=== design 1 ===
Fig. 1: design 1, drive-strength map
Drawn at 4 px/micron.
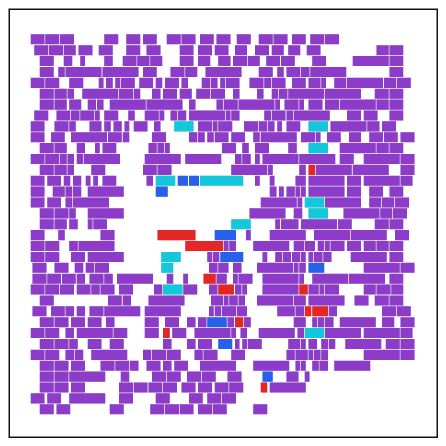

## src/rtl/sm_arbiter.sv

```systemverilog
// Round-robin front end for one shared sequential multiplier.
// One job is in flight at a time: grant in IDLE, pulse start, wait for a
// fresh done (or a watchdog abort), then return the result to the owner.
module sm_arbiter #(
  parameter int WIDTH          = 16,
  parameter int N_REQ          = 4,
  parameter int TIMEOUT_CYCLES = 256
) (
  input  logic                   clock,
  input  logic                   reset_in,
  input  logic [N_REQ-1:0]       req_in,
  input  logic [N_REQ*WIDTH-1:0] multiplicand_in,
  input  logic [N_REQ*WIDTH-1:0] multiplier_in,
  output logic [N_REQ-1:0]       ack_out,
  output logic                   mult_start_out,
  output logic [WIDTH-1:0]       mult_a_out,
  output logic [WIDTH-1:0]       mult_b_out,
  input  logic                   mult_done_in,
  input  logic [WIDTH-1:0]       mult_product_in,
  input  logic                   mult_overflow_in,
  output logic [N_REQ-1:0]       resp_valid_out,
  output logic [WIDTH-1:0]       product_out,
  output logic                   overflow_out,
  output logic                   timeout_out,
  output logic                   busy_out
);

  localparam int IDX_W = (N_REQ > 1) ? $clog2(N_REQ) : 1;
  localparam int WD_W  = $clog2(TIMEOUT_CYCLES + 1);
  localparam logic [WD_W-1:0]  WD_LAST    = WD_W'(TIMEOUT_CYCLES - 1);
  localparam logic [IDX_W-1:0] LAST_RESET = IDX_W'(N_REQ - 1);

  typedef enum logic [2:0] {
    S_IDLE,
    S_ISSUE,
    S_ARM,
    S_WAIT,
    S_RESP
  } state_t;

  state_t           state;
  state_t           state_next;
  logic [IDX_W-1:0] last_grant;
  logic [IDX_W-1:0] grant_idx;
  logic [WD_W-1:0]  wdog;
  logic             pick_vld;
  logic [IDX_W-1:0] pick_idx;
  logic             wd_expired;
  logic             do_grant;
  logic             do_issue;
  logic             do_done;
  logic             do_abort;
  logic             wd_run;

  // First requester found scanning last+1, last+2, ... (mod N_REQ).
  // Scanning from farthest to nearest lets the nearest hit win.
  function automatic logic [IDX_W:0] rr_pick(input logic [N_REQ-1:0] req,
                                             input logic [IDX_W-1:0] last);
    logic [IDX_W:0] res;
    int             idx;
    res = '0;
    for (int k = N_REQ; k >= 1; k--) begin
      idx = int'(last) + k;
      if (idx >= N_REQ) idx = idx - N_REQ;
      if (req[IDX_W'(idx)]) res = {1'b1, IDX_W'(idx)};
    end
    return res;
  endfunction

  function automatic logic [N_REQ-1:0] onehot(input logic [IDX_W-1:0] i);
    logic [N_REQ-1:0] v;
    v    = '0;
    v[i] = 1'b1;
    return v;
  endfunction

  assign {pick_vld, pick_idx} = rr_pick(req_in, last_grant);
  assign wd_expired           = (wdog == WD_LAST);
  assign busy_out             = (state != S_IDLE);

  // State register.
  always_ff @(posedge clock or posedge reset_in) begin
    if (reset_in) state <= S_IDLE;
    else          state <= state_next;
  end

  // Next-state decode and one-cycle action strobes for the datapath.
  always_comb begin
    state_next = state;
    do_grant   = 1'b0;
    do_issue   = 1'b0;
    do_done    = 1'b0;
    do_abort   = 1'b0;
    wd_run     = 1'b0;
    case (state)
      S_IDLE: begin
        if (pick_vld) begin
          do_grant   = 1'b1;
          state_next = S_ISSUE;
        end
      end
      S_ISSUE: begin
        do_issue   = 1'b1;
        state_next = S_ARM;
      end
      S_ARM: begin
        // A done still high from the previous job must drop before we trust it.
        wd_run = 1'b1;
        if (wd_expired) begin
          do_abort   = 1'b1;
          state_next = S_RESP;
        end else if (!mult_done_in) begin
          state_next = S_WAIT;
        end
      end
      S_WAIT: begin
        wd_run = 1'b1;
        if (mult_done_in) begin
          do_done    = 1'b1;
          state_next = S_RESP;
        end else if (wd_expired) begin
          do_abort   = 1'b1;
          state_next = S_RESP;
        end
      end
      S_RESP:  state_next = S_IDLE;
      default: state_next = S_IDLE;
    endcase
  end

  // Grant capture, start pulse, watchdog and result registers.
  always_ff @(posedge clock or posedge reset_in) begin
    if (reset_in) begin
      ack_out        <= '0;
      mult_start_out <= 1'b0;
      mult_a_out     <= '0;
      mult_b_out     <= '0;
      resp_valid_out <= '0;
      product_out    <= '0;
      overflow_out   <= 1'b0;
      timeout_out    <= 1'b0;
      last_grant     <= LAST_RESET;
      grant_idx      <= '0;
      wdog           <= '0;
    end else begin
      ack_out        <= '0;
      resp_valid_out <= '0;
      mult_start_out <= do_issue;
      if (do_grant) begin
        ack_out    <= onehot(pick_idx);
        grant_idx  <= pick_idx;
        last_grant <= pick_idx;
        mult_a_out <= multiplicand_in[int'(pick_idx) * WIDTH +: WIDTH];
        mult_b_out <= multiplier_in[int'(pick_idx) * WIDTH +: WIDTH];
      end
      if (do_issue)    wdog <= '0;
      else if (wd_run) wdog <= wdog + 1'b1;
      if (do_done) begin
        resp_valid_out <= onehot(grant_idx);
        product_out    <= mult_product_in;
        overflow_out   <= mult_overflow_in;
        timeout_out    <= 1'b0;
      end else if (do_abort) begin
        resp_valid_out <= onehot(grant_idx);
        product_out    <= '0;
        overflow_out   <= 1'b0;
        timeout_out    <= 1'b1;
      end
    end
  end

endmodule
```

## config.mk

```make
export PLATFORM = sky130hd
export DESIGN_NAME = sm_arbiter
export DESIGN_NICKNAME = d
export VERILOG_FILES = /design/src/rtl/sm_arbiter.sv
export SDC_FILE = /design/constraint.sdc
export NUM_CORES = 1
export LEC_CHECK = 0
export CORE_MARGIN = 5
export CORE_UTILIZATION = 40
export DETAILED_ROUTE_END_ITERATION = 10
export PLACE_DENSITY = 0.83
export SYNTH_ARGS = -nofsm -noshare
export SYNTH_HDL_FRONTEND = slang
export SYNTH_SLANG_ARGS = --single-unit
```

## constraint.sdc

```tcl
create_clock -name clock -period 5.5 [get_ports clock]
set_clock_uncertainty 0.15 [all_clocks]
set_input_delay 1.1 -clock clock [delete_from_list [all_inputs] [get_ports clock]]
set_output_delay 1.1 -clock clock [all_outputs]
set_load 0.05 [all_outputs]
```

=== design 2 ===
==> src/rtl/pixel_fuzzifier_pkg.sv <==
// Shared constants and types for the pixel fuzzifier path.
// Latency: n/a (declarations only).
// Backpressure: n/a.
// Contents: membership full scale, mid breakpoint, widths, dominance-class
// and counter-FSM enums. The defuzzifier imports the same scale constant.
package pixel_fuzzifier_pkg;

    localparam int PIX_W     = 8;     // membership math assumes 8-bit samples
    localparam int M_W       = 10;    // membership width; full scale fits in 9 bits
    localparam int CNT_W_DEF = 19;    // covers 640x480 pixels per frame
    localparam int M_SCALE   = 256;   // membership full scale (partition of unity)
    localparam int M_MID     = 128;   // breakpoint between the two triangle halves

    typedef enum logic [1:0] {
        CLS_LO  = 2'd0,
        CLS_MID = 2'd1,
        CLS_HI  = 2'd2
    } dom_cls_t;

    typedef enum logic {
        ST_WAIT_SOF = 1'b0,
        ST_COUNT    = 1'b1
    } cnt_state_t;

endpackage

==> src/rtl/pixel_fuzzifier_if.sv <==
// Stream + statistics bundle between the pixel source, the fuzzifier and
// the defuzzifier/statistics consumers.
// Latency/backpressure: n/a (wires only); valid/ready on both streams.
// Ports: in_* (sample stream in), out_* (membership stream out),
// stat_* (per-frame dominance counts). master = environment, slave = block.
interface pixel_fuzzifier_if #(
    parameter int PIX_W = pixel_fuzzifier_pkg::PIX_W,
    parameter int M_W   = pixel_fuzzifier_pkg::M_W,
    parameter int CNT_W = pixel_fuzzifier_pkg::CNT_W_DEF
);
    logic             in_valid;
    logic             in_ready;
    logic [PIX_W-1:0] in_pix;
    logic             in_sof;
    logic             in_eol;

    logic             out_valid;
    logic             out_ready;
    logic [M_W-1:0]   out_mmin;
    logic [M_W-1:0]   out_mmid;
    logic [M_W-1:0]   out_mmax;
    logic             out_sof;
    logic             out_eol;

    logic             stat_valid;
    logic [CNT_W-1:0] stat_lo;
    logic [CNT_W-1:0] stat_mid;
    logic [CNT_W-1:0] stat_hi;

    modport master (
        output in_valid, in_pix, in_sof, in_eol, out_ready,
        input  in_ready, out_valid, out_mmin, out_mmid, out_mmax,
               out_sof, out_eol, stat_valid, stat_lo, stat_mid, stat_hi
    );

    modport slave (
        input  in_valid, in_pix, in_sof, in_eol, out_ready,
        output in_ready, out_valid, out_mmin, out_mmid, out_mmax,
               out_sof, out_eol, stat_valid, stat_lo, stat_mid, stat_hi
    );
endinterface

==> src/rtl/pixel_fuzzifier_membership.sv <==
// Triangular membership (low/mid/high) of one 8-bit sample plus dominance class.
// Latency: purely combinational.
// Backpressure: none (no state).
// Ports: x = sample, lt_mid/le_mid = x<128 / x<=128 (precomputed so the
// pipeline can register them a stage early), mmin/mmid/mmax = degrees on a
// 0..256 scale, cls = dominant set with ties resolved to mid.
module fuzz_membership
    import pixel_fuzzifier_pkg::*;
(
    input  logic [PIX_W-1:0] x,
    input  logic             lt_mid,
    input  logic             le_mid,
    output logic [M_W-1:0]   mmin,
    output logic [M_W-1:0]   mmid,
    output logic [M_W-1:0]   mmax,
    output dom_cls_t         cls
);

    logic [M_W-1:0] x2;

    // 2x never exceeds 510, so it always fits the membership width.
    assign x2 = M_W'({x, 1'b0});

    always_comb begin
        mmin = '0;
        mmid = '0;
        mmax = '0;
        cls  = CLS_MID;

        if (lt_mid) begin
            mmin = M_W'(M_SCALE) - x2;
        end

        // Rising edge of the mid triangle up to and including 128, falling after.
        if (le_mid) begin
            mmid = x2;
        end else begin
            mmid = M_W'(2 * M_SCALE) - x2;
        end

        if (!lt_mid) begin
            mmax = x2 - M_W'(M_SCALE);
        end

        // Strict compares: x=64 and x=192 tie with mid and fall into mid.
        if (mmin > mmid) begin
            cls = CLS_LO;
        end else if (mmax > mmid) begin
            cls = CLS_HI;
        end else begin
            cls = CLS_MID;
        end
    end

endmodule

==> src/rtl/pixel_fuzzifier.sv <==
// Streaming pixel fuzzifier: sample -> three membership degrees, with
// frame/line sideband and per-frame dominance statistics.
// Latency: 2 cycles input handshake -> out_valid; 1 beat/cycle sustained.
// Backpressure: each stage loads when empty or when the next stage drains;
// in_ready is combinational from out_ready. Outputs hold while stalled.
// Ports: clk, reset (sync, active-high), bus (slave side of pixel_fuzzifier_if).
module pixel_fuzzifier
    import pixel_fuzzifier_pkg::*;
#(
    parameter int CNT_W = CNT_W_DEF
)
(
    input  logic            clk,
    input  logic            reset,
    pixel_fuzzifier_if.slave bus
);

    // ---------------- pipeline state ----------------
    logic             s1_valid;
    logic             s1_ready;
    logic [PIX_W-1:0] s1_pix;
    logic             s1_sof;
    logic             s1_eol;
    logic             s1_lt_mid;
    logic             s1_le_mid;

    logic             s2_valid;
    logic             s2_ready;
    logic [M_W-1:0]   s2_mmin;
    logic [M_W-1:0]   s2_mmid;
    logic [M_W-1:0]   s2_mmax;
    logic             s2_sof;
    logic             s2_eol;
    dom_cls_t         s2_cls;

    logic [M_W-1:0]   m_min;
    logic [M_W-1:0]   m_mid;
    logic [M_W-1:0]   m_max;
    dom_cls_t         m_cls;

    logic             in_hs;
    logic             out_hs;

    // ---------------- statistics state ----------------
    cnt_state_t       state;
    cnt_state_t       state_nxt;
    logic             cnt_load;
    logic             cnt_inc;
    logic [CNT_W-1:0] cnt_lo;
    logic [CNT_W-1:0] cnt_mid;
    logic [CNT_W-1:0] cnt_hi;
    logic [CNT_W-1:0] stat_lo_q;
    logic [CNT_W-1:0] stat_mid_q;
    logic [CNT_W-1:0] stat_hi_q;
    logic             stat_valid_q;

    function automatic logic [CNT_W-1:0] sat_inc(input logic [CNT_W-1:0] v);
        return (&v) ? v : v + CNT_W'(1);
    endfunction

    // ---------------- handshakes ----------------
    assign s2_ready     = !s2_valid || bus.out_ready;
    assign s1_ready     = !s1_valid || s2_ready;
    assign bus.in_ready = s1_ready;

    assign in_hs  = bus.in_valid && s1_ready;
    assign out_hs = s2_valid && bus.out_ready;

    // ---------------- stage 1: sample + compare flags ----------------
    always_ff @(posedge clk) begin
        if (reset) begin
            s1_valid  <= 1'b0;
            s1_pix    <= '0;
            s1_sof    <= 1'b0;
            s1_eol    <= 1'b0;
            s1_lt_mid <= 1'b0;
            s1_le_mid <= 1'b0;
        end else begin
            if (s1_ready) begin
                s1_valid <= bus.in_valid;
            end
            if (in_hs) begin
                s1_pix    <= bus.in_pix;
                s1_sof    <= bus.in_sof;
                s1_eol    <= bus.in_eol;
                s1_lt_mid <= (bus.in_pix <  PIX_W'(M_MID));
                s1_le_mid <= (bus.in_pix <= PIX_W'(M_MID));
            end
        end
    end

    fuzz_membership u_membership (
        .x      (s1_pix),
        .lt_mid (s1_lt_mid),
        .le_mid (s1_le_mid),
        .mmin   (m_min),
        .mmid   (m_mid),
        .mmax   (m_max),
        .cls    (m_cls)
    );

    // ---------------- stage 2: memberships + sideband ----------------
    always_ff @(posedge clk) begin
        if (reset) begin
            s2_valid <= 1'b0;
            s2_mmin  <= '0;
            s2_mmid  <= '0;
            s2_mmax  <= '0;
            s2_sof   <= 1'b0;
            s2_eol   <= 1'b0;
            s2_cls   <= CLS_MID;
        end else begin
            if (s2_ready) begin
                s2_valid <= s1_valid;
            end
            if (s1_valid && s2_ready) begin
                s2_mmin <= m_min;
                s2_mmid <= m_mid;
                s2_mmax <= m_max;
                s2_sof  <= s1_sof;
                s2_eol  <= s1_eol;
                s2_cls  <= m_cls;
            end
        end
    end

    assign bus.out_valid = s2_valid;
    assign bus.out_mmin  = s2_mmin;
    assign bus.out_mmid  = s2_mmid;
    assign bus.out_mmax  = s2_mmax;
    assign bus.out_sof   = s2_sof;
    assign bus.out_eol   = s2_eol;

    // ---------------- counter FSM ----------------
    always_ff @(posedge clk) begin
        if (reset) begin
            state <= ST_WAIT_SOF;
        end else begin
            state <= state_nxt;
        end
    end

    // Counting follows the output side so stalled beats are never counted
    // twice; a partial frame before the first sof is ignored.
    always_comb begin
        state_nxt = state;
        cnt_load  = 1'b0;
        cnt_inc   = 1'b0;
        case (state)
            ST_WAIT_SOF: begin
                if (out_hs && s2_sof) begin
                    cnt_load  = 1'b1;
                    state_nxt = ST_COUNT;
                end
            end
            ST_COUNT: begin
                if (out_hs) begin
                    cnt_load = s2_sof;
                    cnt_inc  = !s2_sof;
                end
            end
            default: begin
                state_nxt = ST_WAIT_SOF;
            end
        endcase
    end

    // ---------------- counters + published stats ----------------
    always_ff @(posedge clk) begin
        if (reset) begin
            cnt_lo       <= '0;
            cnt_mid      <= '0;
            cnt_hi       <= '0;
            stat_lo_q    <= '0;
            stat_mid_q   <= '0;
            stat_hi_q    <= '0;
            stat_valid_q <= 1'b0;
        end else begin
            stat_valid_q <= cnt_load;
            if (cnt_load) begin
                // Publish the finished frame, then restart with the sof beat itself.
                stat_lo_q  <= cnt_lo;
                stat_mid_q <= cnt_mid;
                stat_hi_q  <= cnt_hi;
                cnt_lo     <= (s2_cls == CLS_LO)  ? CNT_W'(1) : '0;
                cnt_mid    <= (s2_cls == CLS_MID) ? CNT_W'(1) : '0;
                cnt_hi     <= (s2_cls == CLS_HI)  ? CNT_W'(1) : '0;
            end else if (cnt_inc) begin
                case (s2_cls)
                    CLS_LO:  cnt_lo  <= sat_inc(cnt_lo);
                    CLS_HI:  cnt_hi  <= sat_inc(cnt_hi);
                    default: cnt_mid <= sat_inc(cnt_mid);
                endcase
            end
        end
    end

    assign bus.stat_valid = stat_valid_q;
    assign bus.stat_lo    = stat_lo_q;
    assign bus.stat_mid   = stat_mid_q;
    assign bus.stat_hi    = stat_hi_q;

endmodule

==> src/flat_wrapper.sv <==
// flat-port wrapper written by rule: the top's interface ports become plain ports
module pixel_fuzzifier_flat import pixel_fuzzifier_pkg::*;
#(
    parameter int CNT_W = CNT_W_DEF
)
  (clk, reset, bus_in_valid, bus_in_pix, bus_in_sof, bus_in_eol, bus_out_ready, bus_in_ready, bus_out_valid, bus_out_mmin, bus_out_mmid, bus_out_mmax, bus_out_sof, bus_out_eol, bus_stat_valid, bus_stat_lo, bus_stat_mid, bus_stat_hi);
  pixel_fuzzifier_if #(.CNT_W(CNT_W)) bus_i ();
  input  logic clk;
  input  logic reset;
  input wire logic [$bits(bus_i.in_valid)-1:0] bus_in_valid;
  input wire logic [$bits(bus_i.in_pix)-1:0] bus_in_pix;
  input wire logic [$bits(bus_i.in_sof)-1:0] bus_in_sof;
  input wire logic [$bits(bus_i.in_eol)-1:0] bus_in_eol;
  input wire logic [$bits(bus_i.out_ready)-1:0] bus_out_ready;
  output wire logic [$bits(bus_i.in_ready)-1:0] bus_in_ready;
  output wire logic [$bits(bus_i.out_valid)-1:0] bus_out_valid;
  output wire logic [$bits(bus_i.out_mmin)-1:0] bus_out_mmin;
  output wire logic [$bits(bus_i.out_mmid)-1:0] bus_out_mmid;
  output wire logic [$bits(bus_i.out_mmax)-1:0] bus_out_mmax;
  output wire logic [$bits(bus_i.out_sof)-1:0] bus_out_sof;
  output wire logic [$bits(bus_i.out_eol)-1:0] bus_out_eol;
  output wire logic [$bits(bus_i.stat_valid)-1:0] bus_stat_valid;
  output wire logic [$bits(bus_i.stat_lo)-1:0] bus_stat_lo;
  output wire logic [$bits(bus_i.stat_mid)-1:0] bus_stat_mid;
  output wire logic [$bits(bus_i.stat_hi)-1:0] bus_stat_hi;
  assign bus_i.in_valid = bus_in_valid;
  assign bus_i.in_pix = bus_in_pix;
  assign bus_i.in_sof = bus_in_sof;
  assign bus_i.in_eol = bus_in_eol;
  assign bus_i.out_ready = bus_out_ready;
  assign bus_in_ready = bus_i.in_ready;
  assign bus_out_valid = bus_i.out_valid;
  assign bus_out_mmin = bus_i.out_mmin;
  assign bus_out_mmid = bus_i.out_mmid;
  assign bus_out_mmax = bus_i.out_mmax;
  assign bus_out_sof = bus_i.out_sof;
  assign bus_out_eol = bus_i.out_eol;
  assign bus_stat_valid = bus_i.stat_valid;
  assign bus_stat_lo = bus_i.stat_lo;
  assign bus_stat_mid = bus_i.stat_mid;
  assign bus_stat_hi = bus_i.stat_hi;
  pixel_fuzzifier #(.CNT_W(CNT_W)) u_core (.clk(clk), .reset(reset), .bus(bus_i));
endmodule
==> config.mk <==
export PLATFORM = sky130hd
export DESIGN_NAME = pixel_fuzzifier_flat
export DESIGN_NICKNAME = d
export VERILOG_FILES = /design/src/rtl/pixel_fuzzifier_pkg.sv /design/src/rtl/pixel_fuzzifier_if.sv /design/src/rtl/pixel_fuzzifier_membership.sv /design/src/rtl/pixel_fuzzifier.sv /design/src/flat_wrapper.sv
export SDC_FILE = /design/constraint.sdc
export NUM_CORES = 1
export LEC_CHECK = 0
export CAP_MARGIN = 20
export CORE_MARGIN = 2
export CORE_UTILIZATION = 35
export DETAILED_ROUTE_END_ITERATION = 10
export PLACE_DENSITY_LB_ADDON = 0.2
export SLEW_MARGIN = 20
export SYNTH_ARGS = -nofsm -noshare
export SYNTH_HDL_FRONTEND = slang
export SYNTH_SLANG_ARGS = --single-unit
export TNS_END_PERCENT = 50
==> constraint.sdc <==
create_clock -name clk -period 2.9 [get_ports clk]
set_clock_uncertainty 0.05 [all_clocks]
set_input_delay 0.87 -clock clk [delete_from_list [all_inputs] [get_ports clk]]
set_output_delay 0.87 -clock clk [all_outputs]
set_load 0.02 [all_outputs]
Fig. 2: design 2, track usage over the die
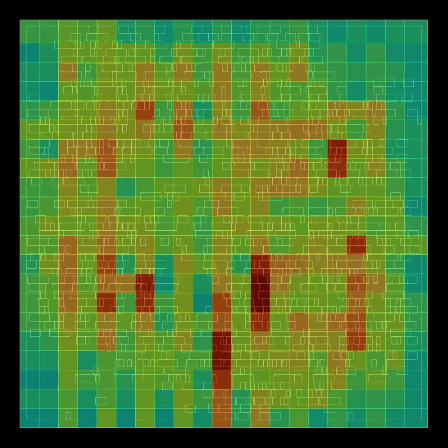
WL/cell: 13.6 microns
met1 GRT Util: 22.4%

==> results.tsv, design 2 <==
stage	metric	value	unit
run_status	status	completed	
yosys	Max-area cell share	45.2	%
clock_tree	clock tree from TritonCTS	yes	
flow_run	Max-Cap Viols	0	
sta	actual slew at the worst max-slew pin	0.806	ns
final_layout	most common logic cells in the final layout	nand2_1, dfxtp_1, a21oi_1	
yosys	cell area after synthesis	0.00708	sq mm
grt	largest net degree at the start of global routing	63	
worst_setup_path	CP max stage delay	0.42	ns
floorplan	chip area	0.0214	sq mm
yosys	count leader, synth	nand2_1	
yosys	XOR/XNOR Area Share	6.68	%
final_layout	Fillers	2076	
worst_setup_path	FF-to-FF Start	u_core.s1_pix[2]	
routing	via-per-instance ratio	4.86	
placement	Post-DP HPWL	12000	microns
routing	final wirelength	17300	microns
pwr	Leakage	3.15	nW
sta	cycle use final	97.8	%
worst_setup_path	Critical Path End Type	output port	
clock_tree	Latency at later pin	0.42	ns
sta	# setup viols final	0	
floorplan	die extent in x	146	microns
worst_setup_path	Setup crit start	bus_out_ready	
pwr	clock power share	43.8	%
sta	setup TNS	0	ns
final_layout	Layout Cells excl Fill	1270	
clock_tree	Bufs on Longest Clock Path	2	
[design 2: metrics by stage]
stage               hold slack [ns]  setup slack, ns
floorplan                     0.382            0.134
global placement              0.392           -0.203
detailed placement            0.397           -0.205
CTS                           0.405          0.00107
global route                  0.419          0.00383
finish                        0.401           0.0629
[design 2: layer usage]
metal	wire length (microns)	track usage, %	up-vias
li1	-	-	3185
met1	8570	22.4	2865
met2	7690	25.9	101
met3	707	4.28	23
met4	302	5.53	0
met5	0	0	-
[design 2: timing repair]
action | 4_1_cts | 5_1_grt
pin swaps | 0 | 1
buffers inserted | 0 | 1
resized | 1 | 4
endpoints found under the setup margin | 1 | 3
Fig. 3: design 1, selected gate families
Drawn at 4 px/micron.
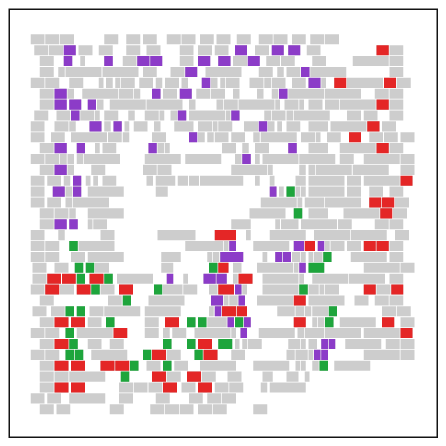
[green] and/or cells | cells: 35 | most used: and3_1
[red] non-inverting ao/oa cells | cells: 50 | most used: a22o_1
[purple] aoi and oai cells | cells: 62
most numerous logic cell after layout: clkdlybuf4s50_1
Layout Cells excl Fill: 678
logic share of the area: 27.8%

Fig. 4: design 1, cells colored by class
Drawn at 4 px/micron. Fill, decap, tap and diode cells in gray.
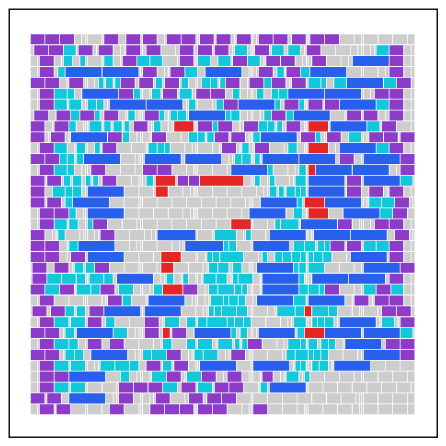
[cyan] remaining logic cells | cells: 262
[blue] registers | cells: 75
[red] clock drivers and dummy loads | cells: 16
[purple] remaining buffers and delay cells | cells: 214
Final Core Density: 66.2%
Rows: 35
Seq area share: 31.0%
Finished Cell Area: 0.00606 sq mm

Notes on Fig. 1 above:
[cyan] x6 and larger | cells: 12 | most used: clkbuf_8
[purple] x1 and smaller | cells: 535 | most used: clkdlybuf4s50_1
[red] x2 | cells: 11 | most used: clkinv_2
[blue] x3 and x4 | cells: 9 | most used: buf_4
P&R area growth vs syn: 62.3%
bufs w/o clock: 214

==> results.tsv, design 1 <==
stage	metric	value	unit
run_status	status	completed	
clock_tree	Bufs on Longest Clock Path	2	
routing	met1 WL	4940	microns
floorplan	die extent in x	107	microns
floorplan	Core Util at FP	40.8	%
clock_tree	clk slew on worst S/H paths	0.07	ns
pwr	post-layout power	3.45	mW
hold_path	Hold Crit Class	flop to flop	
worst_setup_path	FF-to-FF Start	last_grant[0]	
worst_setup_path	crit-path leading delay family	AND-OR/OR-AND gates	
floorplan	Die H	107	microns
routing	1st-pass router iterations	5	
hold_path	Hold Startpoint	grant_idx[1]	
flow_run	tool warnings	26	
worst_setup_path	Setup crit start	req_in[1]	
worst_setup_path	Critical Path Source Type	input port	
worst_setup_path	crit path max fanout	24	
sta	cycle use final	62.0	%
final_layout	flip-flops	75	
clock_tree	postcts setup bufs	0	
worst_setup_path	arrival time at the worst endpoint	3.48	ns
worst_setup_path	R2R Setup Slk	2.83	ns
sta	final hold vios	0	
sta	unrepaired setup endpoints after global routing	no	
clock_tree	Latency at later pin	0.34	ns
final_layout	clkbuf count	10	
hold_path	hold endpoint	resp_valid_out[1]	
worst_setup_path	instance count on the critical path	5	
yosys	count leader, synth	dfrtp_1	
floorplan	# IOs	212	
worst_setup_path	worst reg2reg path endpoint	mult_b_out[15]	
yosys	EDFF count, synth	0	
yosys	average cell area after synthesis	10.1	sq um
final_layout	Logic area	0.00169	sq mm
floorplan	chip area	0.0114	sq mm
placement	dpl cells	662	
yosys	Max-area cell share	48.9	%
yosys	ys cells	368	
yosys	cell area after synthesis	0.00373	sq mm
[design 1: placed cells by master (no fill, tap or decap), types with 10 or more instances in the layout]
cell type / instances
o32a_1: 12
nor2_1: 39
clkbuf_8: 10
dfrtp_1: 73
nand3_1: 43
and3_1: 27
a221o_1: 12
clkdlybuf4s50_1: 211
a221oi_1: 20
a22o_1: 19
a31oi_1: 20
[design 1: report_power, final]
part | internal, mW | total [mW] | switching [mW]
sequential | 0.790 | 0.943 | 0.153
clock | 0.222 | 0.428 | 0.206
combinational | 0.765 | 2.08 | 1.31

==> layout pictures side by side <==
Signal wires on met3.
Plate I
Drawn at 3 px/micron.
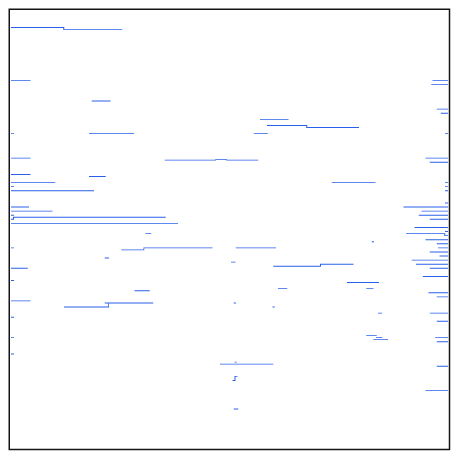
Plate II
Drawn at 4 px/micron.
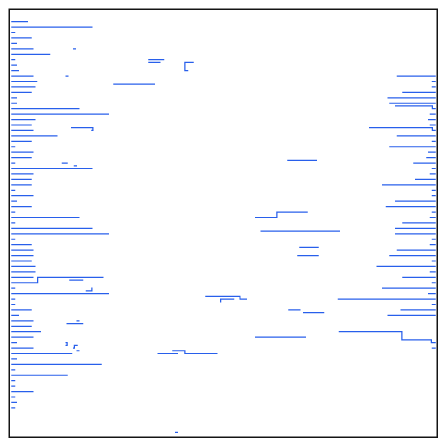
Of these, largest die: Plate I
design 1: Plate II
design 2: Plate I

Key to Plate I:
share of all routed wire: 4.1%
main direction: horizontal
nets with wire on the layer: 70
longest straight run: 55.4 microns


=== design 3 ===
Fig. 5: design 3, signal wires on met3
Drawn at 6 px/micron.
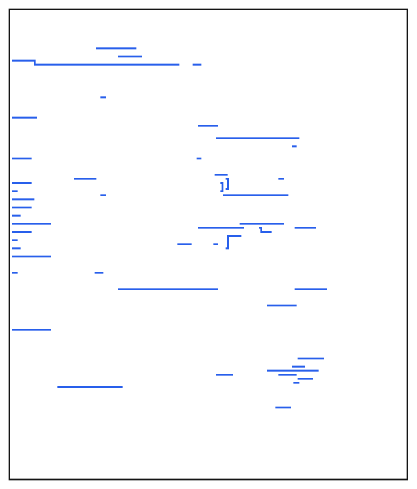

## config.mk

```make
export PLATFORM = sky130hd
export DESIGN_NAME = bcd2_counter
export DESIGN_NICKNAME = d
export VERILOG_FILES = /design/src/rtl/bcd2_counter_pkg.sv /design/src/rtl/bcd2_counter_bcd_digit.sv /design/src/rtl/bcd2_counter.sv
export SDC_FILE = /design/constraint.sdc
export NUM_CORES = 1
export LEC_CHECK = 0
export CAP_MARGIN = 30
export CORE_ASPECT_RATIO = 1.2
export CORE_MARGIN = 3
export CORE_UTILIZATION = 58
export CTS_CLUSTER_SIZE = 10
export DETAILED_ROUTE_END_ITERATION = 8
export GPL_ROUTABILITY_DRIVEN = 0
export PLACE_DENSITY = 0.81
export RECOVER_POWER = 50
export SLEW_MARGIN = 40
export SYNTH_ARGS = -nofsm -noshare
export SYNTH_HDL_FRONTEND = slang
export SYNTH_SLANG_ARGS = --single-unit
```

## constraint.sdc

```tcl
create_clock -name clk -period 3 [get_ports clk]
set_input_delay 0.3 -clock clk [delete_from_list [all_inputs] [get_ports clk]]
set_output_delay 0.3 -clock clk [all_outputs]
set_load 0.01 [all_outputs]
```

## src/rtl/bcd2_counter_pkg.sv

```systemverilog
// Shared types and constants for the two-digit BCD counter.
package bcd2_counter_pkg;

    typedef logic [3:0] bcd_t;

    localparam bcd_t BCD_DIGIT_MAX = 4'd9;

    localparam logic DIR_UP   = 1'b1;
    localparam logic DIR_DOWN = 1'b0;

    // True when a 4-bit nibble holds a legal decimal digit.
    function automatic logic bcd_valid(input bcd_t d);
        return (d <= BCD_DIGIT_MAX);
    endfunction

endpackage

```

## src/rtl/bcd2_counter_bcd_digit.sv

```systemverilog
// Single BCD digit register: increments/decrements on cnt_i and
// reports carry (up) or borrow (down) out to the next digit.
// A load overrides counting.
module bcd_digit
    import bcd2_counter_pkg::*;
(
    input  logic clk,
    input  logic rst,
    input  logic load_i,
    input  bcd_t load_val_i,
    input  logic cnt_i,
    input  logic up_i,
    output logic cout_o,
    output bcd_t digit_o
);

    bcd_t digit_q, digit_d;

    // Next digit value: load first, then inc/dec with 9<->0 rollover.
    always_comb begin
        digit_d = digit_q;
        if (load_i) begin
            digit_d = load_val_i;
        end else if (cnt_i) begin
            if (up_i == DIR_UP) begin
                digit_d = (digit_q == BCD_DIGIT_MAX) ? 4'd0 : digit_q + 4'd1;
            end else begin
                digit_d = (digit_q == 4'd0) ? BCD_DIGIT_MAX : digit_q - 4'd1;
            end
        end
    end

    // Carry/borrow fires when this digit rolls over on a count.
    always_comb begin
        cout_o = cnt_i & ~load_i &
                 ((up_i == DIR_UP) ? (digit_q == BCD_DIGIT_MAX) : (digit_q == 4'd0));
    end

    // Digit register.
    always_ff @(posedge clk or posedge rst) begin
        if (rst) digit_q <= 4'd0;
        else     digit_q <= digit_d;
    end

    assign digit_o = digit_q;

endmodule

```

## src/rtl/bcd2_counter.sv

```systemverilog
// Two-digit BCD up/down counter with prescaler and checked parallel load.
// Optional build macro: BCD2_COUNTER_SATURATE_EN -- when defined the
// value holds at the limits instead of wrapping (tc still pulses).
module bcd2_counter
    import bcd2_counter_pkg::*;
#(
    parameter int PRESCALE = 50000000,
    parameter int MAX_VAL  = 99
) (
    input  logic       clk,
    input  logic       rst,
    input  logic       en,
    input  logic       up_dn,
    input  logic       load,
    input  logic [3:0] d1In,
    input  logic [3:0] d0In,
    output logic [3:0] a1Out,
    output logic [3:0] a0Out,
    output logic       tc,
    output logic       load_err
);

    localparam int            PW         = (PRESCALE > 1) ? $clog2(PRESCALE) : 1;
    localparam logic [PW-1:0] PRESC_LAST = PW'(PRESCALE - 1);
    localparam bcd_t          MAX_TENS   = bcd_t'(MAX_VAL / 10);
    localparam bcd_t          MAX_UNITS  = bcd_t'(MAX_VAL % 10);
    localparam logic [7:0]    MAX_DEC    = 8'(MAX_VAL);

    logic [PW-1:0] presc_q, presc_d;
    logic          tc_q, tc_d;
    logic          err_q, err_d;

    bcd_t       tens, units;
    logic       step, step_eff, at_limit, wrap;
    logic [7:0] load_dec;
    logic       load_ok, load_acc, load_rej;
    logic       digit_load, units_cnt, units_cout;
    bcd_t       tens_ld, units_ld;

    // Step condition and load qualification.
    always_comb begin
        step     = en & (presc_q == PRESC_LAST);
        load_dec = {4'b0, d1In} * 8'd10 + {4'b0, d0In};
        load_ok  = bcd_valid(d1In) & bcd_valid(d0In) & (load_dec <= MAX_DEC);
        load_acc = load & load_ok;
        load_rej = load & ~load_ok;
        // An accepted load wins; the coincident step is dropped.
        step_eff = step & ~load_acc;
        at_limit = (up_dn == DIR_UP) ? ((tens == MAX_TENS) && (units == MAX_UNITS))
                                     : ((tens == 4'd0) && (units == 4'd0));
        wrap     = step_eff & at_limit;
        // Normal inc/dec only away from the limit; the limit is handled below.
        units_cnt = step_eff & ~at_limit;
    end

    // Digit load source: external data, or the wrap target value.
    always_comb begin
`ifdef BCD2_COUNTER_SATURATE_EN
        digit_load = load_acc;
        tens_ld    = d1In;
        units_ld   = d0In;
`else
        digit_load = load_acc | wrap;
        if (load_acc) begin
            tens_ld  = d1In;
            units_ld = d0In;
        end else if (up_dn == DIR_UP) begin
            tens_ld  = 4'd0;
            units_ld = 4'd0;
        end else begin
            tens_ld  = MAX_TENS;
            units_ld = MAX_UNITS;
        end
`endif
    end

    // Prescaler next state: cleared by accepted load or step, frozen when en=0.
    always_comb begin
        presc_d = presc_q;
        if (load_acc)  presc_d = '0;
        else if (step) presc_d = '0;
        else if (en)   presc_d = presc_q + 1'b1;
    end

    // One-cycle status pulses.
    always_comb begin
        tc_d  = wrap;
        err_d = load_rej;
    end

    // Prescaler and status registers.
    always_ff @(posedge clk or posedge rst) begin
        if (rst) begin
            presc_q <= '0;
            tc_q    <= 1'b0;
            err_q   <= 1'b0;
        end else begin
            presc_q <= presc_d;
            tc_q    <= tc_d;
            err_q   <= err_d;
        end
    end

    bcd_digit u_units (
        .clk       (clk),
        .rst       (rst),
        .load_i    (digit_load),
        .load_val_i(units_ld),
        .cnt_i     (units_cnt),
        .up_i      (up_dn),
        .cout_o    (units_cout),
        .digit_o   (units)
    );

    // The tens carry-out is never needed: the top-level limit logic
    // intercepts counting before the tens digit could roll over.
    logic tens_cout;

    bcd_digit u_tens (
        .clk       (clk),
        .rst       (rst),
        .load_i    (digit_load),
        .load_val_i(tens_ld),
        .cnt_i     (units_cout),
        .up_i      (up_dn),
        .cout_o    (tens_cout),
        .digit_o   (tens)
    );

    assign a1Out    = tens;
    assign a0Out    = units;
    assign tc       = tc_q;
    assign load_err = err_q;

    logic unused_ok;
    assign unused_ok = tens_cout;

endmodule
```

=== design 4 ===
--- src/rtl/mem_arbiter.sv ---
// ============================================================================
// Module   : mem_arbiter
// Brief    : Two-port (CPU/debug) arbiter for one shared single-port data RAM.
//            The optional debug starvation guard is enabled by ARB_STARVE_EN.
// Revision : 1.0 - initial release
// ============================================================================
`default_nettype none

module mem_arbiter #(
    parameter int WIDTH        = 32,
    parameter int STARVE_LIMIT = 4
) (
    input  logic             clk,
    input  logic             reset,
    input  logic             cpu_req,
    input  logic             cpu_we,
    input  logic [WIDTH-1:0] cpu_addr,
    input  logic [WIDTH-1:0] cpu_wd,
    output logic             cpu_gnt,
    output logic             cpu_stall,
    output logic             cpu_rvalid,
    output logic [WIDTH-1:0] cpu_rdata,
    input  logic             dbg_req,
    input  logic             dbg_we,
    input  logic [WIDTH-1:0] dbg_addr,
    input  logic [WIDTH-1:0] dbg_wd,
    output logic             dbg_gnt,
    output logic             dbg_rvalid,
    output logic [WIDTH-1:0] dbg_rdata,
    output logic             ram_we,
    output logic [WIDTH-1:0] ram_addr,
    output logic [WIDTH-1:0] ram_wd,
    input  logic [WIDTH-1:0] ram_rdata
);

    typedef enum logic [1:0] {
        PEND_NONE = 2'd0,
        PEND_CPU  = 2'd1,
        PEND_DBG  = 2'd2
    } pend_t;

    pend_t pend_q, pend_d;
    logic  w_dbg_force;

    if (STARVE_LIMIT < 1) begin : g_bad_limit
        $error("mem_arbiter: STARVE_LIMIT must be at least 1");
    end

`ifdef ARB_STARVE_EN
    localparam int CW = $clog2(STARVE_LIMIT + 1);

    logic [CW-1:0] starve_cnt_q, starve_cnt_d;

    assign w_dbg_force = dbg_req && (starve_cnt_q == CW'(STARVE_LIMIT));

    always_comb begin
        starve_cnt_d = starve_cnt_q;
        if (!dbg_req || dbg_gnt) begin
            starve_cnt_d = '0;
        end else if (starve_cnt_q != CW'(STARVE_LIMIT)) begin
            starve_cnt_d = starve_cnt_q + 1'b1;
        end
    end

    always_ff @(posedge clk or posedge reset) begin
        if (reset) begin
            starve_cnt_q <= '0;
        end else begin
            starve_cnt_q <= starve_cnt_d;
        end
    end
`else
    assign w_dbg_force = 1'b0;
`endif

    // Grants are gated by reset so nothing reaches the RAM while reset is held.
    always_comb begin
        cpu_gnt = 1'b0;
        dbg_gnt = 1'b0;
        if (!reset) begin
            if (dbg_req && (w_dbg_force || !cpu_req)) begin
                dbg_gnt = 1'b1;
            end else if (cpu_req) begin
                cpu_gnt = 1'b1;
            end
        end
    end

    assign cpu_stall = cpu_req && !cpu_gnt && !reset;

    always_comb begin
        ram_we   = 1'b0;
        ram_addr = '0;
        ram_wd   = '0;
        if (cpu_gnt) begin
            ram_we   = cpu_we;
            ram_addr = cpu_addr;
            ram_wd   = cpu_wd;
        end else if (dbg_gnt) begin
            ram_we   = dbg_we;
            ram_addr = dbg_addr;
            ram_wd   = dbg_wd;
        end
    end

    // Remembers who owns the read data the RAM returns next cycle.
    always_comb begin
        pend_d = PEND_NONE;
        if (cpu_gnt && !cpu_we) begin
            pend_d = PEND_CPU;
        end else if (dbg_gnt && !dbg_we) begin
            pend_d = PEND_DBG;
        end
    end

    always_ff @(posedge clk or posedge reset) begin
        if (reset) begin
            pend_q <= PEND_NONE;
        end else begin
            pend_q <= pend_d;
        end
    end

    assign cpu_rvalid = (pend_q == PEND_CPU);
    assign dbg_rvalid = (pend_q == PEND_DBG);
    assign cpu_rdata  = ram_rdata;
    assign dbg_rdata  = ram_rdata;

endmodule

`default_nettype wire

--- config.mk ---
export PLATFORM = sky130hd
export DESIGN_NAME = mem_arbiter
export DESIGN_NICKNAME = d
export VERILOG_FILES = /design/src/rtl/mem_arbiter.sv
export SDC_FILE = /design/constraint.sdc
export NUM_CORES = 1
export LEC_CHECK = 0
export CORE_AREA = 4 4 113 115
export CTS_BUF_LIST = sky130_fd_sc_hd__clkbuf_4
export CTS_CLUSTER_SIZE = 14
export DETAILED_ROUTE_END_ITERATION = 7
export DIE_AREA = 0 0 117 119
export PLACE_DENSITY = 0.55
export REMOVE_ABC_BUFFERS = 1
export SLEW_MARGIN = 20
export SYNTH_ARGS = -nofsm -noshare
export SYNTH_HDL_FRONTEND = slang
export SYNTH_SLANG_ARGS = --single-unit
--- constraint.sdc ---
create_clock -name clk -period 1.3 [get_ports clk]
set_input_delay 0.195 -clock clk [delete_from_list [all_inputs] [get_ports clk]]
set_output_delay 0.195 -clock clk [all_outputs]
set_load 0.1 [all_outputs]
Fig. 6: design 4, cells colored by class
Drawn at 3 px/micron. Fill, decap, tap and diode cells in gray.
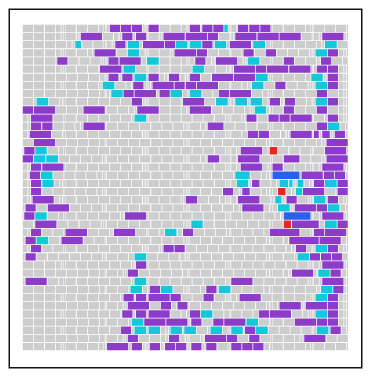
[cyan] remaining logic cells | cells: 74
[blue] registers | cells: 2
[purple] remaining buffers and delay cells | cells: 218
[red] clock-net drivers | cells: 3
Seq area share: 1.24%
Finished Cell Area: 0.00405 sq mm
core box area: 0.0118 sq mm

==> results.tsv, design 4 <==
stage	metric	value	unit
run_status	status	finished with violations	
run_status	violated checks	setup timing	
grt	global route hottest layer	met2	
placement	Post-DP HPWL	10100	microns
floorplan	chip area	0.0139	sq mm
yosys	commonest cells in the netlist	buf_4, a32o_1, buf_2	
final_layout	register area	50.0	sq um
clock_tree	clk slew on worst S/H paths	0.03	ns
placement	RePlAce Congestion	0.740	
placement	dpl cells	435	
floorplan	Core Util at FP	11.6	%
routing	1st-iter DRT viols	108	
final_layout	nonclk inv count	1	
sta	setup ws final	-0.0361	ns
pwr	clock power share	5.3	%
pwr	post-layout power	2.54	mW
worst_setup_path	Critical Path Source Type	input port	
sta	# setup viols final	60	
worst_setup_path	Crit path required time	1.11	ns
pwr	P_comb	2.34	mW
sta	post-layout minimum cycle time	1.34	ns
final_layout	Logic area	795	sq um
routing	WL/cell	27.7	microns
sta	FMAX	0.748	GHz
final_layout	nets	465	
floorplan	Rows	40	
final_layout	max FFs per register	2	
final_layout	bufs w/o clock	218	
worst_setup_path	Buf+Inv Stages, Crit Path	4	
routing	DRC	0	
floorplan	Die H	119	microns
yosys	area fraction in mux cells	0	%
worst_setup_path	Critical Path End Type	output port	
yosys	yosys warning tally	0	
grt	grt met3 use	12.9	%
worst_setup_path	crit-path leading delay family	buffers and inverters	
clock_tree	clock tree from TritonCTS	yes	
final_layout	layout cells sized above 1	52.9	%
yosys	Max-area cell share	47.4	%
grt	met2 GRT Util	24.3	%
pwr	combinational cell fraction of total power	92.1	%
yosys	EDFF count, synth	0	
grt	initial antenna violation count	1	
yosys	XOR/XNOR Area Share	0	%
worst_setup_path	arrival time at the worst endpoint	1.14	ns
yosys	cell area after synthesis	0.00137	sq mm
pwr	switching power	1.34	mW
yosys	Synth area leader	a32o_1	
pwr	P_int	1.20	mW
hold_path	Hold Crit Class	input port to flop	
flow_run	Max-Cap Viols	0	
final_layout	Non-clock buffer share	73.9	%
worst_setup_path	Setup crit start	cpu_req	
==> design 4: worst min path at each step <==
stage	startpoint	end	cells after the start
2_1_floorplan	reset	pend_q[0]	1
3_3_place_gp	ram_rdata[21]	dbg_rdata[21]	0
3_5_place_dp	ram_rdata[21]	dbg_rdata[21]	0
4_1_cts	cpu_req	pend_q[1]	2
5_1_grt	cpu_req	pend_q[1]	2
6_report	cpu_req	pend_q[1]	2
Fig. 7: design 3, cells colored by class
Drawn at 4 px/micron. Fill, decap, tap and diode cells in gray.
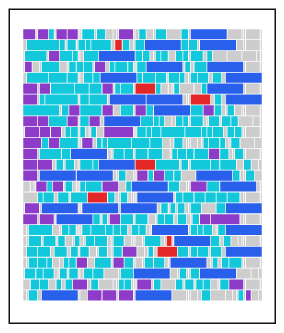
[purple] remaining buffers and delay cells | cells: 54
[blue] registers | cells: 36
[cyan] remaining logic cells | cells: 243
[red] clock drivers and dummy loads | cells: 7
core box area: 0.00407 sq mm
Rows: 25
Final Core Density: 78.3%
Finished Cell Area: 0.00319 sq mm
Seq area share: 28.3%

About Fig. 5:
wire length on this layer: 210 microns
share of all routed wire: 3.4%
final wirelength: 6130 microns
grt met3 use: 4.15%

==> results.tsv, design 3 <==
stage	metric	value	unit
final_layout	most common logic cells in the final layout	dfrtp_1, buf_4, nor2_1	
yosys	average cell area after synthesis	8.50	sq um
clock_tree	clk slew on worst S/H paths	0.07	ns
clock_tree	postcts setup bufs	2	
hold_path	Hold Startpoint	d0In[1]	
final_layout	flip-flops	36	
yosys	XOR/XNOR Area Share	4.18	%
hold_path	hold endpoint	u_units.digit_o[1]	
final_layout	layout cells sized above 1	21.8	%
placement	area of placed instances	0.00299	sq mm
routing	via count	2473	
sta	max-slew violations	37	
yosys	Most common reg cell	dfrtp_1	
yosys	yosys adder share	6.07	%
placement	Post-DP HPWL	4400	microns
worst_setup_path	CP most frequent cell	ha_2	
grt	met1 GRT Util	31.9	%
worst_setup_path	Setup crit end	presc_q[13]	
clock_tree	post-CTS sizing	14	
worst_setup_path	CP max stage delay	0.51	ns
placement	Place WS	-0.568	ns
final_layout	MI comb cells	234	
routing	1st-pass router iterations	5	
final_layout	clkbuf count	6	
routing	Top Layer Used	met4	
pwr	post-layout power	1.50	mW
run_status	violated checks	capacitance limit, slew limit	
sta	# setup viols final	0	
hold_path	Hold Path Cell Cnt	4	
yosys	area fraction in mux cells	0.896	%
final_layout	Fillers	285	
routing	DR WL met3	210	microns
yosys	Synth area leader	dfrtp_1	
yosys	Cell area leaders	dfrtp_1, a21oi_1, ha_1, o21ai_0, or3_1	
flow_run	tool warnings	28	
worst_setup_path	Critical Path Source Type	input port	
pwr	clock power share	21.4	%
worst_setup_path	arrival time at the worst endpoint	3.09	ns
flow_run	Max-Cap Viols	1	
grt	global route overflow	0	
clock_tree	Latency at later pin	0.29	ns
pwr	switching power	0.529	mW
pwr	P_int	0.976	mW
run_status	status	finished with violations	
final_layout	ANT cells	0	
clock_tree	CTS sink count	36	
-- design 3: power by group through the flow --
stage	clock network, mW	logic (mW)	registers (mW)
2_1_floorplan	0	0.333	0.624
3_3_place_gp	0	0.466	0.680
3_5_place_dp	0	0.482	0.683
4_1_cts	0.325	0.497	0.675
5_1_grt	0.352	0.557	0.693
6_report	0.322	0.507	0.676
-- design 3: state kept, by name, summed over array words and instances (netlist names) --
signal,count
u_tens.digit_o,4
tc,1
load_err,1
u_units.digit_o,4
presc_q,26

=== design 5 ===
Fig. 8: design 5, selected gate families
Drawn at 4 px/micron.
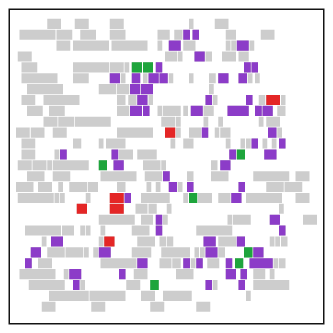

### src/rtl/booth_r4_hi_datapath.sv
// Radix-4 Booth sequencer and HI-half accumulator; drives a 2-bit-per-cycle LO shifter
// so that {hi_out, LO} holds the signed product after tamano/2 CALC cycles.
module booth_r4_hi_datapath #(
    parameter int tamano = 8
) (
    input  logic              CLOCK,
    input  logic              RESET,
    input  logic              start,
    input  logic [tamano-1:0] multiplicand,
    input  logic [1:0]        lo_bits_in,
    output logic [1:0]        lo_bits_out,
    output logic              lo_mode,
    output logic              lo_enable,
    output logic [tamano-1:0] hi_out,
    output logic              busy,
    output logic              done,
    output logic [1:0]        dbg_state
);

    // Handshake: start is accepted only on an edge where the FSM is IDLE; the
    // result is valid during the single cycle done=1, and busy covers LOAD..CALC.
    localparam int AW = tamano + 2;
    localparam int CW = $clog2(tamano / 2) + 1;
    localparam logic [CW-1:0] LAST_ITER = CW'(tamano / 2 - 1);

    typedef enum logic [1:0] {
        S_IDLE = 2'd0,
        S_LOAD = 2'd1,
        S_CALC = 2'd2,
        S_DONE = 2'd3
    } state_t;

    state_t                 state_q, state_d;
    logic [tamano-1:0]      m_q, m_d;
    logic signed [AW-1:0]   acc_q, acc_d;
    logic                   q_prev_q, q_prev_d;
    logic [CW-1:0]          count_q, count_d;

    logic signed [AW-1:0]   m_ext;
    logic signed [AW-1:0]   pp;
    logic signed [AW-1:0]   sum;

    // Two guard bits keep +/-2M exact even for M = -2^(tamano-1).
    always_comb begin
        m_ext = {{2{m_q[tamano-1]}}, m_q};
        pp    = '0;
        case ({lo_bits_in, q_prev_q})
            3'b001, 3'b010: pp = m_ext;
            3'b011:         pp = m_ext <<< 1;
            3'b100:         pp = -(m_ext <<< 1);
            3'b101, 3'b110: pp = -m_ext;
            default:        pp = '0;
        endcase
        sum = acc_q + pp;
    end

    always_ff @(posedge CLOCK or negedge RESET) begin
        if (!RESET) begin
            state_q  <= S_IDLE;
            m_q      <= '0;
            acc_q    <= '0;
            q_prev_q <= 1'b0;
            count_q  <= '0;
        end else begin
            state_q  <= state_d;
            m_q      <= m_d;
            acc_q    <= acc_d;
            q_prev_q <= q_prev_d;
            count_q  <= count_d;
        end
    end

    always_comb begin
        state_d  = state_q;
        m_d      = m_q;
        acc_d    = acc_q;
        q_prev_d = q_prev_q;
        count_d  = count_q;
        case (state_q)
            S_IDLE: begin
                if (start) begin
                    m_d      = multiplicand;
                    acc_d    = '0;
                    q_prev_d = 1'b0;
                    count_d  = '0;
                    state_d  = S_LOAD;
                end
            end
            S_LOAD: state_d = S_CALC;
            S_CALC: begin
                // The two bits dropped here travel into the top of LO via lo_bits_out.
                acc_d    = sum >>> 2;
                q_prev_d = lo_bits_in[1];
                count_d  = count_q + CW'(1);
                if (count_q == LAST_ITER) begin
                    state_d = S_DONE;
                end
            end
            S_DONE: state_d = S_IDLE;
            default: state_d = S_IDLE;
        endcase
    end

    always_comb begin
        lo_bits_out = 2'b00;
        lo_mode     = 1'b0;
        lo_enable   = 1'b0;
        busy        = 1'b0;
        done        = 1'b0;
        case (state_q)
            S_LOAD: begin
                lo_mode   = 1'b1;
                lo_enable = 1'b1;
                busy      = 1'b1;
            end
            S_CALC: begin
                lo_bits_out = sum[1:0];
                lo_enable   = 1'b1;
                busy        = 1'b1;
            end
            S_DONE: done = 1'b1;
            default: ;
        endcase
    end

    assign hi_out    = acc_q[tamano-1:0];
    assign dbg_state = state_q;

endmodule

### config.mk
export PLATFORM = sky130hd
export DESIGN_NAME = booth_r4_hi_datapath
export DESIGN_NICKNAME = d
export VERILOG_FILES = /design/src/rtl/booth_r4_hi_datapath.sv
export SDC_FILE = /design/constraint.sdc
export NUM_CORES = 1
export LEC_CHECK = 0
export ABC_AREA = 0
export CAP_MARGIN = 20
export CELL_PAD_IN_SITES_DETAIL_PLACEMENT = 0
export CELL_PAD_IN_SITES_GLOBAL_PLACEMENT = 2
export CORE_UTILIZATION = 35
export DETAILED_ROUTE_END_ITERATION = 8
export PLACE_DENSITY_LB_ADDON = 0.1
export SYNTH_ARGS = -nofsm -noshare
export SYNTH_HDL_FRONTEND = slang
export SYNTH_SLANG_ARGS = --single-unit
### constraint.sdc
create_clock -name CLOCK -period 5.3 [get_ports CLOCK]
set_input_delay 1.59 -clock CLOCK [delete_from_list [all_inputs] [get_ports CLOCK]]
set_output_delay 1.59 -clock CLOCK [all_outputs]
set_load 0.05 [all_outputs]
=== design 6 ===
--- config.mk ---
export PLATFORM = sky130hd
export DESIGN_NAME = udt_close_sequencer
export DESIGN_NICKNAME = d
export VERILOG_FILES = /design/src/rtl/udt_ctrl_pkg.sv /design/src/rtl/udt_linger_timer.sv /design/src/rtl/udt_close_sequencer.sv
export SDC_FILE = /design/constraint.sdc
export NUM_CORES = 1
export LEC_CHECK = 0
export CAP_MARGIN = 0
export CELL_PAD_IN_SITES_DETAIL_PLACEMENT = 1
export CELL_PAD_IN_SITES_GLOBAL_PLACEMENT = 1
export CORE_AREA = 2 2 61 63
export DETAILED_ROUTE_END_ITERATION = 8
export DIE_AREA = 0 0 63 65
export DONT_BUFFER_PORTS = 1
export GPL_TIMING_DRIVEN = 0
export PLACE_DENSITY = 0.55
export SETUP_SLACK_MARGIN = 0.5
export SYNTH_ARGS = -nofsm -noshare
export SYNTH_HDL_FRONTEND = slang
export SYNTH_HIERARCHICAL = 1
export SYNTH_SLANG_ARGS = --single-unit
--- constraint.sdc ---
create_clock -name core_clk -period 3.6 [get_ports core_clk]
set_input_delay 1.08 -clock core_clk [delete_from_list [all_inputs] [get_ports core_clk]]
set_output_delay 1.08 -clock core_clk [all_outputs]
set_load 0.05 [all_outputs]
--- src/rtl/udt_ctrl_pkg.sv ---
// -----------------------------------------------------------------------------
// udt_ctrl_pkg
// Shared definitions for the UDT control path:
//   - close_state_t : state encoding for the connection-teardown sequencer
//   - CTRL_*        : UDT control packet type codes
//   - CTRL_*_BIT/MSB/LSB : bit positions inside the 64-bit control header word
//   - TIMER_W_DEFAULT    : default linger counter width
//   - ctrl_header() : builds a control header word for a given type code
// -----------------------------------------------------------------------------
package udt_ctrl_pkg;

    typedef enum logic [2:0] {
        ST_IDLE      = 3'd0,
        ST_DRAIN     = 3'd1,
        ST_FLUSH     = 3'd2,
        ST_SEND_SHUT = 3'd3,
        ST_WAIT_REV  = 3'd4,
        ST_CLOSED    = 3'd5
    } close_state_t;

    // UDT control packet types (15-bit type field)
    localparam logic [14:0] CTRL_HANDSHAKE  = 15'h0000;
    localparam logic [14:0] CTRL_KEEPALIVE  = 15'h0001;
    localparam logic [14:0] CTRL_ACK        = 15'h0002;
    localparam logic [14:0] CTRL_NAK        = 15'h0003;
    localparam logic [14:0] CTRL_CONGESTION = 15'h0004;
    localparam logic [14:0] CTRL_SHUTDOWN   = 15'h0005;
    localparam logic [14:0] CTRL_ACK2       = 15'h0006;
    localparam logic [14:0] CTRL_DROPREQ    = 15'h0007;

    // Control header layout: bit 63 flags a control packet, bits 62:48 carry
    // the type, bits 47:32 the extended type, bits 31:0 additional info.
    localparam int CTRL_FLAG_BIT = 63;
    localparam int CTRL_TYPE_MSB = 62;
    localparam int CTRL_TYPE_LSB = 48;

    localparam int TIMER_W_DEFAULT = 24;

    function automatic logic [63:0] ctrl_header(input logic [14:0] ctrl_type);
        logic [63:0] word;
        word = '0;
        word[CTRL_FLAG_BIT] = 1'b1;
        word[CTRL_TYPE_MSB:CTRL_TYPE_LSB] = ctrl_type;
        return word;
    endfunction

endpackage

--- src/rtl/udt_linger_timer.sv ---
// -----------------------------------------------------------------------------
// udt_linger_timer
// Saturating tick counter bounding how long the close sequencer waits for the
// send buffer to drain. Built only when UDT_CLOSE_LINGER_EN is defined.
// Ports:
//   core_clk, core_rst_n : clock, asynchronous active-low reset
//   tick_i    : one-cycle timebase pulse; counter advances by one per pulse
//   clear_i   : synchronous clear (takes priority over tick_i)
//   expired_o : combinational; high when tick_i arrives with the count already
//               at LIMIT-1, i.e. this tick is the LIMIT-th one
// Parameters: TIMER_W (counter width), LIMIT (ticks until expiry, >= 1)
// -----------------------------------------------------------------------------
`ifdef UDT_CLOSE_LINGER_EN
module udt_linger_timer
    import udt_ctrl_pkg::*;
#(
    parameter int TIMER_W = TIMER_W_DEFAULT,
    parameter int LIMIT   = 180000
) (
    input  logic core_clk,
    input  logic core_rst_n,
    input  logic tick_i,
    input  logic clear_i,
    output logic expired_o
);

    localparam logic [TIMER_W-1:0] LAST      = TIMER_W'(LIMIT - 1);
    localparam logic [TIMER_W-1:0] COUNT_MAX = '1;

    logic [TIMER_W-1:0] count_q;

    // Saturates at all-ones so a missed clear can never wrap back to zero.
    always_ff @(posedge core_clk or negedge core_rst_n) begin
        if (!core_rst_n) begin
            count_q <= '0;
        end else if (clear_i) begin
            count_q <= '0;
        end else if (tick_i && (count_q != COUNT_MAX)) begin
            count_q <= count_q + 1'b1;
        end
    end

    assign expired_o = tick_i && (count_q >= LAST);

endmodule
`endif

--- src/rtl/udt_close_sequencer.sv ---
// -----------------------------------------------------------------------------
// udt_close_sequencer
// Sequences UDT connection teardown: consumes the CLOSE control stream, freezes
// application sends, waits for the send buffer to drain, emits one SHUTDOWN
// control word, then waits for the receive buffer to empty and reports closed.
//
// Configuration macro: UDT_CLOSE_LINGER_EN
//   defined   - linger timer bounds the send-buffer drain; linger_expired_o
//               reports a timeout exit.
//   undefined - drain waits indefinitely; tick_i ignored, linger_expired_o = 0.
//
// Ports:
//   core_clk, core_rst_n    : clock, asynchronous active-low reset
//   tick_i                  : linger timebase pulse
//   close_t*                : CLOSE AXI-stream in (data/keep ignored)
//   SND_BUFFER_EMPTY_i      : send buffer empty
//   REV_BUFFER_EMPTY_i      : receive buffer empty
//   snd_stop_o              : block new application data
//   shut_t*                 : SHUTDOWN AXI-stream out (single-beat packet)
//   closed_o                : connection closed, sticky until reset
//   linger_expired_o        : drain ended by timeout, sticky until reset
//
// All control outputs are registered: they are decoded from the next state
// and loaded together with the state register, so each output reflects the
// state the sequencer is currently in without an extra cycle of lag.
// -----------------------------------------------------------------------------
module udt_close_sequencer
    import udt_ctrl_pkg::*;
#(
    parameter int          TIMER_W      = TIMER_W_DEFAULT,
    parameter int          LINGER_TICKS = 180000,
    parameter logic [14:0] SHUT_TYPE    = CTRL_SHUTDOWN
) (
    input  logic        core_clk,
    input  logic        core_rst_n,
    input  logic        tick_i,
    input  logic        close_tvalid_i,
    input  logic [63:0] close_tdata_i,
    input  logic [7:0]  close_tkeep_i,
    input  logic        close_tlast_i,
    output logic        close_tready_o,
    input  logic        SND_BUFFER_EMPTY_i,
    input  logic        REV_BUFFER_EMPTY_i,
    output logic        snd_stop_o,
    output logic        shut_tvalid_o,
    output logic [63:0] shut_tdata_o,
    output logic [7:0]  shut_tkeep_o,
    output logic        shut_tlast_o,
    input  logic        shut_tready_i,
    output logic        closed_o,
    output logic        linger_expired_o
);

    localparam logic [63:0] SHUT_WORD = ctrl_header(SHUT_TYPE);

    close_state_t state_q, state_d;

    logic close_accept;
    logic shut_accept;
    logic linger_hit;
    logic close_ready_d;
    logic snd_stop_d;
    logic shut_valid_d;
    logic closed_d;

    // CLOSE payload carries nothing the sequencer needs.
    logic unused_close_payload;
    assign unused_close_payload = ^{close_tdata_i, close_tkeep_i};

    assign close_accept = close_tvalid_i && close_tready_o;
    assign shut_accept  = shut_tvalid_o && shut_tready_i;

    // NOTE: every signal is given a default before the case so no path leaves
    // it unassigned; a missing default here would infer a latch.
    always_comb begin
        state_d = state_q;
        unique case (state_q)
            ST_IDLE: begin
                if (close_accept) begin
                    state_d = close_tlast_i ? ST_FLUSH : ST_DRAIN;
                end
            end
            ST_DRAIN: begin
                if (close_accept && close_tlast_i) begin
                    state_d = ST_FLUSH;
                end
            end
            ST_FLUSH: begin
                // Empty buffer and timer expiry both leave; the empty case is
                // distinguished only in the sticky linger flag below.
                if (SND_BUFFER_EMPTY_i || linger_hit) begin
                    state_d = ST_SEND_SHUT;
                end
            end
            ST_SEND_SHUT: begin
                if (shut_accept) begin
                    state_d = ST_WAIT_REV;
                end
            end
            ST_WAIT_REV: begin
                if (REV_BUFFER_EMPTY_i) begin
                    state_d = ST_CLOSED;
                end
            end
            ST_CLOSED: begin
                state_d = ST_CLOSED;
            end
            default: begin
                state_d = ST_IDLE;
            end
        endcase

        // CLOSED keeps tready high so late CLOSE beats are swallowed.
        close_ready_d = (state_d == ST_IDLE) || (state_d == ST_DRAIN) ||
                        (state_d == ST_CLOSED);
        snd_stop_d    = (state_d == ST_FLUSH) || (state_d == ST_SEND_SHUT) ||
                        (state_d == ST_WAIT_REV) || (state_d == ST_CLOSED);
        shut_valid_d  = (state_d == ST_SEND_SHUT);
        closed_d      = (state_d == ST_CLOSED);
    end

    // NOTE: sequential state uses non-blocking assignments so every register
    // samples pre-edge values regardless of statement order.
    always_ff @(posedge core_clk or negedge core_rst_n) begin
        if (!core_rst_n) begin
            state_q        <= ST_IDLE;
            close_tready_o <= 1'b0;
            snd_stop_o     <= 1'b0;
            shut_tvalid_o  <= 1'b0;
            closed_o       <= 1'b0;
        end else begin
            state_q        <= state_d;
            close_tready_o <= close_ready_d;
            snd_stop_o     <= snd_stop_d;
            shut_tvalid_o  <= shut_valid_d;
            closed_o       <= closed_d;
        end
    end

    // The header is a constant; gating it with valid keeps the bus at zero
    // outside SEND_SHUT and in reset.
    assign shut_tdata_o = shut_tvalid_o ? SHUT_WORD : 64'h0;
    assign shut_tkeep_o = 8'hFF;
    assign shut_tlast_o = shut_tvalid_o;

`ifdef UDT_CLOSE_LINGER_EN
    logic linger_set;

    // Clear whenever the sequencer will not be in FLUSH next cycle, so the
    // count always starts from zero on FLUSH entry.
    udt_linger_timer #(
        .TIMER_W (TIMER_W),
        .LIMIT   (LINGER_TICKS)
    ) u_linger_timer (
        .core_clk   (core_clk),
        .core_rst_n (core_rst_n),
        .tick_i     (tick_i),
        .clear_i    (state_d != ST_FLUSH),
        .expired_o  (linger_hit)
    );

    assign linger_set = (state_q == ST_FLUSH) && !SND_BUFFER_EMPTY_i && linger_hit;

    always_ff @(posedge core_clk or negedge core_rst_n) begin
        if (!core_rst_n) begin
            linger_expired_o <= 1'b0;
        end else if (linger_set) begin
            linger_expired_o <= 1'b1;
        end
    end
`else
    logic unused_tick;
    assign unused_tick      = tick_i;
    assign linger_hit       = 1'b0;
    assign linger_expired_o = 1'b0;
`endif

endmodule

=== design 7 ===
$ cat src/rtl/regfile_writeback_arbiter_pkg.sv
// Shared definitions for the register file writeback path.
package regfile_writeback_arbiter_pkg;

  localparam int REG_ADDR_W   = 5;
  localparam int NUM_REGS     = 32;
  localparam int DEFAULT_XLEN = 32;

  // One writeback request. The pipeline stage that drives pipe_* uses it as well.
  typedef struct packed {
    logic                    en;
    logic [REG_ADDR_W-1:0]   addr;
    logic [DEFAULT_XLEN-1:0] data;
  } wb_req_t;

  // Register number to a one-hot bit in a NUM_REGS-wide mask.
  function automatic logic [NUM_REGS-1:0] reg_onehot(input logic [REG_ADDR_W-1:0] addr);
    logic [NUM_REGS-1:0] m;
    m       = '0;
    m[addr] = 1'b1;
    return m;
  endfunction

endpackage

$ cat src/rtl/regfile_writeback_arbiter_if.sv
// Bundle of the pipeline, late-result and register-file write signals.
// master drives the writeback sources. slave is the arbiter.
interface regfile_writeback_arbiter_if
  import regfile_writeback_arbiter_pkg::*;
#(
  parameter int XLEN = DEFAULT_XLEN
);
  logic                  pipe_wr_en;
  logic [REG_ADDR_W-1:0] pipe_addr;
  logic [XLEN-1:0]       pipe_data;
  logic                  late_valid;
  logic                  late_ready;
  logic [REG_ADDR_W-1:0] late_addr;
  logic [XLEN-1:0]       late_data;
  logic                  reg_write;
  logic [REG_ADDR_W-1:0] addrD;
  logic [XLEN-1:0]       dataD;
  logic [NUM_REGS-1:0]   pending_mask;
  logic                  drain_req;

  modport master (
    output pipe_wr_en, pipe_addr, pipe_data,
    output late_valid, late_addr, late_data,
    input  late_ready,
    input  reg_write, addrD, dataD, pending_mask, drain_req
  );

  modport slave (
    input  pipe_wr_en, pipe_addr, pipe_data,
    input  late_valid, late_addr, late_data,
    output late_ready,
    output reg_write, addrD, dataD, pending_mask, drain_req
  );
endinterface

$ cat src/rtl/regfile_writeback_arbiter_sync_fifo.sv
// In-order synchronous FIFO. The entry array and the per-entry valid bits are
// exported so the owner can build masks over everything that is buffered.
module sync_fifo #(
  parameter int WIDTH = 37,
  parameter int DEPTH = 4
) (
  input  logic                   clk,
  input  logic                   reset,
  input  logic                   push,
  input  logic [WIDTH-1:0]       wr_data,
  input  logic                   pop,
  output logic [WIDTH-1:0]       rd_data,
  output logic [$clog2(DEPTH):0] count,
  output logic                   full,
  output logic                   empty,
  output logic [WIDTH-1:0]       entries [DEPTH],
  output logic [DEPTH-1:0]       valid
);
  localparam int PTR_W = $clog2(DEPTH);
  localparam int CNT_W = PTR_W + 1;

  logic [PTR_W-1:0] rd_ptr_reg;
  logic [PTR_W-1:0] wr_ptr_reg;
  logic [CNT_W-1:0] count_reg;
  logic [WIDTH-1:0] mem_reg [DEPTH];
  logic [DEPTH-1:0] valid_reg;
  logic [DEPTH-1:0] valid_next;
  logic             do_push;
  logic             do_pop;

  // Pushes into a full FIFO are dropped even when a pop happens that cycle.
  assign full    = (count_reg == CNT_W'(DEPTH));
  assign empty   = (count_reg == '0);
  assign do_push = push & ~full;
  assign do_pop  = pop & ~empty;
  assign count   = count_reg;
  assign rd_data = mem_reg[rd_ptr_reg];
  assign valid   = valid_reg;

  // Per-entry valid: set by the write pointer, cleared by the read pointer.
  // Both can only hit the same slot when empty or full, where one is blocked.
  for (genvar gi = 0; gi < DEPTH; gi++) begin : g_entry
    always_comb begin
      valid_next[gi] = valid_reg[gi];
      if (do_push && (wr_ptr_reg == PTR_W'(gi))) begin
        valid_next[gi] = 1'b1;
      end else if (do_pop && (rd_ptr_reg == PTR_W'(gi))) begin
        valid_next[gi] = 1'b0;
      end
    end
    assign entries[gi] = mem_reg[gi];
  end

  // Storage array; no reset so it can map onto distributed RAM.
  always_ff @(posedge clk) begin
    if (do_push) begin
      mem_reg[wr_ptr_reg] <= wr_data;
    end
  end

  // Pointers, occupancy and valid bits.
  always_ff @(posedge clk) begin
    if (reset) begin
      rd_ptr_reg <= '0;
      wr_ptr_reg <= '0;
      count_reg  <= '0;
      valid_reg  <= '0;
    end else begin
      valid_reg <= valid_next;
      if (do_push) begin
        wr_ptr_reg <= wr_ptr_reg + PTR_W'(1);
      end
      if (do_pop) begin
        rd_ptr_reg <= rd_ptr_reg + PTR_W'(1);
      end
      case ({do_push, do_pop})
        2'b10:   count_reg <= count_reg + CNT_W'(1);
        2'b01:   count_reg <= count_reg - CNT_W'(1);
        default: count_reg <= count_reg;
      endcase
    end
  end
endmodule

$ cat src/rtl/regfile_writeback_arbiter.sv
// Merges the in-order pipeline writeback and buffered late results onto the
// single register file write port. The pipeline always wins. Late results
// drain on idle writeback cycles and are tracked in pending_mask.
module regfile_writeback_arbiter
  import regfile_writeback_arbiter_pkg::*;
#(
  parameter int XLEN  = DEFAULT_XLEN,
  parameter int DEPTH = 4
) (
  input  logic                        clk,
  input  logic                        reset,
  regfile_writeback_arbiter_if.slave  bus
);
  localparam int ENTRY_W = REG_ADDR_W + XLEN;
  localparam int CNT_W   = $clog2(DEPTH) + 1;

  logic                  pipe_req;
  logic                  late_push;
  logic                  fifo_pop;
  logic [ENTRY_W-1:0]    fifo_head;
  logic [ENTRY_W-1:0]    fifo_entries [DEPTH];
  logic [DEPTH-1:0]      fifo_valid;
  logic [CNT_W-1:0]      fifo_count;
  logic                  fifo_full;
  logic                  fifo_empty;
  logic                  reg_write_reg;
  logic [REG_ADDR_W-1:0] addr_reg;
  logic [XLEN-1:0]       data_reg;
  logic [NUM_REGS-1:0]   entry_mask [DEPTH];
  logic [NUM_REGS-1:0]   pending_bits;

  // A write to x0 is an idle writeback cycle and frees the port for the FIFO.
  assign pipe_req  = bus.pipe_wr_en & (bus.pipe_addr != '0);
  // Late results for x0 complete the handshake but are never buffered.
  assign late_push = bus.late_valid & bus.late_ready & (bus.late_addr != '0);
  assign fifo_pop  = ~pipe_req & ~fifo_empty;

  // Ready depends only on the registered count, never on this cycle's pop.
  assign bus.late_ready = ~reset & ~fifo_full;
  assign bus.drain_req  = fifo_full;

  sync_fifo #(
    .WIDTH (ENTRY_W),
    .DEPTH (DEPTH)
  ) u_late_fifo (
    .clk     (clk),
    .reset   (reset),
    .push    (late_push),
    .wr_data ({bus.late_addr, bus.late_data}),
    .pop     (fifo_pop),
    .rd_data (fifo_head),
    .count   (fifo_count),
    .full    (fifo_full),
    .empty   (fifo_empty),
    .entries (fifo_entries),
    .valid   (fifo_valid)
  );

  // Output stage: pipeline write, else FIFO head, else idle with address/data held.
  always_ff @(posedge clk) begin
    if (reset) begin
      reg_write_reg <= 1'b0;
      addr_reg      <= '0;
      data_reg      <= '0;
    end else if (pipe_req) begin
      reg_write_reg <= 1'b1;
      addr_reg      <= bus.pipe_addr;
      data_reg      <= bus.pipe_data;
    end else if (fifo_pop) begin
      reg_write_reg <= 1'b1;
      addr_reg      <= fifo_head[ENTRY_W-1 -: REG_ADDR_W];
      data_reg      <= fifo_head[XLEN-1:0];
    end else begin
      reg_write_reg <= 1'b0;
    end
  end

  assign bus.reg_write = reg_write_reg;
  assign bus.addrD     = addr_reg;
  assign bus.dataD     = data_reg;

  // One-hot destination of every buffered entry.
  for (genvar gi = 0; gi < DEPTH; gi++) begin : g_pending
    assign entry_mask[gi] = fifo_valid[gi]
                          ? reg_onehot(fifo_entries[gi][ENTRY_W-1 -: REG_ADDR_W])
                          : '0;
  end

  // Pending writes: everything in the FIFO plus the write in the output stage.
  always_comb begin
    pending_bits = reg_write_reg ? reg_onehot(addr_reg) : '0;
    for (int i = 0; i < DEPTH; i++) begin
      pending_bits = pending_bits | entry_mask[i];
    end
    pending_bits[0] = 1'b0;
  end

  assign bus.pending_mask = pending_bits;

  // The count itself is only used through full/empty here.
  logic unused_count;
  assign unused_count = ^fifo_count;
endmodule

$ cat src/flat_wrapper.sv
// flat-port wrapper written by rule: the top's interface ports become plain ports
module regfile_writeback_arbiter_flat import regfile_writeback_arbiter_pkg::*;
#(
  parameter int XLEN  = DEFAULT_XLEN,
  parameter int DEPTH = 4
)
  (clk, reset, bus_pipe_wr_en, bus_pipe_addr, bus_pipe_data, bus_late_valid, bus_late_addr, bus_late_data, bus_late_ready, bus_reg_write, bus_addrD, bus_dataD, bus_pending_mask, bus_drain_req);
  regfile_writeback_arbiter_if #(.XLEN(XLEN)) bus_i ();
  input  logic clk;
  input  logic reset;
  input wire logic [$bits(bus_i.pipe_wr_en)-1:0] bus_pipe_wr_en;
  input wire logic [$bits(bus_i.pipe_addr)-1:0] bus_pipe_addr;
  input wire logic [$bits(bus_i.pipe_data)-1:0] bus_pipe_data;
  input wire logic [$bits(bus_i.late_valid)-1:0] bus_late_valid;
  input wire logic [$bits(bus_i.late_addr)-1:0] bus_late_addr;
  input wire logic [$bits(bus_i.late_data)-1:0] bus_late_data;
  output wire logic [$bits(bus_i.late_ready)-1:0] bus_late_ready;
  output wire logic [$bits(bus_i.reg_write)-1:0] bus_reg_write;
  output wire logic [$bits(bus_i.addrD)-1:0] bus_addrD;
  output wire logic [$bits(bus_i.dataD)-1:0] bus_dataD;
  output wire logic [$bits(bus_i.pending_mask)-1:0] bus_pending_mask;
  output wire logic [$bits(bus_i.drain_req)-1:0] bus_drain_req;
  assign bus_i.pipe_wr_en = bus_pipe_wr_en;
  assign bus_i.pipe_addr = bus_pipe_addr;
  assign bus_i.pipe_data = bus_pipe_data;
  assign bus_i.late_valid = bus_late_valid;
  assign bus_i.late_addr = bus_late_addr;
  assign bus_i.late_data = bus_late_data;
  assign bus_late_ready = bus_i.late_ready;
  assign bus_reg_write = bus_i.reg_write;
  assign bus_addrD = bus_i.addrD;
  assign bus_dataD = bus_i.dataD;
  assign bus_pending_mask = bus_i.pending_mask;
  assign bus_drain_req = bus_i.drain_req;
  regfile_writeback_arbiter #(.XLEN(XLEN), .DEPTH(DEPTH)) u_core (.clk(clk), .reset(reset), .bus(bus_i));
endmodule
$ cat config.mk
export PLATFORM = sky130hd
export DESIGN_NAME = regfile_writeback_arbiter_flat
export DESIGN_NICKNAME = d
export VERILOG_FILES = /design/src/rtl/regfile_writeback_arbiter_pkg.sv /design/src/rtl/regfile_writeback_arbiter_if.sv /design/src/rtl/regfile_writeback_arbiter_sync_fifo.sv /design/src/rtl/regfile_writeback_arbiter.sv /design/src/flat_wrapper.sv
export SDC_FILE = /design/constraint.sdc
export NUM_CORES = 1
export LEC_CHECK = 0
export CAP_MARGIN = 5
export CORE_AREA = 2 2 154 156
export CTS_CLUSTER_SIZE = 24
export DETAILED_ROUTE_END_ITERATION = 12
export DIE_AREA = 0 0 156 158
export GPL_ROUTABILITY_DRIVEN = 0
export HOLD_SLACK_MARGIN = 0.02
export MAX_ROUTING_LAYER = met4
export SKIP_LAST_GASP = 1
export SYNTH_ARGS = -nofsm -noshare
export SYNTH_HDL_FRONTEND = slang
export SYNTH_SLANG_ARGS = --single-unit
$ cat constraint.sdc
create_clock -name clk -period 3.1 [get_ports clk]
set_input_delay 0.775 -clock clk [delete_from_list [all_inputs] [get_ports clk]]
set_output_delay 0.775 -clock clk [all_outputs]
set_load 0.02 [all_outputs]
=== design 8 ===
## config.mk

```make
export PLATFORM = sky130hd
export DESIGN_NAME = vector_dot_sequencer
export DESIGN_NICKNAME = d
export VERILOG_FILES = /design/src/rtl/vdot_pkg.sv /design/src/rtl/result_deser.sv /design/src/rtl/vector_dot_sequencer.sv
export SDC_FILE = /design/constraint.sdc
export NUM_CORES = 1
export LEC_CHECK = 0
export ABC_AREA = 1
export CAP_MARGIN = 5
export CORE_MARGIN = 3
export CORE_UTILIZATION = 44
export CTS_CLUSTER_DIAMETER = 120
export DETAILED_ROUTE_END_ITERATION = 7
export HOLD_SLACK_MARGIN = 0.03
export MAX_ROUTING_LAYER = met4
export PLACE_DENSITY = 0.84
export SKIP_LAST_GASP = 1
export SLEW_MARGIN = 20
export SYNTH_ARGS = -nofsm -noshare
export SYNTH_HDL_FRONTEND = slang
export SYNTH_SLANG_ARGS = --single-unit
```

## constraint.sdc

```tcl
create_clock -name clk -period 1.3 [get_ports clk]
set_input_delay 0.26 -clock clk [delete_from_list [all_inputs] [get_ports clk]]
set_output_delay 0.26 -clock clk [all_outputs]
set_load 0.01 [all_outputs]
```

## src/rtl/vdot_pkg.sv

```systemverilog
`default_nettype none
// ============================================================================
// vdot_pkg
// Shared op codes, sequencer states and sizing for vector_dot_sequencer.
// Rev 1.0
// ============================================================================
package vdot_pkg;

  localparam int N_LANES = 8;
  localparam int RES_W   = 19;
  localparam int IDX_W   = $clog2(N_LANES);
  localparam int ADDR_W  = 6;

  localparam logic [1:0] OP_LOAD_W = 2'b00;
  localparam logic [1:0] OP_LOAD_A = 2'b01;
  localparam logic [1:0] OP_READ_S = 2'b10;
  localparam logic [1:0] OP_NOP    = 2'b11;

  typedef enum logic [2:0] {
    ST_IDLE    = 3'd0,
    ST_LOAD_W  = 3'd1,
    ST_LOAD_A  = 3'd2,
    ST_READ    = 3'd3,
    ST_WAIT    = 3'd4,
    ST_COLLECT = 3'd5,
    ST_HOLD    = 3'd6
  } seq_state_t;

endpackage
`default_nettype wire

```

## src/rtl/result_deser.sv

```systemverilog
`default_nettype none
// ============================================================================
// result_deser
// Captures the array's three serial result bytes (MSB first) READ_LAT cycles
// after the READ_S issue cycle and assembles the 19-bit dot product.
// Rev 1.0
// ============================================================================
module result_deser
  import vdot_pkg::*;
#(
  parameter int READ_LAT = 2
) (
  input  logic             clk,
  input  logic             rst,
  input  logic             i_start,
  input  logic [7:0]       i_byte,
  output logic             o_done,
  output logic [RES_W-1:0] o_res_data,
  output logic             o_res_err
);

  localparam int POS_W = $clog2(READ_LAT + 3) + 1;
  localparam logic [POS_W-1:0] c_CAP_FIRST = POS_W'(READ_LAT);
  localparam logic [POS_W-1:0] c_CAP_LAST  = POS_W'(READ_LAT + 2);

  logic             r_active;
  logic [POS_W-1:0] r_pos;
  logic [15:0]      r_shift;
  logic [RES_W-1:0] r_res;
  logic             r_err;
  logic             w_cap;
  logic             w_last;

  // r_pos counts cycles since the issue cycle; READ_LAT must be at least 1.
  assign w_cap  = r_active && (r_pos >= c_CAP_FIRST);
  assign w_last = r_active && (r_pos == c_CAP_LAST);

  always_ff @(posedge clk) begin
    if (rst) begin
      r_active <= 1'b0;
      r_pos    <= '0;
      r_shift  <= '0;
      r_res    <= '0;
      r_err    <= 1'b0;
    end else begin
      if (i_start) begin
        r_active <= 1'b1;
        r_pos    <= POS_W'(1);
      end else if (r_active) begin
        r_pos <= r_pos + POS_W'(1);
        if (w_last) begin
          r_active <= 1'b0;
        end
      end
      if (w_cap) begin
        r_shift <= {r_shift[7:0], i_byte};
      end
      // Upper five bits of byte2 can never be set by a legal sum.
      if (w_last) begin
        r_res <= {r_shift[10:8], r_shift[7:0], i_byte};
        r_err <= |r_shift[15:11];
      end
    end
  end

  assign o_done     = w_last;
  assign o_res_data = r_res;
  assign o_res_err  = r_err;

endmodule
`default_nettype wire

```

## src/rtl/vector_dot_sequencer.sv

```systemverilog
`default_nettype none
// ============================================================================
// vector_dot_sequencer
// Streams weights/activations into the 8-lane compute-in-SRAM array, issues
// the read, and returns the 19-bit dot product on a valid/ready port.
// Rev 1.0
// ============================================================================
module vector_dot_sequencer
  import vdot_pkg::*;
#(
  parameter int READ_LAT = 2
) (
  input  logic             clk,
  input  logic             rst,
  input  logic             in_valid,
  output logic             in_ready,
  input  logic [7:0]       in_data,
  input  logic             reuse_w,
  output logic [1:0]       arr_op,
  output logic [5:0]       arr_addr,
  output logic [7:0]       arr_data,
  input  logic [7:0]       arr_dout,
  output logic             res_valid,
  input  logic             res_ready,
  output logic [RES_W-1:0] res_data,
  output logic             res_err
);

  seq_state_t        r_state;
  logic [IDX_W-1:0]  r_idx;
  logic              r_w_loaded;
  logic              r_in_ready;
  logic              r_res_valid;
  logic [1:0]        r_op;
  logic [ADDR_W-1:0] r_addr;
  logic [7:0]        r_data;

  logic w_hs;
  logic w_last_idx;
  logic w_start;
  logic w_done;

  assign w_hs       = in_valid && r_in_ready;
  assign w_last_idx = (r_idx == IDX_W'(N_LANES - 1));
  assign w_start    = (r_op == OP_READ_S);

  always_ff @(posedge clk) begin
    if (rst) begin
      r_state     <= ST_IDLE;
      r_idx       <= '0;
      r_w_loaded  <= 1'b0;
      r_in_ready  <= 1'b0;
      r_res_valid <= 1'b0;
      r_op        <= OP_NOP;
      r_addr      <= '0;
      r_data      <= '0;
    end else begin
      r_op <= OP_NOP;
      case (r_state)
        ST_IDLE: begin
          r_in_ready <= 1'b1;
          if (w_hs) begin
            r_addr <= '0;
            r_data <= in_data;
            r_idx  <= IDX_W'(1);
            // reuse_w only matters on the first byte of a frame
            if (reuse_w && r_w_loaded) begin
              r_op    <= OP_LOAD_A;
              r_state <= ST_LOAD_A;
            end else begin
              r_op    <= OP_LOAD_W;
              r_state <= ST_LOAD_W;
            end
          end
        end

        ST_LOAD_W, ST_LOAD_A: begin
          if (w_hs) begin
            r_op   <= (r_state == ST_LOAD_W) ? OP_LOAD_W : OP_LOAD_A;
            r_addr <= ADDR_W'(r_idx);
            r_data <= in_data;
            if (w_last_idx) begin
              r_idx <= '0;
              if (r_state == ST_LOAD_W) begin
                r_w_loaded <= 1'b1;
                r_state    <= ST_LOAD_A;
              end else begin
                r_in_ready <= 1'b0;
                r_state    <= ST_READ;
              end
            end else begin
              r_idx <= r_idx + IDX_W'(1);
            end
          end
        end

        ST_READ: begin
          r_op    <= OP_READ_S;
          r_state <= ST_WAIT;
        end

        ST_WAIT: begin
          r_state <= ST_COLLECT;
        end

        ST_COLLECT: begin
          if (w_done) begin
            r_res_valid <= 1'b1;
            r_state     <= ST_HOLD;
          end
        end

        ST_HOLD: begin
          if (res_ready) begin
            r_res_valid <= 1'b0;
            r_in_ready  <= 1'b1;
            r_state     <= ST_IDLE;
          end
        end

        default: begin
          r_state <= ST_IDLE;
        end
      endcase
    end
  end

  result_deser #(
    .READ_LAT (READ_LAT)
  ) u_deser (
    .clk        (clk),
    .rst        (rst),
    .i_start    (w_start),
    .i_byte     (arr_dout),
    .o_done     (w_done),
    .o_res_data (res_data),
    .o_res_err  (res_err)
  );

  assign in_ready  = r_in_ready;
  assign res_valid = r_res_valid;
  assign arr_op    = r_op;
  assign arr_addr  = r_addr;
  assign arr_data  = r_data;

endmodule
`default_nettype wire

```

Fig. 9: design 8, drive-strength map
Drawn at 4 px/micron.
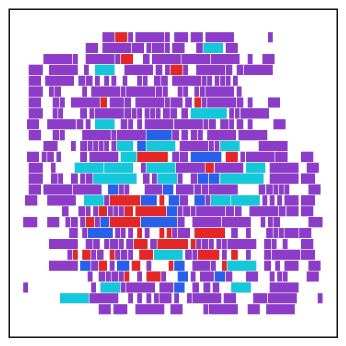
[cyan] x6 and larger | cells: 23 | most used: clkbuf_8
[purple] x1 and smaller | cells: 333 | most used: nand2_1
[red] x2 | cells: 34 | most used: inv_2
[blue] x3 and x4 | cells: 20 | most used: buf_4
Finished Cell Area: 0.00361 sq mm
P&R area growth vs syn: 43.6%
bufs w/o clock: 77
setup ws final: 0.0410 ns

==> results.tsv, design 8 <==
stage	metric	value	unit
clock_tree	post-CTS sizing	40	
grt	initial antenna violation count	0	
worst_setup_path	Setup crit start	u_deser.r_pos[1]	
hold_path	Hold Crit Class	flop to flop	
final_layout	most numerous logic cell after layout	nand2_1	
worst_setup_path	Crit Path Class	flop to flop	
sta	# setup viols final	0	
run_status	status	completed	
clock_tree	Latency at later pin	0.35	ns
sta	hold_ws	0.462	ns
worst_setup_path	Critical Path End Type	flop	
final_layout	max FFs per register	19	
routing	final wirelength	6310	microns
placement	Post-DP HPWL	4340	microns
routing	WL/cell	13.1	microns
grt	met2 GRT Util	33.9	%
sta	cycle use final	96.8	%
yosys	ys cells	332	
[design 8: layout make-up]
cell class,instances,area (sq um)
timing repair buffer,77,785
tap,70,87.6
fill,443,1690
clock buffer,10,138
multi-input combinational,233,1160
clock inverter,6,83.8
sequential,63,1270
inverter,21,83.8
[design 8: path summary, 6_finish.rpt]
kind	end	slack [ns]	depth (start not counted)
min	u_deser.o_res_data[4]	0.46	2
max reg2reg	u_deser.o_res_data[11]	0.04	7
min reg2reg	u_deser.o_res_data[4]	0.46	2
max	u_deser.o_res_data[11]	0.04	7
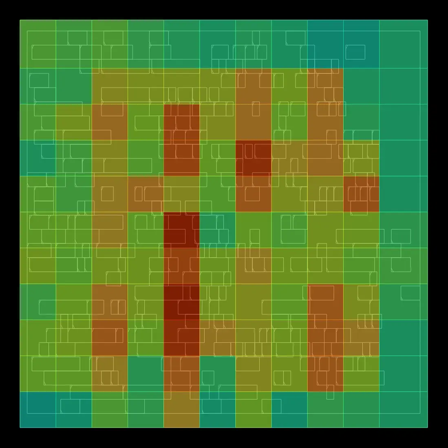
Fig. 10. Track usage over the die (design 5).
Final Core Density: 44.6%
WL/cell: 15.4 microns
global route hottest layer: met2
met1 GRT Util: 27.3%

Notes on Fig. 8 above:
[red] non-inverting ao/oa cells | cells: 6
[purple] aoi and oai cells | cells: 65 | most used: o21ai_0
[green] and/or cells | cells: 8
logic share of the area: 55.2%
Layout Cells excl Fill: 343

==> results.tsv, design 5 <==
stage	metric	value	unit
routing	met1 WL	2740	microns
worst_setup_path	Critical Path End Type	output port	
clock_tree	CTS HTree Levels	1	
yosys	Post-synth seq share	27.0	%
clock_tree	Bufs on Longest Clock Path	2	
floorplan	core box area	0.00554	sq mm
routing	final wirelength	5280	microns
worst_setup_path	Setup crit end	lo_bits_out[1]	
worst_setup_path	Crit path required time	3.71	ns
final_layout	Fillers	580	
floorplan	# IOs	29	
yosys	Yosys cell types	46	
pwr	Pwr per Cell Area	720	mW/mm^2
yosys	post-synthesis simple-gate area fraction	18.3	%
pwr	P_comb	1.29	mW
worst_setup_path	worst reg2reg path endpoint	acc_q[6]	
floorplan	Die H	78.3	microns
floorplan	chip area	0.00613	sq mm
pwr	clock power share	6.0	%
routing	met2 WL	2350	microns
run_status	status	completed	
hold_path	Hold Path Cell Cnt	2	
yosys	syn nets	276	
hold_path	Hold Startpoint	count_q[2]	
clock_tree	postcts setup bufs	0	
clock_tree	Latency at later pin	0.27	ns
pwr	P_int	0.832	mW
clock_tree	CTS sink count	22	
yosys	FFs w/ async S/R, synth	100	%
final_layout	clkbuf count	3	
grt	first-pass GRT wire length	8760	microns
pwr	combinational cell fraction of total power	72.3	%
placement	Post-DP HPWL	4140	microns
pwr	Clk. pwr	0.107	mW
grt	grt met3 use	2.09	%
sta	cycle use final	96.2	%
routing	DR WL met3	140	microns
pwr	Net Sw Frac	53.2	%
yosys	Max-area cell share	27.0	%
sta	post-layout minimum cycle time	5.10	ns
grt	largest net degree at the start of global routing	23	
clock_tree	Clk Tree Root Cell	clkbuf_8	
routing	via count	1848	
flow_run	tool warnings	29	
routing	via-per-instance ratio	5.39	
design 5: per-stage QoR:
step                cells  power [mW]  hold slack (ns)
floorplan             246        1.34            0.473
detailed placement    339        1.66            0.516
finish                343        1.78            0.529
global route          343        1.93            0.577
global placement      339        1.67            0.506
CTS                   342        1.78            0.535
design 5: critical path, stage by stage:
cell and delay, ns:
clkdlybuf4s50_1 0.50, xnor2_1 0.30, nor2_1 0.08, ha_1 0.20, inv_1 0.07, fa_1 0.40, nor2_1 0.20, buf_12 0.17
design 5: state kept, by name, indices dropped and copies added, names as in the netlist:
name	count
m_q	8
q_prev_q	1
acc_q	8
count_q	3
dbg_state	2
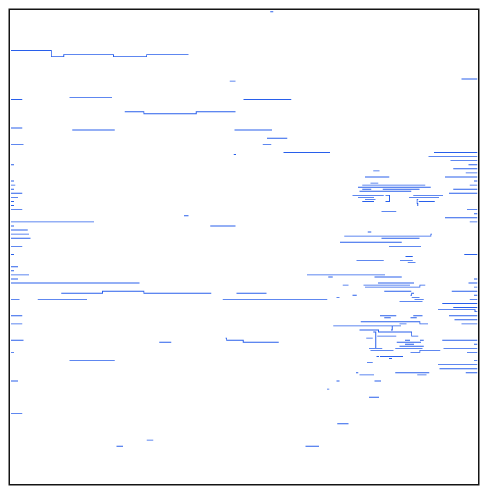
Fig. 11. Signal wires on met3 (design 7).
Drawn at 3 px/micron.
share of all routed wire: 5.4%
nets with wire on the layer: 133
via count: 6601
final wirelength: 23200 microns
grt met3 use: 3.89%

Fig. 12: design 7, drive-strength map
Drawn at 2 px/micron.
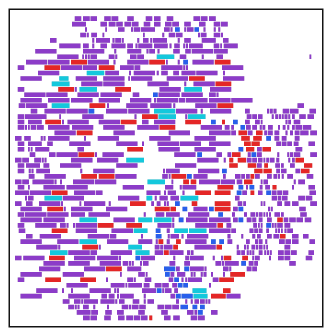
[blue] x3 and x4 | cells: 45 | most used: buf_4
[purple] x1 and smaller | cells: 730 | most used: edfxtp_1
[cyan] x6 and larger | cells: 27 | most used: clkbuf_16
[red] x2 | cells: 82 | most used: mux4_2
P&R area growth vs syn: 30.0%
Finished Cell Area: 0.0117 sq mm

==> results.tsv, design 7 <==
stage	metric	value	unit
grt	first-pass GRT wire length	35800	microns
final_layout	nonclk inv count	9	
run_status	status	completed	
floorplan	chip area	0.0246	sq mm
yosys	Post-synth seq share	60.7	%
worst_setup_path	CP max stage cell	clkdlybuf4s50_1	
final_layout	Logic area	0.00339	sq mm
final_layout	max FFs per register	148	
floorplan	Core Util at FP	39.1	%
floorplan	Rows	56	
final_layout	nets	959	
worst_setup_path	Buf+Inv Stages, Crit Path	1	
routing	met1 WL	9710	microns
sta	FMAX	0.326	GHz
routing	DR WL met3	1260	microns
worst_setup_path	FF-to-FF Start	u_core.u_late_fifo.count[2]	
yosys	commonest cells in the netlist	edfxtp_1, nand2_1, nor2_1	
yosys	average cell area after synthesis	12.8	sq um
floorplan	core box area	0.0231	sq mm
worst_setup_path	crit path max fanout	9	
yosys	Most common reg cell	edfxtp_1	
final_layout	Non-clock buffer share	16.4	%
sta	hold_ws	0.483	ns
worst_setup_path	R2R Setup Slk	0.70	ns
clock_tree	Latency at later pin	0.42	ns
routing	met2 WL	11800	microns
clock_tree	post-CTS sizing	16	
clock_tree	total CTS buffers	17	
hold_path	Hold Crit Class	flop to flop	
worst_setup_path	Setup crit start	u_core.u_late_fifo.mem_reg[1][35]	
worst_setup_path	Critical Path End Type	output port	
==> design 7: cell families (layout without fill, tap and decap cells) <==
kind of cell,count (synthesis),in the layout
adders and majority gates,10,10
buffers and inverters,55,236
and+or+nand+nor,282,282
xor gates and xnor gates,3,3
DFF,199,199
muxes,39,39
AOI/OAI and AO/OA,114,114
other,1,1
==> design 7: per-stage QoR <==
step | std cells | TNS [ns] | power (mW)
after floorplan | 703 | 0 | 4.00
after global placement | 1131 | 0 | 4.64
after detailed placement | 1131 | 0 | 4.64
after CTS | 1163 | 0 | 6.67
after global routing | 1174 | -0.692 | 6.90
final | 1174 | 0 | 6.60
Fig. 13: design 6, cells colored by class
Drawn at 6 px/micron. Fill, decap, tap and diode cells in gray.
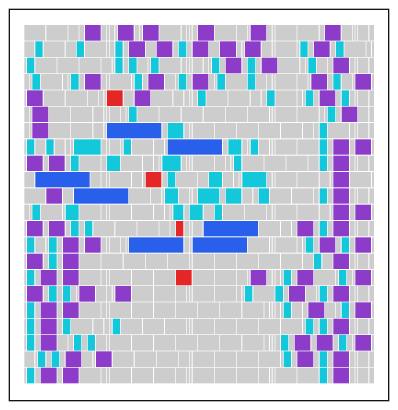
[purple] remaining buffers and delay cells | cells: 74
[cyan] remaining logic cells | cells: 89
[red] clock drivers and dummy loads | cells: 4
[blue] registers | cells: 7
Seq area share: 14.6%
core box area: 0.00350 sq mm

==> results.tsv, design 6 <==
stage	metric	value	unit
run_status	status	completed	
final_layout	Top reg by flops	state_q	
pwr	clock power share	19.2	%
yosys	count leader, synth	buf_4	
grt	met2 GRT Util	13.2	%
flow_run	tool warnings	99	
yosys	cell area after synthesis	862	sq um
final_layout	Finished Cell Area	0.00120	sq mm
sta	unrepaired setup endpoints after global routing	no	
floorplan	Rows	22	
pwr	combinational cell fraction of total power	59.8	%
pwr	switching power	0.202	mW
routing	via-per-instance ratio	2.90	
yosys	Most common reg cell	dfrtp_1	
floorplan	Core Util at FP	24.7	%
sta	final hold vios	0	
yosys	ys cells	102	
sta	hold_ws	0.511	ns
routing	DRC	0	
routing	1st-iter DRT viols	2	
yosys	yosys adder share	1.45	%
final_layout	layout cells sized above 1	45.4	%
floorplan	die extent in x	63	microns
sta	actual slew at the worst max-slew pin	0.614	ns
sta	setup TNS	0	ns
final_layout	clkbuf count	4	
final_layout	Clock-cell share	2.18	%
yosys	EDFF count, synth	0	
pwr	P_int	0.174	mW
clock_tree	clock tree from TritonCTS	yes	
floorplan	chip area	0.00410	sq mm
grt	first-pass GRT wire length	2840	microns
hold_path	Hold Crit Class	flop to flop	
worst_setup_path	CP max stage cell	dfrtp_1	
yosys	average cell area after synthesis	8.45	sq um
clock_tree	CTS sink count	7	
final_layout	Final Core Density	34.4	%
sta	max-slew violations	0	
final_layout	P&R area growth vs syn	39.6	%
worst_setup_path	Crit Path Class	flop to output port	
==> design 6: path summary, 6_finish.rpt <==
kind	start	endpoint	slack, ns	depth (start not counted)
min in group asynchronous	core_rst_n	snd_stop_o	0.52	0
max in group asynchronous	core_rst_n	shut_tlast_o	3.01	0
worst min-delay path	state_q[2]	state_q[1]	0.51	1
worst max register to register	close_tready_o	close_tready_o	1.77	5
worst max-delay path	shut_tlast_o	shut_tdata_o[48]	1.23	1
worst min register to register	state_q[2]	state_q[1]	0.51	1


==> screenshots <==
Cells colored by class.
picture 1
Drawn at 2 px/micron. Fill, decap, tap and diode cells in gray.
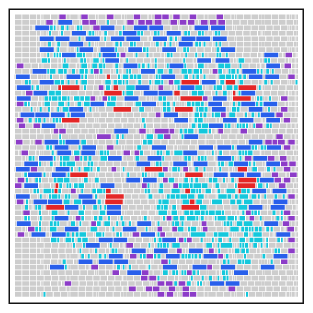
picture 2
Drawn at 2 px/micron. Fill, decap, tap and diode cells in gray.
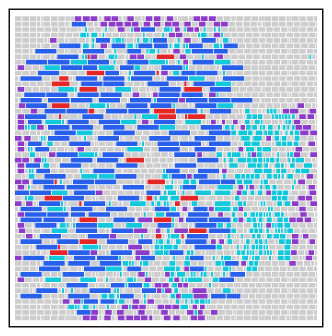
picture 3
Drawn at 4 px/micron. Fill, decap, tap and diode cells in gray.
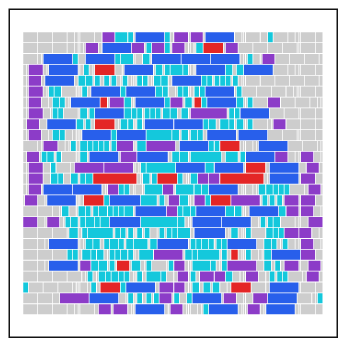
picture 4
Drawn at 4 px/micron. Fill, decap, tap and diode cells in gray.
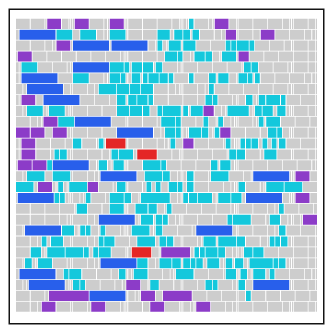
For design 2, see picture 1.
For design 7, see picture 2.
For design 8, see picture 3.
For design 5, see picture 4.
The one with the fewest sequential cells is picture 4.
The one with the largest die is picture 2.


==> gallery <==
Signal wires on met3.
image #1
Drawn at 6 px/micron.
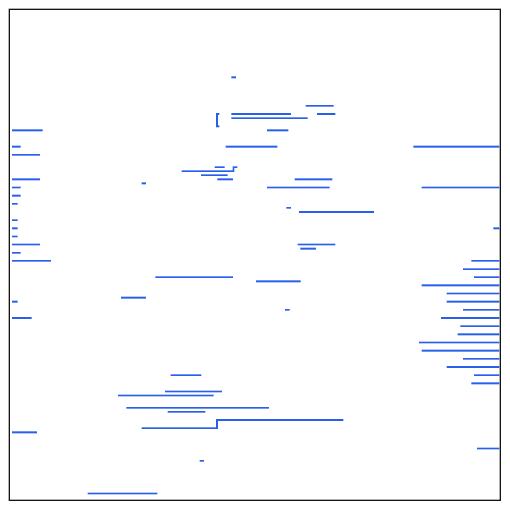
image #2
Drawn at 4 px/micron.
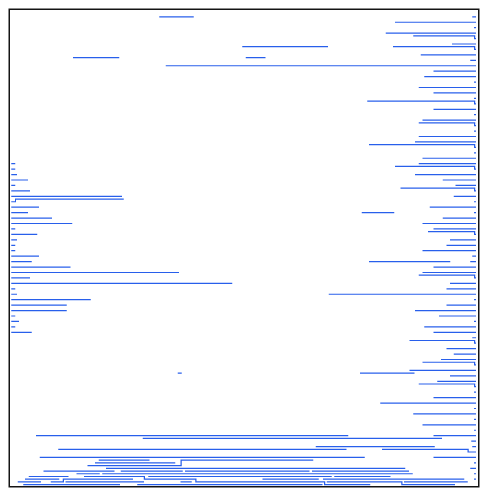
image #3
Drawn at 6 px/micron.
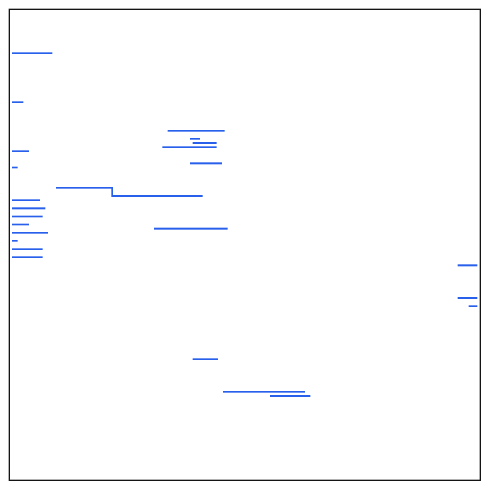
image #4
Drawn at 8 px/micron.
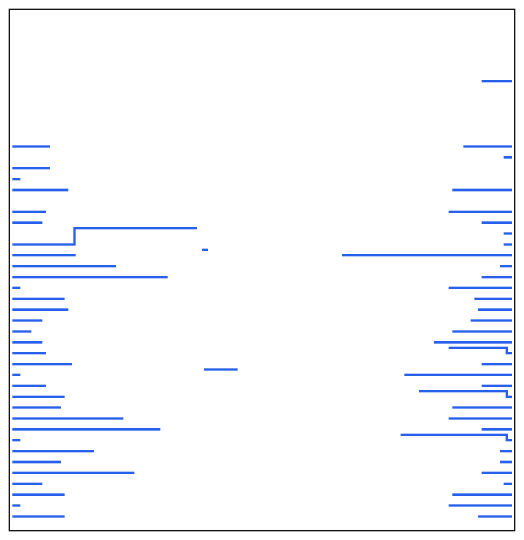
design 6 -> image #4
design 8 -> image #1
design 5 -> image #3
design 4 -> image #2

Power is estimated from default activity; no workload was simulated.
